######## pipe_stage_skid ########
pipe_stage_skid/metal_stack.png
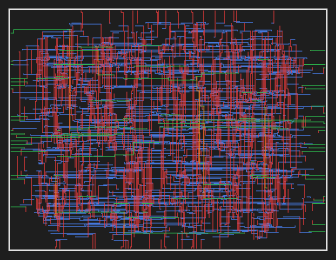

<file path="src/rtl/arm_pipe_pkg.sv">
// Shared definitions for the pipeline stage registers: occupancy encodings, the
// skid-stage control states and the payload widths of each stage boundary.
package arm_pipe_pkg;

  localparam logic [1:0] OCC_EMPTY = 2'd0;
  localparam logic [1:0] OCC_ONE   = 2'd1;
  localparam logic [1:0] OCC_FULL  = 2'd2;

  // State values double as the occupancy count presented on occ.
  typedef enum logic [1:0] {
    StEmpty = OCC_EMPTY,
    StOne   = OCC_ONE,
    StFull  = OCC_FULL
  } occ_state_e;

  localparam int unsigned IF_ID_W  = 96;   // {instr, pc, pc_plus4}
  localparam int unsigned ID_EX_W  = 160;
  localparam int unsigned EX_MEM_W = 104;
  localparam int unsigned MEM_WB_W = 72;

endpackage

</file>
<file path="src/rtl/pipe_slot.sv">
// One storage slot of a pipeline stage: valid bit plus payload, with load, clear
// and optional payload clear. Clear has priority over load.
module pipe_slot #(
  parameter int unsigned       DATA_W    = 32,
  parameter logic [DATA_W-1:0] RESET_VAL = '0
) (
  input  logic              clk_i,
  input  logic              rst_ni,
  input  logic              load_i,
  input  logic              clear_i,
  input  logic              clear_data_i,
  input  logic [DATA_W-1:0] data_i,
  output logic              valid_o,
  output logic [DATA_W-1:0] data_o
);

  logic              valid_d, valid_q;
  logic [DATA_W-1:0] data_d, data_q;

  always_comb begin
    valid_d = valid_q;
    data_d  = data_q;
    if (clear_i) begin
      valid_d = 1'b0;
      if (clear_data_i) begin
        data_d = RESET_VAL;
      end
    end else if (load_i) begin
      valid_d = 1'b1;
      data_d  = data_i;
    end
  end

  always_ff @(posedge clk_i or negedge rst_ni) begin
    if (!rst_ni) begin
      valid_q <= 1'b0;
      data_q  <= RESET_VAL;
    end else begin
      valid_q <= valid_d;
      data_q  <= data_d;
    end
  end

  assign valid_o = valid_q;
  assign data_o  = data_q;

endmodule

</file>
<file path="src/rtl/pipe_stage_skid.sv">
// Pipeline stage register with valid/ready flow control and a 2-entry skid buffer,
// so in_ready comes from a flop. flush turns the stage into a bubble.
module pipe_stage_skid
  import arm_pipe_pkg::*;
#(
  parameter int unsigned       DATA_W    = 32,
  parameter logic [DATA_W-1:0] RESET_VAL = '0,
  parameter bit                CLR_DATA  = 1'b1
) (
  input  logic              clk,
  input  logic              rst,
  input  logic              flush,
  input  logic              in_valid,
  input  logic [DATA_W-1:0] in_data,
  output logic              in_ready,
  output logic              out_valid,
  output logic [DATA_W-1:0] out_data,
  input  logic              out_ready,
  output logic [1:0]        occ
);

  occ_state_e        state_d, state_q;
  logic              main_v, skid_v;
  logic [DATA_W-1:0] main_data, skid_data, main_din;
  logic              main_load, main_clr, main_src_skid;
  logic              skid_load, skid_clr;
  logic              clr_data;
  logic              in_fire, out_fire;

  assign in_ready  = rst & ~skid_v;
  assign in_fire   = in_valid & in_ready;
  assign out_fire  = main_v & out_ready;
  assign out_valid = main_v;
  assign out_data  = main_data;
  assign occ       = state_q;
  assign clr_data  = flush & CLR_DATA;
  assign main_din  = main_src_skid ? skid_data : in_data;

  always_comb begin
    state_d       = state_q;
    main_load     = 1'b0;
    main_clr      = 1'b0;
    main_src_skid = 1'b0;
    skid_load     = 1'b0;
    skid_clr      = 1'b0;
    if (flush) begin
      // Flush wins over any transfer; a simultaneous in_fire is dropped.
      state_d  = StEmpty;
      main_clr = 1'b1;
      skid_clr = 1'b1;
    end else begin
      case (state_q)
        StEmpty: begin
          if (in_fire) begin
            main_load = 1'b1;
            state_d   = StOne;
          end
        end
        StOne: begin
          if (in_fire && out_fire) begin
            main_load = 1'b1;
          end else if (in_fire) begin
            skid_load = 1'b1;
            state_d   = StFull;
          end else if (out_fire) begin
            main_clr = 1'b1;
            state_d  = StEmpty;
          end
        end
        StFull: begin
          if (out_fire) begin
            main_load     = 1'b1;
            main_src_skid = 1'b1;
            skid_clr      = 1'b1;
            state_d       = StOne;
          end
        end
        default: begin
          state_d  = StEmpty;
          main_clr = 1'b1;
          skid_clr = 1'b1;
        end
      endcase
    end
  end

  always_ff @(posedge clk or negedge rst) begin
    if (!rst) begin
      state_q <= StEmpty;
    end else begin
      state_q <= state_d;
    end
  end

  pipe_slot #(
    .DATA_W    (DATA_W),
    .RESET_VAL (RESET_VAL)
  ) u_main (
    .clk_i        (clk),
    .rst_ni       (rst),
    .load_i       (main_load),
    .clear_i      (main_clr),
    .clear_data_i (clr_data),
    .data_i       (main_din),
    .valid_o      (main_v),
    .data_o       (main_data)
  );

  pipe_slot #(
    .DATA_W    (DATA_W),
    .RESET_VAL (RESET_VAL)
  ) u_skid (
    .clk_i        (clk),
    .rst_ni       (rst),
    .load_i       (skid_load),
    .clear_i      (skid_clr),
    .clear_data_i (clr_data),
    .data_i       (in_data),
    .valid_o      (skid_v),
    .data_o       (skid_data)
  );

endmodule

</file>
<file path="config.mk">
export PLATFORM = sky130hd
export DESIGN_NAME = pipe_stage_skid
export DESIGN_NICKNAME = d
export VERILOG_FILES = /design/src/rtl/arm_pipe_pkg.sv /design/src/rtl/pipe_slot.sv /design/src/rtl/pipe_stage_skid.sv
export SDC_FILE = /design/constraint.sdc
export NUM_CORES = 1
export LEC_CHECK = 0
export ABC_CLOCK_PERIOD_IN_PS = 1300
export CAP_MARGIN = 10
export CELL_PAD_IN_SITES_DETAIL_PLACEMENT = 1
export CELL_PAD_IN_SITES_GLOBAL_PLACEMENT = 1
export CORE_ASPECT_RATIO = 0.75
export CORE_MARGIN = 2
export CORE_UTILIZATION = 35
export CTS_CLUSTER_DIAMETER = 150
export DETAILED_ROUTE_END_ITERATION = 10
export GPL_TIMING_DRIVEN = 0
export PLACE_DENSITY_LB_ADDON = 0.1
export SKIP_LAST_GASP = 1
export SYNTH_ARGS = -nofsm -noshare
export SYNTH_HDL_FRONTEND = slang
export SYNTH_SLANG_ARGS = --single-unit
</file>
<file path="constraint.sdc">
create_clock -name clk -period 1.3 [get_ports clk]
set_clock_uncertainty 0.05 [all_clocks]
set_input_delay 0.195 -clock clk [delete_from_list [all_inputs] [get_ports clk]]
set_output_delay 0.195 -clock clk [all_outputs]
set_load 0.02 [all_outputs]
</file>
######## thread_fetch_sched ########
### src/rtl/thread_fetch_sched.sv
// thread_fetch_sched
//
// Instruction-fetch scheduler for a fine-grained multithreaded core.
// Every cycle one hardware thread is chosen, its PC is presented to the
// instruction memory, and the returned word is registered into a single
// fetch slot. When no thread can be fetched the slot carries a bubble,
// which shows out_valid=0 and an all-ones (NOP) instruction.
//
// Two scheduling modes are available:
//   BARREL=0  round-robin that skips ineligible threads
//   BARREL=1  fixed-slot barrel; an ineligible slot thread becomes a bubble
//
// Ports
//   clk             clock, all state changes on its rising edge
//   reset           asynchronous active-high reset
//   imem_addr       {selected tid, fetch PC}, combinational
//   imem_data       instruction word for imem_addr, same cycle
//   stall_req       per-thread stall, the thread is skipped this cycle
//   redirect_valid  PC redirect strobe from downstream
//   redirect_tid    thread being redirected
//   redirect_pc     new PC for that thread
//   halt_valid      halt strobe
//   halt_tid        thread being halted
//   out_valid       fetch slot holds a real instruction
//   out_tid         thread ID of the fetch slot
//   out_pc          address of out_ir
//   out_ir          fetched instruction, all ones on a bubble
//   halted          sticky per-thread halt flags
//   all_halted      every thread is halted

module thread_fetch_sched #(
    parameter int NTHREADS = 4,
    parameter int TIDW     = $clog2(NTHREADS),
    parameter int AW       = 16,
    parameter int IW       = 16,
    parameter int BARREL   = 0
) (
    input  logic                 clk,
    input  logic                 reset,
    output logic [TIDW+AW-1:0]   imem_addr,
    input  logic [IW-1:0]        imem_data,
    input  logic [NTHREADS-1:0]  stall_req,
    input  logic                 redirect_valid,
    input  logic [TIDW-1:0]      redirect_tid,
    input  logic [AW-1:0]        redirect_pc,
    input  logic                 halt_valid,
    input  logic [TIDW-1:0]      halt_tid,
    output logic                 out_valid,
    output logic [TIDW-1:0]      out_tid,
    output logic [AW-1:0]        out_pc,
    output logic [IW-1:0]        out_ir,
    output logic [NTHREADS-1:0]  halted,
    output logic                 all_halted
);

    // Per-thread program counters
    logic [AW-1:0]       pc [NTHREADS];

    // Scheduling state: last fetched thread (round-robin) and slot counter (barrel)
    logic [TIDW-1:0]     last_tid;
    logic [TIDW-1:0]     slot;

    // Combinational scheduling results
    logic [NTHREADS-1:0] halt_now;
    logic [NTHREADS-1:0] eligible;
    logic [TIDW-1:0]     sel_tid;
    logic [TIDW-1:0]     scan_tid;
    logic                fetch;
    logic                bypass;
    logic [AW-1:0]       cur_pc;
    logic [AW-1:0]       fetch_pc;

    // A thread being halted this very cycle is already treated as halted,
    // so it can neither be fetched nor have its PC touched.
    always_comb begin
        halt_now = '0;
        eligible = '0;
        for (int t = 0; t < NTHREADS; t++) begin
            halt_now[t] = halt_valid && (halt_tid == TIDW'(t));
            eligible[t] = !halted[t] && !stall_req[t] && !halt_now[t];
        end
    end

    // Thread selection. The round-robin scan walks from the farthest
    // candidate (last_tid itself) towards the nearest one (last_tid+1), so the
    // last eligible hit is the nearest and no early loop exit is needed.
    // When nothing is fetched, sel_tid still names the thread reported on
    // the bubble: the previous thread in round-robin, the slot in barrel mode.
    always_comb begin
        sel_tid  = last_tid;
        scan_tid = last_tid;
        fetch    = 1'b0;
        if (BARREL != 0) begin
            sel_tid = slot;
            fetch   = eligible[slot];
        end else begin
            for (int i = NTHREADS; i >= 1; i--) begin
                scan_tid = last_tid + TIDW'(i);
                if (eligible[scan_tid]) begin
                    sel_tid = scan_tid;
                    fetch   = 1'b1;
                end
            end
        end
    end

    // A redirect aimed at the thread being fetched this cycle is bypassed
    // straight onto the memory address instead of waiting a cycle.
    always_comb begin
        cur_pc    = pc[sel_tid];
        bypass    = redirect_valid && (redirect_tid == sel_tid);
        fetch_pc  = bypass ? redirect_pc : cur_pc;
        imem_addr = {sel_tid, fetch_pc};
    end

    assign all_halted = &halted;

    // PC update. Halted threads (including those halting now) keep their PC,
    // which also makes halt win over a simultaneous redirect. The fetched
    // thread advances past the fetch PC; any other thread may be redirected,
    // even while stalled.
    always_ff @(posedge clk or posedge reset) begin
        if (reset) begin
            for (int t = 0; t < NTHREADS; t++) begin
                pc[t] <= '0;
            end
        end else begin
            for (int t = 0; t < NTHREADS; t++) begin
                if (!halted[t] && !halt_now[t]) begin
                    if (fetch && (sel_tid == TIDW'(t))) begin
                        pc[t] <= fetch_pc + AW'(1);
                    end else if (redirect_valid && (redirect_tid == TIDW'(t))) begin
                        pc[t] <= redirect_pc;
                    end
                end
            end
        end
    end

    // Sticky halt flags, only cleared by reset
    always_ff @(posedge clk or posedge reset) begin
        if (reset) begin
            halted <= '0;
        end else begin
            halted <= halted | halt_now;
        end
    end

    // Scheduling pointers. last_tid resets to the top thread so the
    // round-robin scan begins at thread 0; the barrel slot starts at 0
    // and advances unconditionally every cycle.
    always_ff @(posedge clk or posedge reset) begin
        if (reset) begin
            last_tid <= TIDW'(NTHREADS - 1);
            slot     <= '0;
        end else begin
            if (fetch) begin
                last_tid <= sel_tid;
            end
            slot <= slot + TIDW'(1);
        end
    end

    // Fetch slot register. A bubble still reports its thread and that
    // thread's current PC so downstream debug sees where the slot went.
    always_ff @(posedge clk or posedge reset) begin
        if (reset) begin
            out_valid <= 1'b0;
            out_tid   <= '0;
            out_pc    <= '0;
            out_ir    <= '1;
        end else begin
            out_valid <= fetch;
            out_tid   <= sel_tid;
            out_pc    <= fetch ? fetch_pc : cur_pc;
            out_ir    <= fetch ? imem_data : '1;
        end
    end

endmodule

### config.mk
export PLATFORM = sky130hd
export DESIGN_NAME = thread_fetch_sched
export DESIGN_NICKNAME = d
export VERILOG_FILES = /design/src/rtl/thread_fetch_sched.sv
export SDC_FILE = /design/constraint.sdc
export NUM_CORES = 1
export LEC_CHECK = 0
export CAP_MARGIN = 5
export CORE_MARGIN = 2
export CORE_UTILIZATION = 57
export CTS_CLUSTER_DIAMETER = 150
export DETAILED_ROUTE_END_ITERATION = 7
export PLACE_DENSITY = 0.85
export SLEW_MARGIN = 15
export SYNTH_ARGS = -nofsm -noshare
export SYNTH_HDL_FRONTEND = slang
export SYNTH_SLANG_ARGS = --single-unit
### constraint.sdc
create_clock -name clk -period 10.7 [get_ports clk]
set_input_delay 1.07 -clock clk [delete_from_list [all_inputs] [get_ports clk]]
set_output_delay 1.07 -clock clk [all_outputs]
set_load 0.01 [all_outputs]
thread_fetch_sched/final_congestion.png
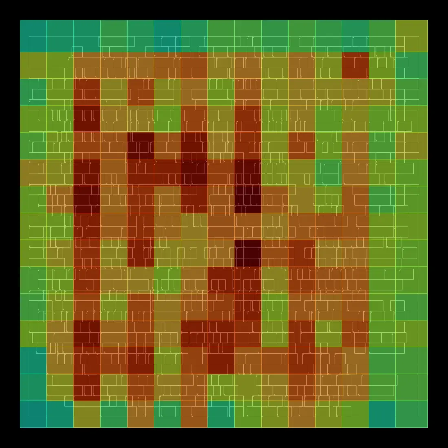
met1 Track Usage GR: 43.0%
gr usage total: 33.5%

==> notes.md, thread_fetch_sched <==
Implementation numbers.

- The leading cell type in the layout, fill and taps excluded reads sky130_fd_sc_hd__clkdlybuf4s50_1.
- The cell count after synthesis reads 638.
- By area the synthesized netlist is led by sky130_fd_sc_hd__dfrtp_1 38%, sky130_fd_sc_hd__dfstp_2 8.2%, sky130_fd_sc_hd__mux2i_1 6.2%.
- The setup total negative slack is 0 ns.
- The post-route minimum period is ~6.4 ns.
- TritonRoute output was used to compute an average wire per cell of between 20 and 25 um.
- The finished cells cover slightly above 7000 um2.
- The post-synthesis cell area is slightly below 6000 um2.
- The wire length of the first global-routing pass reads between 20000 and 30000 um.
- The initial detailed-routing violation count reads about 800.
- The wire length on met1 is between 6000 and 7000 um.
- The highest clock rate this design can be run at is roughly 160 MHz.
- The final worst setup slack is 4.26 ns.
- The kind of path behind the tightest hold check is register to register.
- The antenna diode instance count reads 0.
- For reference, the post-synthesis area per instance comes to between 9 and 10 um2.
- For this configuration, the core starts out at a cell density of 59.0%.
- The number of placement rows reads 36.
- Setup repair after global routing left no endpoint under its margin.
- The fraction of the mapped netlist area in adder cells reads less than 1%.
- The worst clock skew is ~0.018 ns.
- Of the available clock period, the critical path in the final layout requires roughly three fifths.
- The hold path startpoint is pc[32].
- The area overhead of the layout relative to synthesis reads 23.2%.
- The run finished with clean final reports.
- The average vias per placed instance reads between 6 and 7.
==> thread_fetch_sched: power breakdown <==
| group | leakage, uW | total [uW] | internal (uW) | switching [uW] |
|---|---|---|---|---|
| Clock | 0.000104 | 276 | 133 | 143 |
| Sequential | 0.00121 | 642 | 557 | 84.4 |
| Combinational | 0.00174 | 1160 | 492 | 664 |
==> thread_fetch_sched: sequential cells by signal, indices dropped and copies added, names as in the netlist <==
register / flops
pc: 64
out_valid: 1
out_pc: 16
last_tid: 2
out_ir: 16
out_tid: 2
halted: 4
==> thread_fetch_sched: through the flow <==
stage	power [uW]	std cells
floorplan	1360	638
global placement	1750	851
detailed placement	1780	851
CTS	2060	867
global route	2200	867
finish	2070	867
==> thread_fetch_sched: area by class of cell <==
class	count	area [um2]	area share [%]
repair buffers	113	1100	15.4
well taps	133	166	2.33
clock inverters	5	81.3	1.14
inverters	23	88.8	1.24
multi-input cells	477	2920	40.9
clock buffers	11	131	1.84
flip-flops and latches	105	2650	37.1
==> thread_fetch_sched: logic make-up after synthesis <==
logic type,Yosys count
and+or+nand+nor,222
AOI/OAI and AO/OA,196
DFF,105
buffers and inverters,56
muxes,45
xor gates and xnor gates,13
adders and majority gates,1
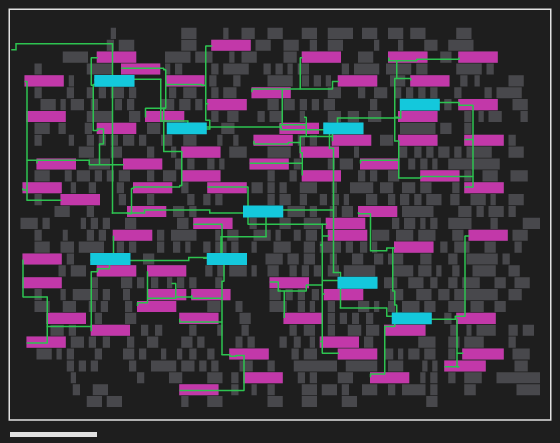
pipe_stage_skid/clock_map.png
Bar = 20 um.
green -> clock wires  # length 1110 um
magenta -> flip-flops  # count 68
cyan -> cells driving clock nets  # count 9
flops lie = widely spread
routed clock nets = 10

Notes on pipe_stage_skid/metal_stack.png above:
green -> met3  # wire length 881 um
red -> met2  # wire length 7080 um
orange -> met4  # wire length 174 um
blue -> met1  # wire length 7040 um

==> notes.md, pipe_stage_skid <==
Implementation numbers.

- The end of the critical path reads u_main.data_o[1].
- For this run, the final setup violation count is recorded as just over 70.
- Setup repair after global routing could not meet its margin everywhere.
- A synthesized cell averages between 8 and 9 um2.
- CTS built an H-tree with a depth of 3.
- The worst-case reg-to-reg path depth reads 6.
- The cell area power density reads 1090 nW/um2.
- The flow ran to the end, but the final reports show violations.
- Across all setup checks in the final design, the least slack found is -0.359 ns.
- The final count of hold timing violations reads 34.
- The power report shows net switching accounting for 29.9% of the total.
- For this design the total switching power over the nets is 1800 uW.
- For this run, the number of standard cells in the final layout without fillers is slightly below 700.
- The post-CTS hold buffer count recorded in the log is 1.
- The dominant cell by count in the synthesized netlist reads sky130_fd_sc_hd__nand3_1.
- The total routing resource utilization after global routing is between 20% and 30%.
- The final reports fail on hold timing, setup timing.
- The area overhead of the layout relative to synthesis is 47.6%.
- The data required time of the worst path is between 1 and 1.5 ns.
- The power in sequential cells reads roughly 2300 uW.
- The final hold slack is -0.327 ns.
- The power in the clock group is ~2400 uW.
- Measured along the y axis, the die boundary spans approximately 94 um.
- The async set-or-reset flop fraction in the synthesized netlist reads 100%.
- The leading cell type in the layout, fill and taps excluded reads sky130_fd_sc_hd__nand3_1.
- The report lists the number of standard-cell rows as 32.
- Per the OpenROAD floorplan log, the area of the core is between 10000 and 15000 um2.
## pipe_stage_skid: per-layer routing
| layer | up-vias | global-route usage (%) | routed length [um] |
|---|---|---|---|
| met3 | 16 | 5.16 | 880 |
| met5 | - | 0 | 0 |
| met1 | 2101 | 37.7 | 7040 |
| met2 | 140 | 42.0 | 7080 |
| met4 | 0 | 8.33 | 174 |
| li1 | 1824 | - | - |
## pipe_stage_skid: cell type report
class	count	share of cell area [%]
multi-input combinational	312	37.0
sequential	68	30.7
timing repair buffer	95	16.0
buffer	51	7.96
clock buffer	15	5.01
tap	136	3.07
inverter	2	0.135
clock inverter	1	0.0902
## pipe_stage_skid: critical path, cell delays in order, from the launching register on
cell and delay, ns:
sky130_fd_sc_hd__dfrtp_2 0.40, sky130_fd_sc_hd__buf_6 0.13, sky130_fd_sc_hd__and4bb_2 0.33, sky130_fd_sc_hd__buf_8 0.16, sky130_fd_sc_hd__buf_12 0.12, sky130_fd_sc_hd__mux2i_1 0.20
sky130_fd_sc_hd__a311oi_1 0.12
## pipe_stage_skid: state kept, by name (all words and copies together), names as in the netlist
register / cells
u_skid.valid_o: 1
u_main.valid_o: 1
occ: 2
u_main.data_o: 32
u_skid.data_o: 32

## Gallery

Met2 routing.
picture 1
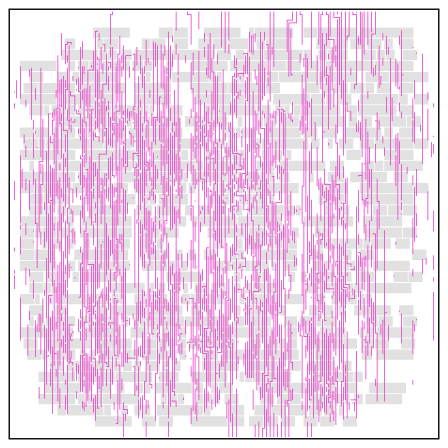
picture 2
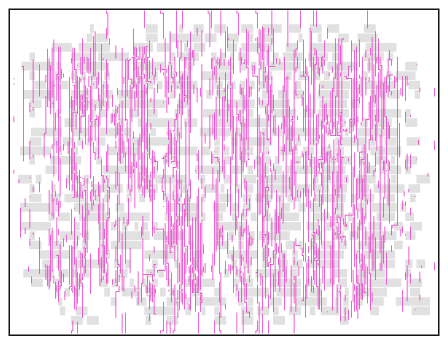
For pipe_stage_skid, see picture 2.
For thread_fetch_sched, see picture 1.


######## uart_rx_frontend ########
uart_rx_frontend/final_congestion.png
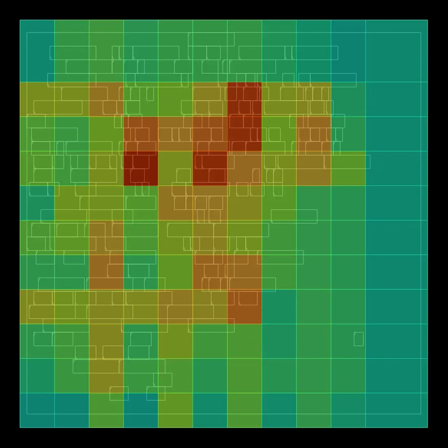

`src/rtl/uart_rx_frontend.sv`:
```
// UART 8N1 receive front end: synchroniser, mid-bit sampler and one-entry valid/ready holding register.
// Define UART_RX_PARITY_EN to receive and check an even-parity bit after bit 7.
module uart_rx_frontend #(
  parameter int unsigned CLKS_PER_BIT = 416,
  parameter int unsigned SYNC_STAGES  = 2
) (
  input  logic       clk_48mhz,
  input  logic       reset,
  input  logic       rx_in,
  output logic [7:0] rx_data,
  output logic       rx_valid,
  input  logic       rx_ready,
  output logic       frame_err,
  output logic       overrun,
  input  logic       clr_err,
  output logic       busy
);

  localparam int unsigned CntW = $clog2(CLKS_PER_BIT);
`ifdef UART_RX_PARITY_EN
  localparam int unsigned NumBits = 9;
`else
  localparam int unsigned NumBits = 8;
`endif

  typedef enum logic [2:0] {StIdle, StStart, StData, StStop, StWaitHigh} state_e;

  state_e               state_q, state_d;
  logic [CntW-1:0]      cnt_q, cnt_d;
  logic [3:0]           idx_q, idx_d;
  logic [NumBits-1:0]   shift_q, shift_d;
  logic [SYNC_STAGES-1:0] sync_q;
  logic [7:0]           rx_data_q, rx_data_d;
  logic                 rx_valid_q, rx_valid_d;
  logic                 ferr_q, ferr_d;
  logic                 overrun_q, overrun_d;
  logic                 rx_s, cnt_zero, stop_good, stop_bad, deliver, ovr_set;

  always_ff @(posedge clk_48mhz or negedge reset) begin
    if (!reset) begin
      sync_q <= '1;
    end else begin
      sync_q <= {sync_q[SYNC_STAGES-2:0], rx_in};
    end
  end

  assign rx_s     = sync_q[SYNC_STAGES-1];
  assign cnt_zero = (cnt_q == '0);

  always_comb begin
    state_d   = state_q;
    cnt_d     = cnt_q;
    idx_d     = idx_q;
    shift_d   = shift_q;
    stop_good = 1'b0;
    stop_bad  = 1'b0;
    unique case (state_q)
      StIdle: begin
        if (!rx_s) begin
          state_d = StStart;
          cnt_d   = CntW'(CLKS_PER_BIT / 2 - 1);
        end
      end
      StStart: begin
        if (cnt_zero) begin
          if (!rx_s) begin
            state_d = StData;
            cnt_d   = CntW'(CLKS_PER_BIT - 1);
            idx_d   = 4'd0;
          end else begin
            state_d = StIdle;
          end
        end else begin
          cnt_d = cnt_q - 1'b1;
        end
      end
      StData: begin
        if (cnt_zero) begin
          // LSB arrives first, so shift in from the top
          shift_d = {rx_s, shift_q[NumBits-1:1]};
          cnt_d   = CntW'(CLKS_PER_BIT - 1);
          if (idx_q == 4'(NumBits - 1)) begin
            state_d = StStop;
          end else begin
            idx_d = idx_q + 4'd1;
          end
        end else begin
          cnt_d = cnt_q - 1'b1;
        end
      end
      StStop: begin
        if (cnt_zero) begin
          if (rx_s) begin
            stop_good = 1'b1;
            state_d   = StIdle;
          end else begin
            stop_bad = 1'b1;
            state_d  = StWaitHigh;
          end
        end else begin
          cnt_d = cnt_q - 1'b1;
        end
      end
      StWaitHigh: begin
        if (rx_s) begin
          state_d = StIdle;
        end
      end
      default: state_d = StIdle;
    endcase
  end

`ifdef UART_RX_PARITY_EN
  // Even parity: data plus parity bit must XOR to zero
  assign deliver = stop_good & ~(^shift_q);
  assign ferr_d  = stop_bad | (stop_good & (^shift_q));
`else
  assign deliver = stop_good;
  assign ferr_d  = stop_bad;
`endif

  always_comb begin
    rx_data_d  = rx_data_q;
    rx_valid_d = rx_valid_q;
    ovr_set    = 1'b0;
    if (deliver) begin
      if (!rx_valid_q || rx_ready) begin
        rx_data_d  = shift_q[7:0];
        rx_valid_d = 1'b1;
      end else begin
        ovr_set = 1'b1;
      end
    end else if (rx_valid_q && rx_ready) begin
      rx_valid_d = 1'b0;
    end
    overrun_d = ovr_set | (overrun_q & ~clr_err);
  end

  always_ff @(posedge clk_48mhz or negedge reset) begin
    if (!reset) begin
      state_q    <= StIdle;
      cnt_q      <= '0;
      idx_q      <= 4'd0;
      shift_q    <= '0;
      rx_data_q  <= 8'h00;
      rx_valid_q <= 1'b0;
      ferr_q     <= 1'b0;
      overrun_q  <= 1'b0;
    end else begin
      state_q    <= state_d;
      cnt_q      <= cnt_d;
      idx_q      <= idx_d;
      shift_q    <= shift_d;
      rx_data_q  <= rx_data_d;
      rx_valid_q <= rx_valid_d;
      ferr_q     <= ferr_d;
      overrun_q  <= overrun_d;
    end
  end

  assign rx_data   = rx_data_q;
  assign rx_valid  = rx_valid_q;
  assign frame_err = ferr_q;
  assign overrun   = overrun_q;
  assign busy      = (state_q != StIdle);

endmodule

```
`config.mk`:
```
export PLATFORM = sky130hd
export DESIGN_NAME = uart_rx_frontend
export DESIGN_NICKNAME = d
export VERILOG_FILES = /design/src/rtl/uart_rx_frontend.sv
export SDC_FILE = /design/constraint.sdc
export NUM_CORES = 1
export LEC_CHECK = 0
export ABC_CLOCK_PERIOD_IN_PS = 2700
export CAP_MARGIN = 20
export CORE_UTILIZATION = 30
export CTS_BUF_LIST = sky130_fd_sc_hd__clkbuf_4
export DETAILED_ROUTE_END_ITERATION = 7
export SLEW_MARGIN = 20
export SYNTH_ARGS = -nofsm -noshare
export SYNTH_HDL_FRONTEND = slang
export SYNTH_SLANG_ARGS = --single-unit
export TNS_END_PERCENT = 50
```
`constraint.sdc`:
```
create_clock -name clk_48mhz -period 2.7 [get_ports clk_48mhz]
set_input_delay 0.54 -clock clk_48mhz [delete_from_list [all_inputs] [get_ports clk_48mhz]]
set_output_delay 0.54 -clock clk_48mhz [all_outputs]
set_load 0.05 [all_outputs]
```
######## rf_writeback_arbiter ########
`src/rtl/rv32_wb_pkg.sv`:
```
// Shared writeback types for the rv32 IEU register-file write side.
package rv32_wb_pkg;

    localparam int WB_WORD_LENGTH = 32;
    localparam int WB_ADDR_LENGTH = 5;

    typedef enum logic [1:0] {WB_NONE, WB_ALU, WB_LSU, WB_MD} wb_src_e;

    typedef struct packed {
        logic                      valid;
        logic [WB_ADDR_LENGTH-1:0] rd;
        logic [WB_WORD_LENGTH-1:0] wd;
    } wb_req_t;

    function automatic logic is_long_src(input wb_src_e src);
        return (src == WB_LSU) || (src == WB_MD);
    endfunction

endpackage

```
`src/rtl/rf_scoreboard.sv`:
```
// Pending-destination scoreboard: set on long-latency issue, clear when the
// register file captures the matching long-latency write.
module rf_scoreboard #(
    parameter int ADDR_LENGTH = 5,
    parameter int NREG        = 2**ADDR_LENGTH
) (
    input  logic                   clk,
    input  logic                   rst_n,
    input  logic                   set_valid_i,
    input  logic [ADDR_LENGTH-1:0] set_rd_i,
    input  logic                   clr_valid_i,
    input  logic [ADDR_LENGTH-1:0] clr_rd_i,
    output logic [NREG-1:0]        pending_o,
    output logic                   dup_err_o
);

    logic [NREG-1:0] pending_q, pending_d;
    logic            dup_q, dup_d;
    logic            set_live;

    assign set_live = set_valid_i && (set_rd_i != '0);

    always_comb begin
        pending_d = pending_q;
        // Clear first so a same-edge reissue of the register keeps it pending.
        if (clr_valid_i) pending_d[clr_rd_i] = 1'b0;
        if (set_live)    pending_d[set_rd_i] = 1'b1;
        dup_d = dup_q | (set_live && pending_q[set_rd_i]);
    end

    always_ff @(posedge clk or negedge rst_n) begin
        if (!rst_n) begin
            pending_q <= '0;
            dup_q     <= 1'b0;
        end else begin
            pending_q <= pending_d;
            dup_q     <= dup_d;
        end
    end

    assign pending_o = pending_q;
    assign dup_err_o = dup_q;

endmodule

```
`src/rtl/rf_writeback_arbiter.sv`:
```
// Merges ALU/LSU/MD writebacks into the single registered regfile write port.
// Optional RF_WB_STALL_CNT_EN adds a saturating long-latency stall counter.
module rf_writeback_arbiter
    import rv32_wb_pkg::*;
#(
    parameter int WORD_LENGTH = WB_WORD_LENGTH,
    parameter int ADDR_LENGTH = WB_ADDR_LENGTH
) (
    input  logic                      clk,
    input  logic                      rst_n,
    input  logic                      alu_valid,
    input  logic [ADDR_LENGTH-1:0]    alu_rd,
    input  logic [WORD_LENGTH-1:0]    alu_wd,
    input  logic                      lsu_valid,
    output logic                      lsu_ready,
    input  logic [ADDR_LENGTH-1:0]    lsu_rd,
    input  logic [WORD_LENGTH-1:0]    lsu_wd,
    input  logic                      md_valid,
    output logic                      md_ready,
    input  logic [ADDR_LENGTH-1:0]    md_rd,
    input  logic [WORD_LENGTH-1:0]    md_wd,
    input  logic                      issue_valid,
    input  logic [ADDR_LENGTH-1:0]    issue_rd,
    output logic [2**ADDR_LENGTH-1:0] pending,
    output logic                      dup_issue_err,
`ifdef RF_WB_STALL_CNT_EN
    output logic [31:0]               stall_cnt,
`endif
    output logic                      we3,
    output logic [ADDR_LENGTH-1:0]    wa3,
    output logic [WORD_LENGTH-1:0]    wd3
);

    wb_req_t alu_req, lsu_req, md_req, sel_req;
    wb_src_e sel_src;
    logic    contested;
    logic    rr_lsu_q, rr_lsu_d;
    logic    we3_q, we3_d;
    logic    long_q, long_d;
    logic [ADDR_LENGTH-1:0] wa3_q, wa3_d;
    logic [WORD_LENGTH-1:0] wd3_q, wd3_d;

    assign alu_req = '{valid: alu_valid, rd: alu_rd, wd: alu_wd};
    assign lsu_req = '{valid: lsu_valid, rd: lsu_rd, wd: lsu_wd};
    assign md_req  = '{valid: md_valid,  rd: md_rd,  wd: md_wd};

    always_comb begin
        lsu_ready = 1'b0;
        md_ready  = 1'b0;
        sel_src   = WB_NONE;
        sel_req   = '0;
        if (alu_valid) begin
            sel_src = WB_ALU;
            sel_req = alu_req;
        end else if (lsu_valid && (!md_valid || rr_lsu_q)) begin
            lsu_ready = 1'b1;
            sel_src   = WB_LSU;
            sel_req   = lsu_req;
        end else if (md_valid) begin
            md_ready = 1'b1;
            sel_src  = WB_MD;
            sel_req  = md_req;
        end
    end

    // Pointer only moves after a grant that actually had to choose.
    assign contested = !alu_valid && lsu_valid && md_valid;
    assign rr_lsu_d  = contested ? ~rr_lsu_q : rr_lsu_q;

    always_comb begin
        we3_d  = sel_req.valid && (sel_req.rd != '0);
        long_d = is_long_src(sel_src);
        wa3_d  = wa3_q;
        wd3_d  = wd3_q;
        if (sel_src != WB_NONE) begin
            wa3_d = sel_req.rd;
            wd3_d = sel_req.wd;
        end
    end

    always_ff @(posedge clk or negedge rst_n) begin
        if (!rst_n) begin
            we3_q    <= 1'b0;
            wa3_q    <= '0;
            wd3_q    <= '0;
            long_q   <= 1'b0;
            rr_lsu_q <= 1'b1;
        end else begin
            we3_q    <= we3_d;
            wa3_q    <= wa3_d;
            wd3_q    <= wd3_d;
            long_q   <= long_d;
            rr_lsu_q <= rr_lsu_d;
        end
    end

    assign we3 = we3_q;
    assign wa3 = wa3_q;
    assign wd3 = wd3_q;

    // The regfile captures on the edge after we3 rises; clear pending then.
    rf_scoreboard #(
        .ADDR_LENGTH (ADDR_LENGTH)
    ) u_scoreboard (
        .clk         (clk),
        .rst_n       (rst_n),
        .set_valid_i (issue_valid),
        .set_rd_i    (issue_rd),
        .clr_valid_i (we3_q && long_q),
        .clr_rd_i    (wa3_q),
        .pending_o   (pending),
        .dup_err_o   (dup_issue_err)
    );

`ifdef RF_WB_STALL_CNT_EN
    logic [31:0] stall_cnt_q, stall_cnt_d;
    logic        long_wait;

    assign long_wait = (lsu_valid || md_valid) && !lsu_ready && !md_ready;

    always_comb begin
        stall_cnt_d = stall_cnt_q;
        if (long_wait && (stall_cnt_q != '1)) stall_cnt_d = stall_cnt_q + 32'd1;
    end

    always_ff @(posedge clk or negedge rst_n) begin
        if (!rst_n) stall_cnt_q <= '0;
        else        stall_cnt_q <= stall_cnt_d;
    end

    assign stall_cnt = stall_cnt_q;
`endif

endmodule
```
`config.mk`:
```
export PLATFORM = sky130hd
export DESIGN_NAME = rf_writeback_arbiter
export DESIGN_NICKNAME = d
export VERILOG_FILES = /design/src/rtl/rv32_wb_pkg.sv /design/src/rtl/rf_scoreboard.sv /design/src/rtl/rf_writeback_arbiter.sv
export SDC_FILE = /design/constraint.sdc
export NUM_CORES = 1
export LEC_CHECK = 0
export CAP_MARGIN = 20
export CORE_MARGIN = 4
export CORE_UTILIZATION = 43
export CTS_BUF_LIST = sky130_fd_sc_hd__clkbuf_4
export DETAILED_ROUTE_END_ITERATION = 8
export PLACE_DENSITY = 0.88
export SYNTH_ARGS = -nofsm -noshare
export SYNTH_HDL_FRONTEND = slang
export SYNTH_HIERARCHICAL = 1
export SYNTH_SLANG_ARGS = --single-unit
```
`constraint.sdc`:
```
create_clock -name clk -period 4.15 [get_ports clk]
set_clock_uncertainty 0.15 [all_clocks]
set_input_delay 0.415 -clock clk [delete_from_list [all_inputs] [get_ports clk]]
set_output_delay 0.415 -clock clk [all_outputs]
set_load 0.01 [all_outputs]
```
######## data_mem_lsu ########
### src/rtl/lsu_pkg.sv
// lsu_pkg: shared definitions for the data-memory load/store unit.
//   - SIZE_B / SIZE_H / SIZE_W / SIZE_X : req_size encodings (byte, half, word, illegal)
//   - lsu_state_t                       : FSM state encoding of data_mem_lsu
//   - lsu_req_err()                     : misalignment / illegal-size check for a request
package lsu_pkg;

    localparam logic [1:0] SIZE_B = 2'b00;
    localparam logic [1:0] SIZE_H = 2'b01;
    localparam logic [1:0] SIZE_W = 2'b10;
    localparam logic [1:0] SIZE_X = 2'b11;

    typedef enum logic [2:0] {
        ST_IDLE   = 3'd0,
        ST_RD_LO  = 3'd1,
        ST_RD_HI  = 3'd2,
        ST_WR_LO  = 3'd3,
        ST_WR_HI  = 3'd4,
        ST_RMW_RD = 3'd5,
        ST_RMW_WR = 3'd6,
        ST_RESP   = 3'd7
    } lsu_state_t;

    // A request is rejected when its size is illegal or its address is not
    // naturally aligned for that size. Only the two low address bits matter.
    function automatic logic lsu_req_err(input logic [1:0] size, input logic [1:0] addr_lo);
        logic err;
        err = 1'b0;
        case (size)
            SIZE_H:  err = addr_lo[0];
            SIZE_W:  err = (addr_lo != 2'b00);
            SIZE_X:  err = 1'b1;
            default: err = 1'b0;
        endcase
        return err;
    endfunction

endpackage

### src/rtl/lsu_load_ext.sv
// lsu_load_ext: combinational formation of a 32-bit load result.
//   lo, hi   in  16  halfwords read at idx and idx+1
//   size     in   2  access size (SIZE_B / SIZE_H / SIZE_W)
//   lane     in   1  byte lane for byte loads (0 = lo[7:0], 1 = lo[15:8])
//   is_uns   in   1  zero-extend instead of sign-extend
//   result   out 32  extended load data (0 for the illegal size)
module lsu_load_ext
    import lsu_pkg::*;
(
    input  logic [15:0] lo,
    input  logic [15:0] hi,
    input  logic [1:0]  size,
    input  logic        lane,
    input  logic        is_uns,
    output logic [31:0] result
);

    logic [7:0] byte_sel;
    logic       fill_h;
    logic       fill_b;

    assign byte_sel = lane ? lo[15:8] : lo[7:0];
    assign fill_h   = ~is_uns & lo[15];
    assign fill_b   = ~is_uns & byte_sel[7];

    always_comb begin
        result = 32'd0;
        case (size)
            SIZE_W:  result = {hi, lo};
            SIZE_H:  result = {{16{fill_h}}, lo};
            SIZE_B:  result = {{24{fill_b}}, byte_sel};
            default: result = 32'd0;
        endcase
    end

endmodule

### src/rtl/data_mem_lsu.sv
// data_mem_lsu: turns one 32-bit load/store into a sequence of 16-bit
// accesses to a combinational-read data memory.
//   clk, rst_n                      clock, synchronous active-low reset
//   req_valid / req_ready           request handshake (ready only in IDLE)
//   req_we, req_size, req_unsigned,
//   req_addr, req_wdata             request fields, sampled only at acceptance
//   rsp_valid, rsp_err, rsp_rdata   single-cycle response, no backpressure
//   mem_write_en, mem_addr,
//   mem_wdata, mem_rdata            16-bit memory port (ADDR_W halfword index)
//
// Handshake: a request transfers on a posedge where req_valid && req_ready.
// rsp_valid is a one-cycle pulse that the receiver must take unconditionally.
module data_mem_lsu
    import lsu_pkg::*;
#(
    parameter int ADDR_W = 6
) (
    input  logic              clk,
    input  logic              rst_n,
    input  logic              req_valid,
    output logic              req_ready,
    input  logic              req_we,
    input  logic [1:0]        req_size,
    input  logic              req_unsigned,
    input  logic [31:0]       req_addr,
    input  logic [31:0]       req_wdata,
    output logic              rsp_valid,
    output logic              rsp_err,
    output logic [31:0]       rsp_rdata,
    output logic              mem_write_en,
    output logic [ADDR_W-1:0] mem_addr,
    output logic [15:0]       mem_wdata,
    input  logic [15:0]       mem_rdata
);

    lsu_state_t        state_q, state_d;
    logic              accept;
    logic              we_q, uns_q, lane_q, err_q;
    logic [1:0]        size_q;
    logic [ADDR_W-1:0] idx_q;
    logic [ADDR_W-1:0] idx_hi;
    logic [31:0]       wdata_q;
    logic [15:0]       lo_q, hi_q;
    logic [31:0]       load_data;

    assign accept = req_valid && req_ready;
    // Word accesses are aligned, so idx_q is even and this never wraps.
    assign idx_hi = idx_q + ADDR_W'(1);

    always_ff @(posedge clk) begin
        if (!rst_n) begin
            state_q <= ST_IDLE;
            we_q    <= 1'b0;
            uns_q   <= 1'b0;
            lane_q  <= 1'b0;
            err_q   <= 1'b0;
            size_q  <= SIZE_B;
            idx_q   <= '0;
            wdata_q <= 32'd0;
            lo_q    <= 16'd0;
            hi_q    <= 16'd0;
        end else begin
            state_q <= state_d;
            if (accept) begin
                we_q    <= req_we;
                uns_q   <= req_unsigned;
                lane_q  <= req_addr[0];
                err_q   <= lsu_req_err(req_size, req_addr[1:0]);
                size_q  <= req_size;
                idx_q   <= req_addr[ADDR_W:1];
                wdata_q <= req_wdata;
            end
            if (state_q == ST_RD_LO || state_q == ST_RMW_RD) begin
                lo_q <= mem_rdata;
            end
            if (state_q == ST_RD_HI) begin
                hi_q <= mem_rdata;
            end
        end
    end

    lsu_load_ext u_load_ext (
        .lo     (lo_q),
        .hi     (hi_q),
        .size   (size_q),
        .lane   (lane_q),
        .is_uns (uns_q),
        .result (load_data)
    );

    // All outputs are held at 0 while rst_n is low, so a reset landing in a
    // write state suppresses that write before the clock edge arrives.
    always_comb begin
        state_d      = state_q;
        req_ready    = 1'b0;
        rsp_valid    = 1'b0;
        rsp_err      = 1'b0;
        rsp_rdata    = 32'd0;
        mem_write_en = 1'b0;
        mem_addr     = '0;
        mem_wdata    = 16'd0;
        if (rst_n) begin
            case (state_q)
                ST_IDLE: begin
                    req_ready = 1'b1;
                    if (req_valid) begin
                        if (lsu_req_err(req_size, req_addr[1:0])) state_d = ST_RESP;
                        else if (!req_we)                         state_d = ST_RD_LO;
                        else if (req_size == SIZE_B)              state_d = ST_RMW_RD;
                        else                                      state_d = ST_WR_LO;
                    end
                end
                ST_RD_LO: begin
                    mem_addr = idx_q;
                    state_d  = (size_q == SIZE_W) ? ST_RD_HI : ST_RESP;
                end
                ST_RD_HI: begin
                    mem_addr = idx_hi;
                    state_d  = ST_RESP;
                end
                ST_WR_LO: begin
                    mem_write_en = 1'b1;
                    mem_addr     = idx_q;
                    mem_wdata    = wdata_q[15:0];
                    state_d      = (size_q == SIZE_W) ? ST_WR_HI : ST_RESP;
                end
                ST_WR_HI: begin
                    mem_write_en = 1'b1;
                    mem_addr     = idx_hi;
                    mem_wdata    = wdata_q[31:16];
                    state_d      = ST_RESP;
                end
                ST_RMW_RD: begin
                    mem_addr = idx_q;
                    state_d  = ST_RMW_WR;
                end
                ST_RMW_WR: begin
                    // Replace only the addressed byte of the captured halfword.
                    mem_write_en = 1'b1;
                    mem_addr     = idx_q;
                    mem_wdata    = lane_q ? {wdata_q[7:0], lo_q[7:0]} : {lo_q[15:8], wdata_q[7:0]};
                    state_d      = ST_RESP;
                end
                ST_RESP: begin
                    rsp_valid = 1'b1;
                    rsp_err   = err_q;
                    rsp_rdata = (err_q || we_q) ? 32'd0 : load_data;
                    state_d   = ST_IDLE;
                end
                default: state_d = ST_IDLE;
            endcase
        end
    end

endmodule

### config.mk
export PLATFORM = sky130hd
export DESIGN_NAME = data_mem_lsu
export DESIGN_NICKNAME = d
export VERILOG_FILES = /design/src/rtl/lsu_pkg.sv /design/src/rtl/lsu_load_ext.sv /design/src/rtl/data_mem_lsu.sv
export SDC_FILE = /design/constraint.sdc
export NUM_CORES = 1
export LEC_CHECK = 0
export CAP_MARGIN = 20
export CORE_ASPECT_RATIO = 1.5
export CORE_MARGIN = 3
export CORE_UTILIZATION = 51
export CTS_BUF_LIST = sky130_fd_sc_hd__clkbuf_8
export CTS_CLUSTER_SIZE = 16
export DETAILED_ROUTE_END_ITERATION = 8
export PLACE_DENSITY = 0.91
export SETUP_SLACK_MARGIN = 0.4
export SYNTH_ARGS = -nofsm -noshare
export SYNTH_HDL_FRONTEND = slang
export SYNTH_HIERARCHICAL = 1
export SYNTH_SLANG_ARGS = --single-unit
### constraint.sdc
create_clock -name clk -period 5.1 [get_ports clk]
set_input_delay 1.02 -clock clk [delete_from_list [all_inputs] [get_ports clk]]
set_output_delay 1.02 -clock clk [all_outputs]
set_load 0.01 [all_outputs]
######## ttt_board_ctrl_flat ########
### src/rtl/ttt_pkg.sv
// ttt_pkg: shared types and constants for the tic-tac-toe board slice.
// Cell masks are row-major, bit0=a .. bit8=i.
package ttt_pkg;

  typedef enum logic [1:0] {
    PLAY,
    CHECK,
    OVER
  } state_e;

  localparam logic [1:0] WIN_NONE = 2'b00;
  localparam logic [1:0] WIN_P1   = 2'b01;
  localparam logic [1:0] WIN_P2   = 2'b10;
  localparam logic [1:0] WIN_DRAW = 2'b11;

  localparam int CELL_A = 0;
  localparam int CELL_B = 1;
  localparam int CELL_C = 2;
  localparam int CELL_D = 3;
  localparam int CELL_E = 4;
  localparam int CELL_F = 5;
  localparam int CELL_G = 6;
  localparam int CELL_H = 7;
  localparam int CELL_I = 8;

  // Entry order: rows 0-2, columns 3-5, main diag 6, anti-diag 7
  localparam logic [7:0][8:0] WIN_LINES = {
    9'h054, 9'h111,
    9'h124, 9'h092, 9'h049,
    9'h1C0, 9'h038, 9'h007
  };

  function automatic logic [3:0] sat_inc(
    input logic [3:0] v,
    input logic       en
  );
    return (en && v != 4'hF) ? v + 4'd1 : v;
  endfunction

endpackage

### src/rtl/ttt_board_ctrl_if.sv
// ttt_board_ctrl_if: button inputs and board/status outputs.
// TTT_SCORE_EN adds the score counter signals.
interface ttt_board_ctrl_if;
  logic       game_mode;
  logic       new_game;
  logic [8:0] btn;
  logic [8:0] occupied;
  logic [8:0] owner;
  logic       p1_turn;
  logic       move_accept;
  logic       move_reject;
  logic       game_over;
  logic [1:0] winner;
  logic [7:0] win_line;
`ifdef TTT_SCORE_EN
  logic [3:0] score_p1;
  logic [3:0] score_p2;
  logic [3:0] score_draw;

  modport master (
    output game_mode, new_game, btn,
    input  occupied, owner, p1_turn,
    input  move_accept, move_reject,
    input  game_over, winner, win_line,
    input  score_p1, score_p2, score_draw
  );
  modport slave (
    input  game_mode, new_game, btn,
    output occupied, owner, p1_turn,
    output move_accept, move_reject,
    output game_over, winner, win_line,
    output score_p1, score_p2, score_draw
  );
`else
  modport master (
    output game_mode, new_game, btn,
    input  occupied, owner, p1_turn,
    input  move_accept, move_reject,
    input  game_over, winner, win_line
  );
  modport slave (
    input  game_mode, new_game, btn,
    output occupied, owner, p1_turn,
    output move_accept, move_reject,
    output game_over, winner, win_line
  );
`endif
endinterface

### src/rtl/ttt_win_check.sv
// ttt_win_check: combinational line/full evaluation for one mover.
// Also intended for the AI stage to score candidate boards.
module ttt_win_check
  import ttt_pkg::*;
(
  input  logic [8:0] occupied,
  input  logic [8:0] owner,
  input  logic       mover,
  output logic [7:0] line_hit,
  output logic       full
);

  logic [8:0] mine;

  always_comb begin
    mine     = occupied & ~(owner ^ {9{mover}});
    line_hit = '0;
    for (int i = 0; i < 8; i++) begin
      line_hit[i] = (mine & WIN_LINES[i]) == WIN_LINES[i];
    end
    full = &occupied;
  end

endmodule

### src/rtl/ttt_board_ctrl.sv
// ttt_board_ctrl: move validation, board storage, win/draw and turn handover.
// Define TTT_SCORE_EN to add saturating win/draw score counters.
module ttt_board_ctrl
  import ttt_pkg::*;
#(
  parameter int SYNC_STAGES = 2,
  parameter bit P2_FIRST    = 1'b0
) (
  input  logic clk,
  input  logic reset,
  ttt_board_ctrl_if.slave bus
);

  logic [SYNC_STAGES-1:0][8:0] sync_q, sync_d;
  logic [8:0] prev_q, prev_d;
  logic [8:0] req_q, req_d;
  state_e     state_q, state_d;
  logic [8:0] occ_q, occ_d;
  logic [8:0] own_q, own_d;
  logic       p1_turn_q, p1_turn_d;
  logic [1:0] winner_q, winner_d;
  logic [7:0] win_line_q, win_line_d;
  logic       accept, reject;
  logic       req_any, req_multi, req_clash;
  logic [7:0] line_hit;
  logic       full;
  wire        unused_game_mode = bus.game_mode;

  always_comb begin
    sync_d = {sync_q[SYNC_STAGES-2:0], bus.btn};
    prev_d = sync_q[SYNC_STAGES-1];
    req_d  = sync_q[SYNC_STAGES-1] & ~prev_q;
  end

  assign req_any   = |req_q;
  assign req_multi = (req_q & (req_q - 9'd1)) != 9'd0;
  assign req_clash = |(req_q & occ_q);

  ttt_win_check u_win (
    .occupied (occ_q),
    .owner    (own_q),
    .mover    (p1_turn_q),
    .line_hit (line_hit),
    .full     (full)
  );

  // Edge history survives new_game so a held button never re-fires
  always_ff @(posedge clk or posedge reset) begin
    if (reset) begin
      sync_q <= '0;
      prev_q <= '0;
      req_q  <= '0;
    end else begin
      sync_q <= sync_d;
      prev_q <= prev_d;
      req_q  <= req_d;
    end
  end

  always_ff @(posedge clk or posedge reset) begin
    if (reset) begin
      state_q    <= PLAY;
      occ_q      <= '0;
      own_q      <= '0;
      p1_turn_q  <= P2_FIRST;
      winner_q   <= WIN_NONE;
      win_line_q <= '0;
    end else begin
      state_q    <= state_d;
      occ_q      <= occ_d;
      own_q      <= own_d;
      p1_turn_q  <= p1_turn_d;
      winner_q   <= winner_d;
      win_line_q <= win_line_d;
    end
  end

  always_comb begin
    state_d    = state_q;
    occ_d      = occ_q;
    own_d      = own_q;
    p1_turn_d  = p1_turn_q;
    winner_d   = winner_q;
    win_line_d = win_line_q;
    if (bus.new_game) begin
      state_d    = PLAY;
      occ_d      = '0;
      own_d      = '0;
      p1_turn_d  = P2_FIRST;
      winner_d   = WIN_NONE;
      win_line_d = '0;
    end else begin
      unique case (1'b1)
        state_q == PLAY: begin
          if (accept) begin
            occ_d   = occ_q | req_q;
            own_d   = (own_q & ~req_q) | (req_q & {9{p1_turn_q}});
            state_d = CHECK;
          end
        end
        state_q == CHECK: begin
          if (|line_hit) begin
            winner_d   = p1_turn_q ? WIN_P2 : WIN_P1;
            win_line_d = line_hit;
            state_d    = OVER;
          end else if (full) begin
            winner_d = WIN_DRAW;
            state_d  = OVER;
          end else begin
            p1_turn_d = ~p1_turn_q;
            state_d   = PLAY;
          end
        end
        state_q == OVER: state_d = OVER;
        default: state_d = PLAY;
      endcase
    end
  end

  always_comb begin
    accept = 1'b0;
    reject = 1'b0;
    if (!bus.new_game && req_any) begin
      unique case (1'b1)
        state_q == PLAY: begin
          accept = !req_multi && !req_clash;
          reject = req_multi || req_clash;
        end
        state_q == OVER: reject = 1'b1;
        default: ;
      endcase
    end
  end

  assign bus.occupied    = occ_q;
  assign bus.owner       = own_q;
  assign bus.p1_turn     = p1_turn_q;
  assign bus.move_accept = accept;
  assign bus.move_reject = reject;
  assign bus.game_over   = state_q == OVER;
  assign bus.winner      = winner_q;
  assign bus.win_line    = win_line_q;

`ifdef TTT_SCORE_EN
  logic [3:0] sc_p1_q, sc_p2_q, sc_dr_q;
  logic [3:0] sc_p1_d, sc_p2_d, sc_dr_d;
  logic       enter_over;

  assign enter_over = (state_q != OVER) && (state_d == OVER);

  always_comb begin
    sc_p1_d = sat_inc(sc_p1_q, enter_over && winner_d == WIN_P1);
    sc_p2_d = sat_inc(sc_p2_q, enter_over && winner_d == WIN_P2);
    sc_dr_d = sat_inc(sc_dr_q, enter_over && winner_d == WIN_DRAW);
  end

  always_ff @(posedge clk or posedge reset) begin
    if (reset) begin
      sc_p1_q <= '0;
      sc_p2_q <= '0;
      sc_dr_q <= '0;
    end else begin
      sc_p1_q <= sc_p1_d;
      sc_p2_q <= sc_p2_d;
      sc_dr_q <= sc_dr_d;
    end
  end

  assign bus.score_p1   = sc_p1_q;
  assign bus.score_p2   = sc_p2_q;
  assign bus.score_draw = sc_dr_q;
`endif

endmodule

### src/flat_wrapper.sv
// flat-port wrapper written by rule: the top's interface ports become plain ports
module ttt_board_ctrl_flat import ttt_pkg::*;
#(
  parameter int SYNC_STAGES = 2,
  parameter bit P2_FIRST    = 1'b0
)
  (clk, reset, bus_game_mode, bus_new_game, bus_btn, bus_occupied, bus_owner, bus_p1_turn, bus_move_accept, bus_move_reject, bus_game_over, bus_winner, bus_win_line);
  ttt_board_ctrl_if bus_i ();
  input  logic clk;
  input  logic reset;
  input wire logic [$bits(bus_i.game_mode)-1:0] bus_game_mode;
  input wire logic [$bits(bus_i.new_game)-1:0] bus_new_game;
  input wire logic [$bits(bus_i.btn)-1:0] bus_btn;
  output wire logic [$bits(bus_i.occupied)-1:0] bus_occupied;
  output wire logic [$bits(bus_i.owner)-1:0] bus_owner;
  output wire logic [$bits(bus_i.p1_turn)-1:0] bus_p1_turn;
  output wire logic [$bits(bus_i.move_accept)-1:0] bus_move_accept;
  output wire logic [$bits(bus_i.move_reject)-1:0] bus_move_reject;
  output wire logic [$bits(bus_i.game_over)-1:0] bus_game_over;
  output wire logic [$bits(bus_i.winner)-1:0] bus_winner;
  output wire logic [$bits(bus_i.win_line)-1:0] bus_win_line;
  assign bus_i.game_mode = bus_game_mode;
  assign bus_i.new_game = bus_new_game;
  assign bus_i.btn = bus_btn;
  assign bus_occupied = bus_i.occupied;
  assign bus_owner = bus_i.owner;
  assign bus_p1_turn = bus_i.p1_turn;
  assign bus_move_accept = bus_i.move_accept;
  assign bus_move_reject = bus_i.move_reject;
  assign bus_game_over = bus_i.game_over;
  assign bus_winner = bus_i.winner;
  assign bus_win_line = bus_i.win_line;
  ttt_board_ctrl #(.SYNC_STAGES(SYNC_STAGES), .P2_FIRST(P2_FIRST)) u_core (.clk(clk), .reset(reset), .bus(bus_i));
endmodule
### config.mk
export PLATFORM = sky130hd
export DESIGN_NAME = ttt_board_ctrl_flat
export DESIGN_NICKNAME = d
export VERILOG_FILES = /design/src/rtl/ttt_pkg.sv /design/src/rtl/ttt_board_ctrl_if.sv /design/src/rtl/ttt_win_check.sv /design/src/rtl/ttt_board_ctrl.sv /design/src/flat_wrapper.sv
export SDC_FILE = /design/constraint.sdc
export NUM_CORES = 1
export LEC_CHECK = 0
export ABC_CLOCK_PERIOD_IN_PS = 2640
export CAP_MARGIN = 0
export CORE_MARGIN = 10
export CORE_UTILIZATION = 50
export CTS_CLUSTER_DIAMETER = 200
export DETAILED_ROUTE_END_ITERATION = 8
export PLACE_DENSITY = 0.75
export REMOVE_ABC_BUFFERS = 1
export SLEW_MARGIN = 20
export SYNTH_ARGS = -nofsm -noshare
export SYNTH_HDL_FRONTEND = slang
export SYNTH_SLANG_ARGS = --single-unit
### constraint.sdc
create_clock -name clk -period 2.64 [get_ports clk]
set_input_delay 0.528 -clock clk [delete_from_list [all_inputs] [get_ports clk]]
set_output_delay 0.528 -clock clk [all_outputs]
set_load 0.005 [all_outputs]
rf_writeback_arbiter/metal_stack.png
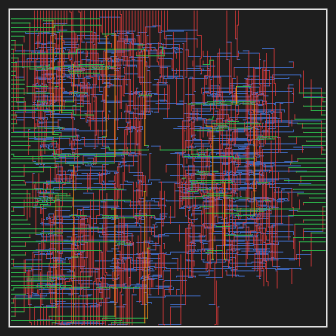
green -> met3  # wire length 1710 um
orange -> met4  # wire length 461 um
red -> met2  # wire length 6440 um
blue -> met1  # wire length 4680 um

==> notes.md, rf_writeback_arbiter <==
Implementation numbers.

- The area of all placed cells without fillers reads between 5000 and 6000 um2.
- The origin of the critical flop-to-flop path is rr_lsu_q.
- The cell area reported after detailed placement is approximately 5500 um2.
- The number of placement rows is 32.
- The instance count after placement with tap cells included is ~620.
- The net switching share of the total power reads a little over a third.
- The worst stage delay on the critical path reads approximately 0.63 ns.
- The buffer type at the clock tree root is sky130_fd_sc_hd__clkbuf_4.
- The run finished with clean final reports.
- The maximum resistive drop on vdd is 0.198 mV.
- The die boundary height is 98.2 um.
- The routed design shows a via density per instance of a little over 6.
- The number of pins with negative max-slew slack in the final report is 0.
- The area overhead of the layout relative to synthesis is 60.0%.
- The hold path startpoint reads rr_lsu_q.
- The number of cells in Yosys stat reads ~350.
- In the final layout, clock buffers and inverters account for 2.19% of the cell area.
- sky130_fd_sc_hd__dfrtp_1 is the most common cell in the netlist.
- The global-route track usage on met3 reads around 11%.
- The slowest stage cell on the critical path is sky130_fd_sc_hd__clkdlybuf4s50_1.
- The first global-routing pass estimated between 20000 and 25000 um of wire.
- The combinational share of cell area reads between 20% and 30%.
[rf_writeback_arbiter: flip-flops by register name, indices dropped and copies added, names as in the netlist]
register / cells
wd3: 32
u_scoreboard/pending_o: 32
long_q: 1
wa3: 5
we3: 1
rr_lsu_q: 1
u_scoreboard/dup_err_o: 1
[rf_writeback_arbiter: how the worst max path moves through the flow]
stage | startpoint | to | slack (ns)
3_5_place_dp | issue_rd[1] | u_scoreboard/dup_err_o | 1.15
2_1_floorplan | issue_rd[1] | u_scoreboard/dup_err_o | 2.36
3_3_place_gp | issue_rd[1] | u_scoreboard/dup_err_o | 1.26
4_1_cts | rr_lsu_q | lsu_ready | 1.28
6_report | rr_lsu_q | lsu_ready | 1.30
5_1_grt | rr_lsu_q | lsu_ready | 1.20
[rf_writeback_arbiter: critical path, delay by kind of cell (launching register included)]
family,cells,cell delay (ns)
AND/OR/NAND/NOR,2,0.23
buffers and inverters,2,1.02
flip-flops,1,0.62
[rf_writeback_arbiter: cell families after synthesis]
group / share of synthesized area, %
AND-OR/OR-AND: 27.1
XOR/XNOR: 0.250
multiplexers: 4.29
buffers and inverters: 4.07
flip-flops: 52.2
AND/OR/NAND/NOR: 12.1
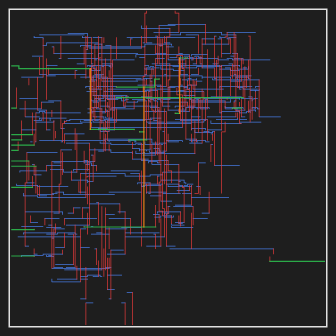
uart_rx_frontend/metal_stack.png
blue -> met1  # wire length 1800 um
red -> met2  # wire length 1640 um
orange -> met4  # wire length 66.0 um
green -> met3  # wire length 165 um

Notes on uart_rx_frontend/final_congestion.png above:
final core area utilization: 36.9%
gr usage total: 13.1%

==> notes.md, uart_rx_frontend <==
Implementation numbers.

- The final count of hold timing violations reads 0.
- The via count of the first global-routing pass is around 1400.
- The antenna diode instance count reads 0.
- The family with the most delay on the worst path is buffers and inverters.
- The signal on the critical path passes through or3_1 -> clkdlybuf4s50_1.
- In this run, power in combinational logic comes to around 19 uW.
- The area recorded from the Yosys report for this design is around 1900 um2.
- Switching power as a fraction of the total was reported as around a fifth.
- The storage element area reads 928 um2.
- The cell count after synthesis came out at around 170.
- The number of setup buffers added after CTS is 0.
- The maximum resistive drop on vdd reads roughly 0.24 mV.
- The area share of the leading cell type in the synthesized netlist is between 40% and 50%.
- Ranked by total area, the top cell class in this layout is flip-flops and latches.
- The top-level port count reads 17.
- The biggest area consumer among synthesized cells is sky130_fd_sc_hd__dfrtp_1.
- The average wire per standard cell reads ~14 um.
- The fmax reads around 420 MHz.
- The pin count of the biggest net entering global routing is 38.
- TritonCTS built the clock tree.
- The stage logs contain a warning count of 27.
- Logic depth along the worst register-to-register path is recorded as 7.
- The leading cell type in the layout, fill and taps excluded is sky130_fd_sc_hd__dfrtp_1.
- The combinational share of cell area is 40.8%.
- The flow ran to the end, and the final reports show no timing, DRC or antenna violations.
- Per report_power, the Sequential row totals around 560 uW.
- The area taken by multi-input logic gates reads 903 um2.
- The tally of nets with antenna violations remaining after routing is 0.
uart_rx_frontend: layer usage:
metal  share of wire (%)  vias to the layer above  wire length [um]  GRT usage (%)
met1                  49                      674              1800           18.1
met2                  45                       26              1640           19.4
met5                   0                        -                 0              0
li1                    -                      658                 -              -
met4                 1.8                        0                65           4.82
met3                 4.5                        7               165           3.48
uart_rx_frontend: kinds of logic (layout without fill, tap and decap cells):
kind of cell,count (synthesis),after routing,share of synthesized area (%)
XOR/XNOR,1,1,0.463
adder cells (fa/ha/maj),4,4,2.58
multiplexers,18,18,10.6
buffers and inverters,13,34,3.11
AND-OR/OR-AND,37,37,13.7
flip-flops,37,37,49.1
AND/OR/NAND/NOR,60,60,20.5
uart_rx_frontend: per-stage QoR:
step                setup WS [ns]  std cells  power (uW)  hold WS (ns)
global placement            0.614        258         590         0.347
detailed placement          0.575        258         590         0.352
CTS                         0.319        266         975         0.305
global route                0.278        266        1000         0.345
floorplan                   0.792        170         573         0.244
finish                      0.336        266         957         0.279
uart_rx_frontend: sequential cells by signal, summed over array words and instances, names as in the netlist:
name,flops
shift_q,8
sync_q,2
state_q,3
overrun,1
frame_err,1
idx_q,4
cnt_q,9
rx_data,8
rx_valid,1
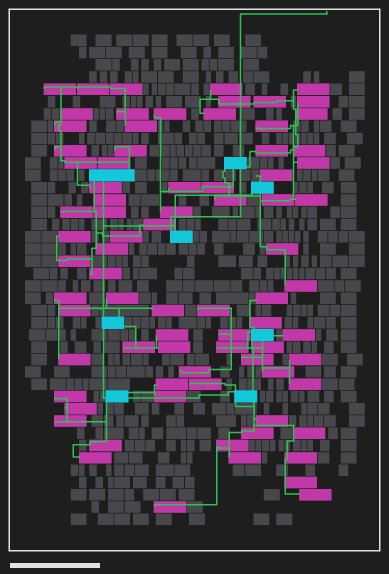
data_mem_lsu/clock_map.png
Bar = 20 um.
magenta -> flip-flops  # count 79
green -> clock wires  # length 900 um
cyan -> cells driving clock nets  # count 9
flops lie = widely spread

==> notes.md, data_mem_lsu <==
Implementation numbers.

- The top-level port count is 145.
- The number of pins with negative max-slew slack in the final report is 0.
- The flow ran to the end, and the final reports show no timing, DRC or antenna violations.
- After global routing, the most crowded layer is met2.
- Summed over all nets, the half-perimeter wirelength after detailed placement is between 9000 and 10000 um.
- The cell-mix breakdown from Yosys lists the compound-gate area share as 23.4%.
- The number of tap cells inserted is 105.
- The worst slew margin relative to its limit is a little under a quarter.
- At the placement stage, the worst setup path has a slack of around 1.1 ns.
- The number of placement rows is 40.
- The number of cells in Yosys stat reads just under 600.
- The xor and xnor fraction of the mapped netlist area reads less than 1%.
- The area overhead of the layout relative to synthesis is 31.3%.
- The worst stage delay on the critical path is 0.95 ns.
- Ranked by total cell area, the synthesized netlist is headed by sky130_fd_sc_hd__dfxtp_1 36%, sky130_fd_sc_hd__nand2_1 11%, sky130_fd_sc_hd__o21ai_0 7.2%.
- The Yosys step of the flow raised 6 warnings.
- In the log, the iteration count for the first detailed-route pass is 5.
- Internal power comes to 1030 uW.
- Per the OpenROAD floorplan log, the area of the core is just over 8000 um2.
- The fmax reads 242 MHz.
- The clock reaches the later pin of the worst-skew pair after 0.35 ns.
- The dominant cell by count in the synthesized netlist reads sky130_fd_sc_hd__nand2_1.
- STA reports the tightest min-delay check as being of type register to register.
-- data_mem_lsu: placed cells by master, fill, tap and decap left out, types with 3 or more instances in the layout --
cell                              instances
sky130_fd_sc_hd__and2_1                  34
sky130_fd_sc_hd__inv_1                    5
sky130_fd_sc_hd__mux2i_1                  4
sky130_fd_sc_hd__nor4_1                   3
sky130_fd_sc_hd__nand3_1                 45
sky130_fd_sc_hd__a22oi_1                 13
sky130_fd_sc_hd__a21oi_1                 53
sky130_fd_sc_hd__a21o_1                  16
sky130_fd_sc_hd__clkdlybuf4s50_1        119
sky130_fd_sc_hd__nand2_1                131
sky130_fd_sc_hd__nor2b_1                 12
sky130_fd_sc_hd__clkbuf_8                10
sky130_fd_sc_hd__nand3b_1                 3
sky130_fd_sc_hd__o2bb2ai_1                8
sky130_fd_sc_hd__nor4b_1                  3
sky130_fd_sc_hd__and3_1                  11
sky130_fd_sc_hd__dfxtp_1                 79
sky130_fd_sc_hd__nand2b_1                 7
sky130_fd_sc_hd__o21ai_0                 63
sky130_fd_sc_hd__mux2_2                  11
sky130_fd_sc_hd__o22ai_1                  3
sky130_fd_sc_hd__buf_4                   12
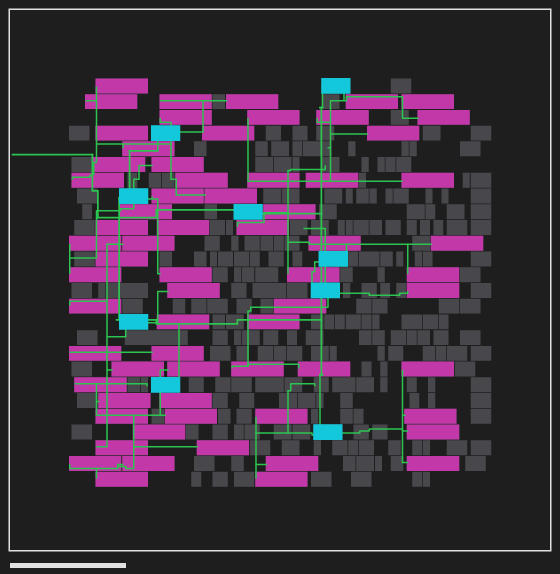
ttt_board_ctrl_flat/clock_map.png
Bar = 20 um.
magenta -> flip-flops  # count 67
cyan -> cells driving clock nets  # count 9
green -> clock wires  # length 806 um
routed clock nets = 10

==> notes.md, ttt_board_ctrl_flat <==
Implementation numbers.

- The run finished, with violations left.
- The final reports fail on setup timing.
- The origin of the critical flop-to-flop path reads u_core.bus.p1_turn.
- The cell-mix breakdown from Yosys lists the simple-gate area share as between 10% and 20%.
- Non-clock buffers in the final layout number ~65.
- The TritonCTS clock tree is built.
- The final worst setup slack reads -0.0353 ns.
- Entering global routing, the biggest net connects 44 pins.
- The combinational share of cell area reads about a quarter.
- Summing all multi-input logic gate instances after layout gives about 900 um2.
- Clock tree synthesis selected as its root buffer the cell sky130_fd_sc_hd__clkbuf_8.
- The average vias per placed instance reads around 5.6.
- The post-synthesis cell area reads about 2700 um2.
- The total congestion overflow reads 0.
- The final number of setup-violating endpoints is 2.
- The worst-margin pin slew reads roughly 0.57 ns.
- The tally of nets with antenna violations remaining after routing is 0.
[ttt_board_ctrl_flat: Yosys cell counts (all sizes together)]
master | instances | area (um2)
o31ai | 1 | 7.51
xnor2 | 2 | 17.5
a21o | 10 | 75.1
a222oi | 1 | 10.0
o221ai | 1 | 8.76
and3 | 5 | 31.3
a311oi | 9 | 78.8
a41o | 1 | 10.0
inv | 17 | 63.8
a32o | 1 | 10.0
a21oi | 11 | 58.8
or4 | 3 | 26.3
nor3 | 9 | 45.0
a22o | 1 | 8.76
a211oi | 3 | 22.5
or2 | 1 | 6.26
nor2b | 18 | 113
nand2 | 11 | 41.3
clkbuf | 5 | 18.8
nand3 | 6 | 30.0
dfrtp | 67 | 1680
nand4 | 6 | 37.5
o211ai | 5 | 37.5
or3 | 3 | 18.8
nand2b | 1 | 6.26
buf | 6 | 38.8
o41ai | 2 | 17.5
nor2 | 11 | 41.3
a31o | 13 | 114
o21ai | 4 | 20.0
[ttt_board_ctrl_flat: report_power, final]
group / total, uW / internal [uW] / leakage, uW / switching [uW]
Combinational: 201 / 94.4 / 0.000617 / 107
Clock: 834 / 438 / 0.0000966 / 396
Sequential: 1090 / 1060 / 0.000861 / 29.4
Total: 2130 / 1600 / 0.00157 / 532

==> notes/layouts.md <==
Pictures saved along the way, in no particular order.

Met3 routing.
Bar = 20 um.
Plate I
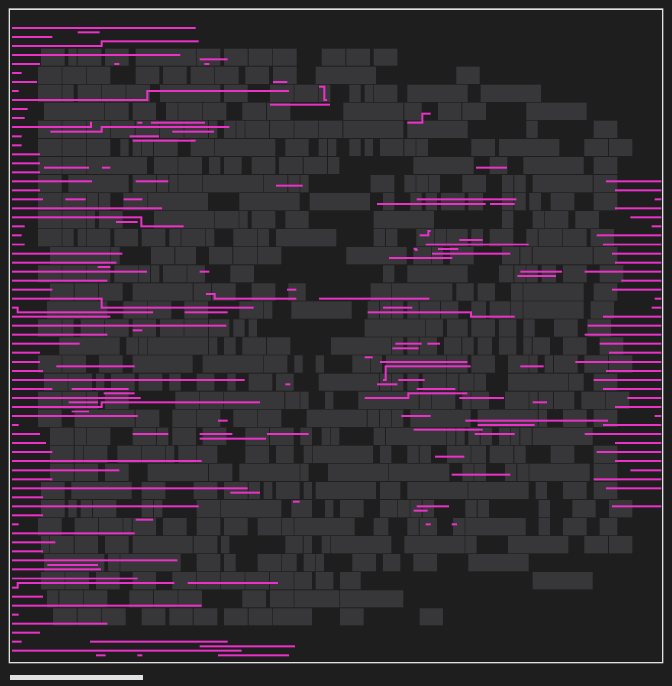
Plate II
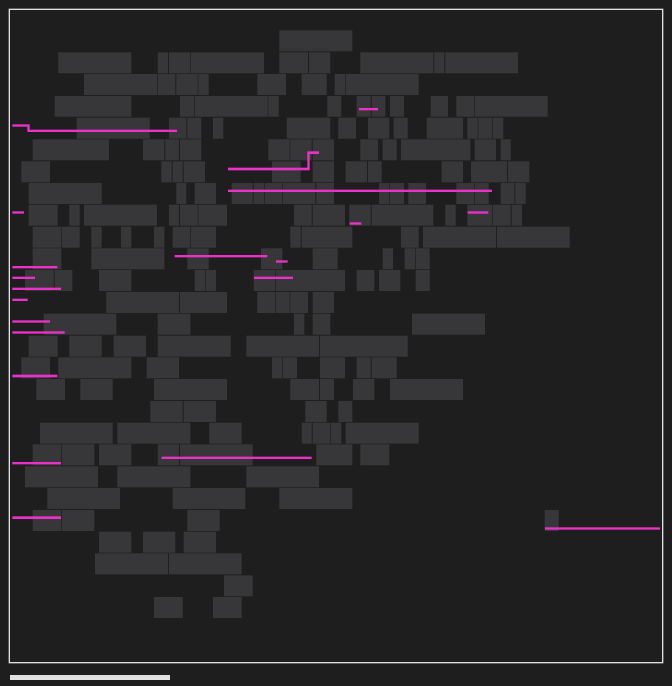
Plate III
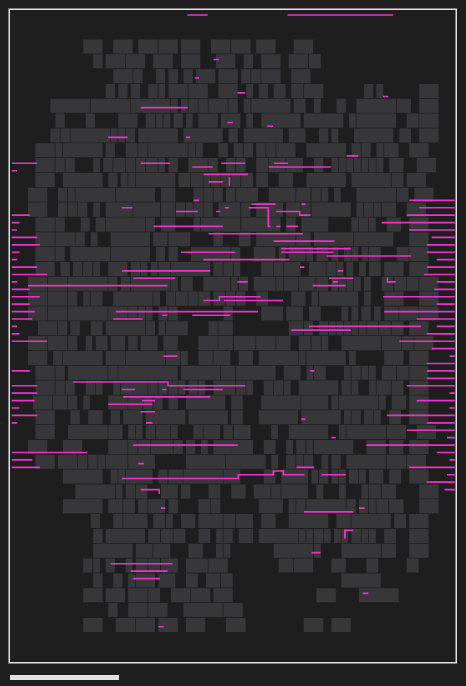
Plate IV
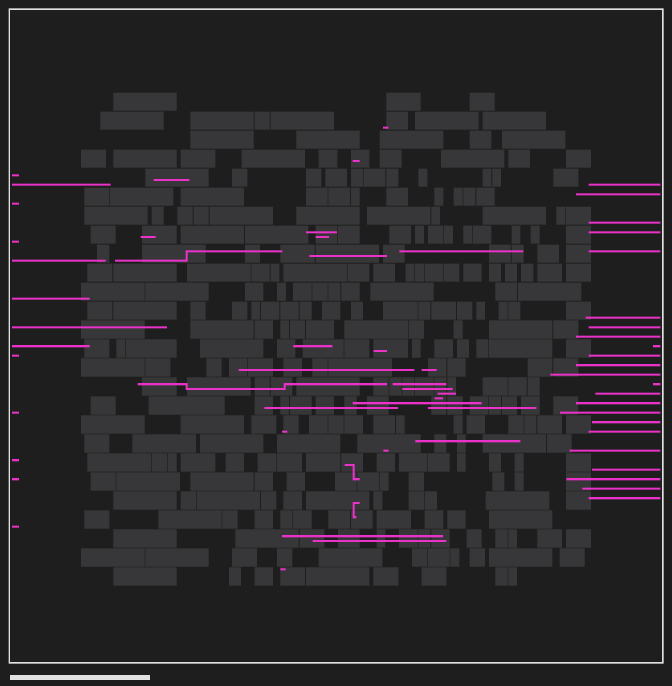
The one with the smallest die is Plate II.
| picture | from |
|---|---|
| Plate IV | ttt_board_ctrl_flat |
| Plate II | uart_rx_frontend |
| Plate III | data_mem_lsu |
| Plate I | rf_writeback_arbiter |



==> notes/layouts.md <==
Pictures saved along the way, in no particular order.

Met2 routing.
image #1
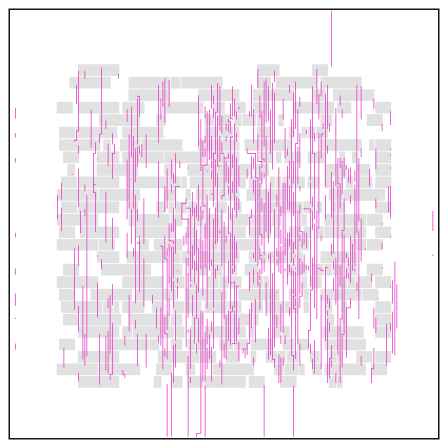
image #2
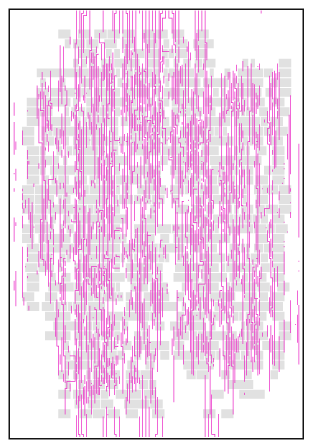
image #3
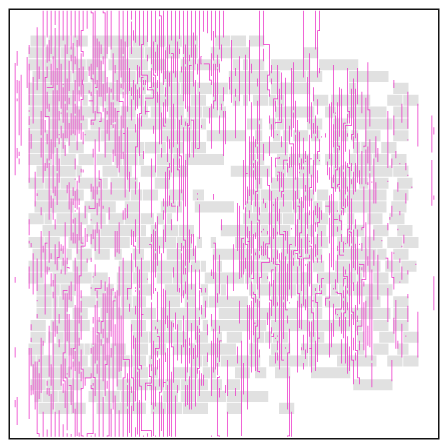
image #4
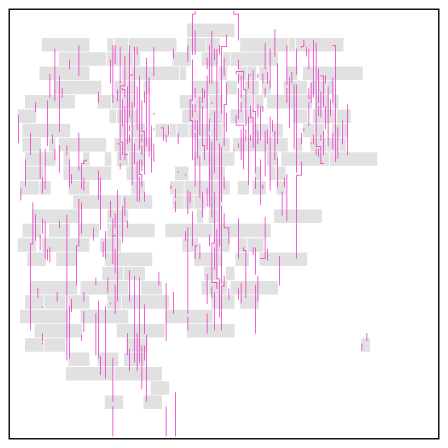
image #4: uart_rx_frontend
image #1: ttt_board_ctrl_flat
image #3: rf_writeback_arbiter
image #2: data_mem_lsu

Key to image #1:
main direction = vertical
share of all routed wire = 49%


## Gallery

Routing congestion map.
panel A
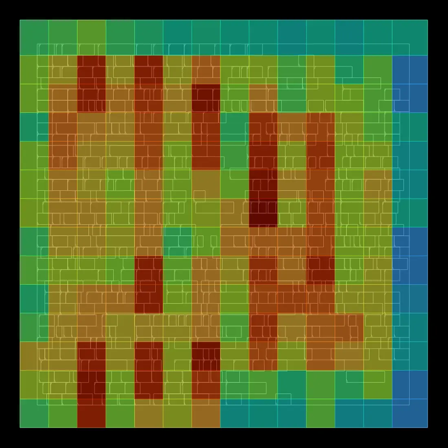
panel B
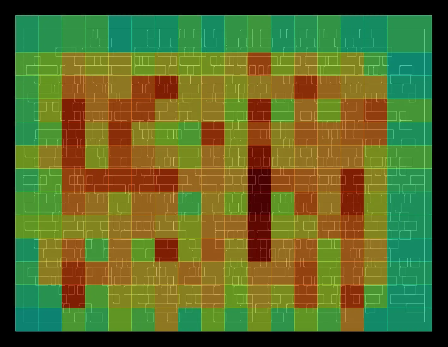
panel C
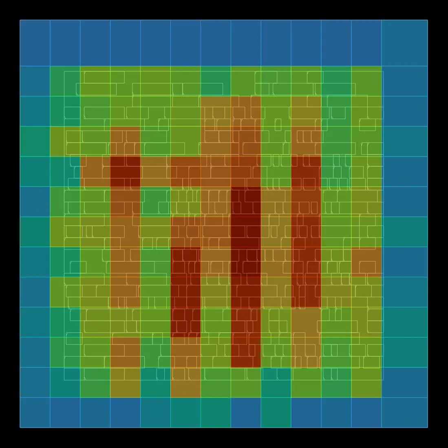
panel D
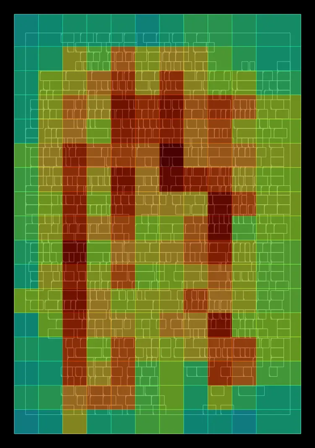
For pipe_stage_skid, see panel B.
For data_mem_lsu, see panel D.
For rf_writeback_arbiter, see panel A.
For ttt_board_ctrl_flat, see panel C.
- lowest utilization: panel B
- lowest track usage: panel C

Power and IR drop assume default switching activity.
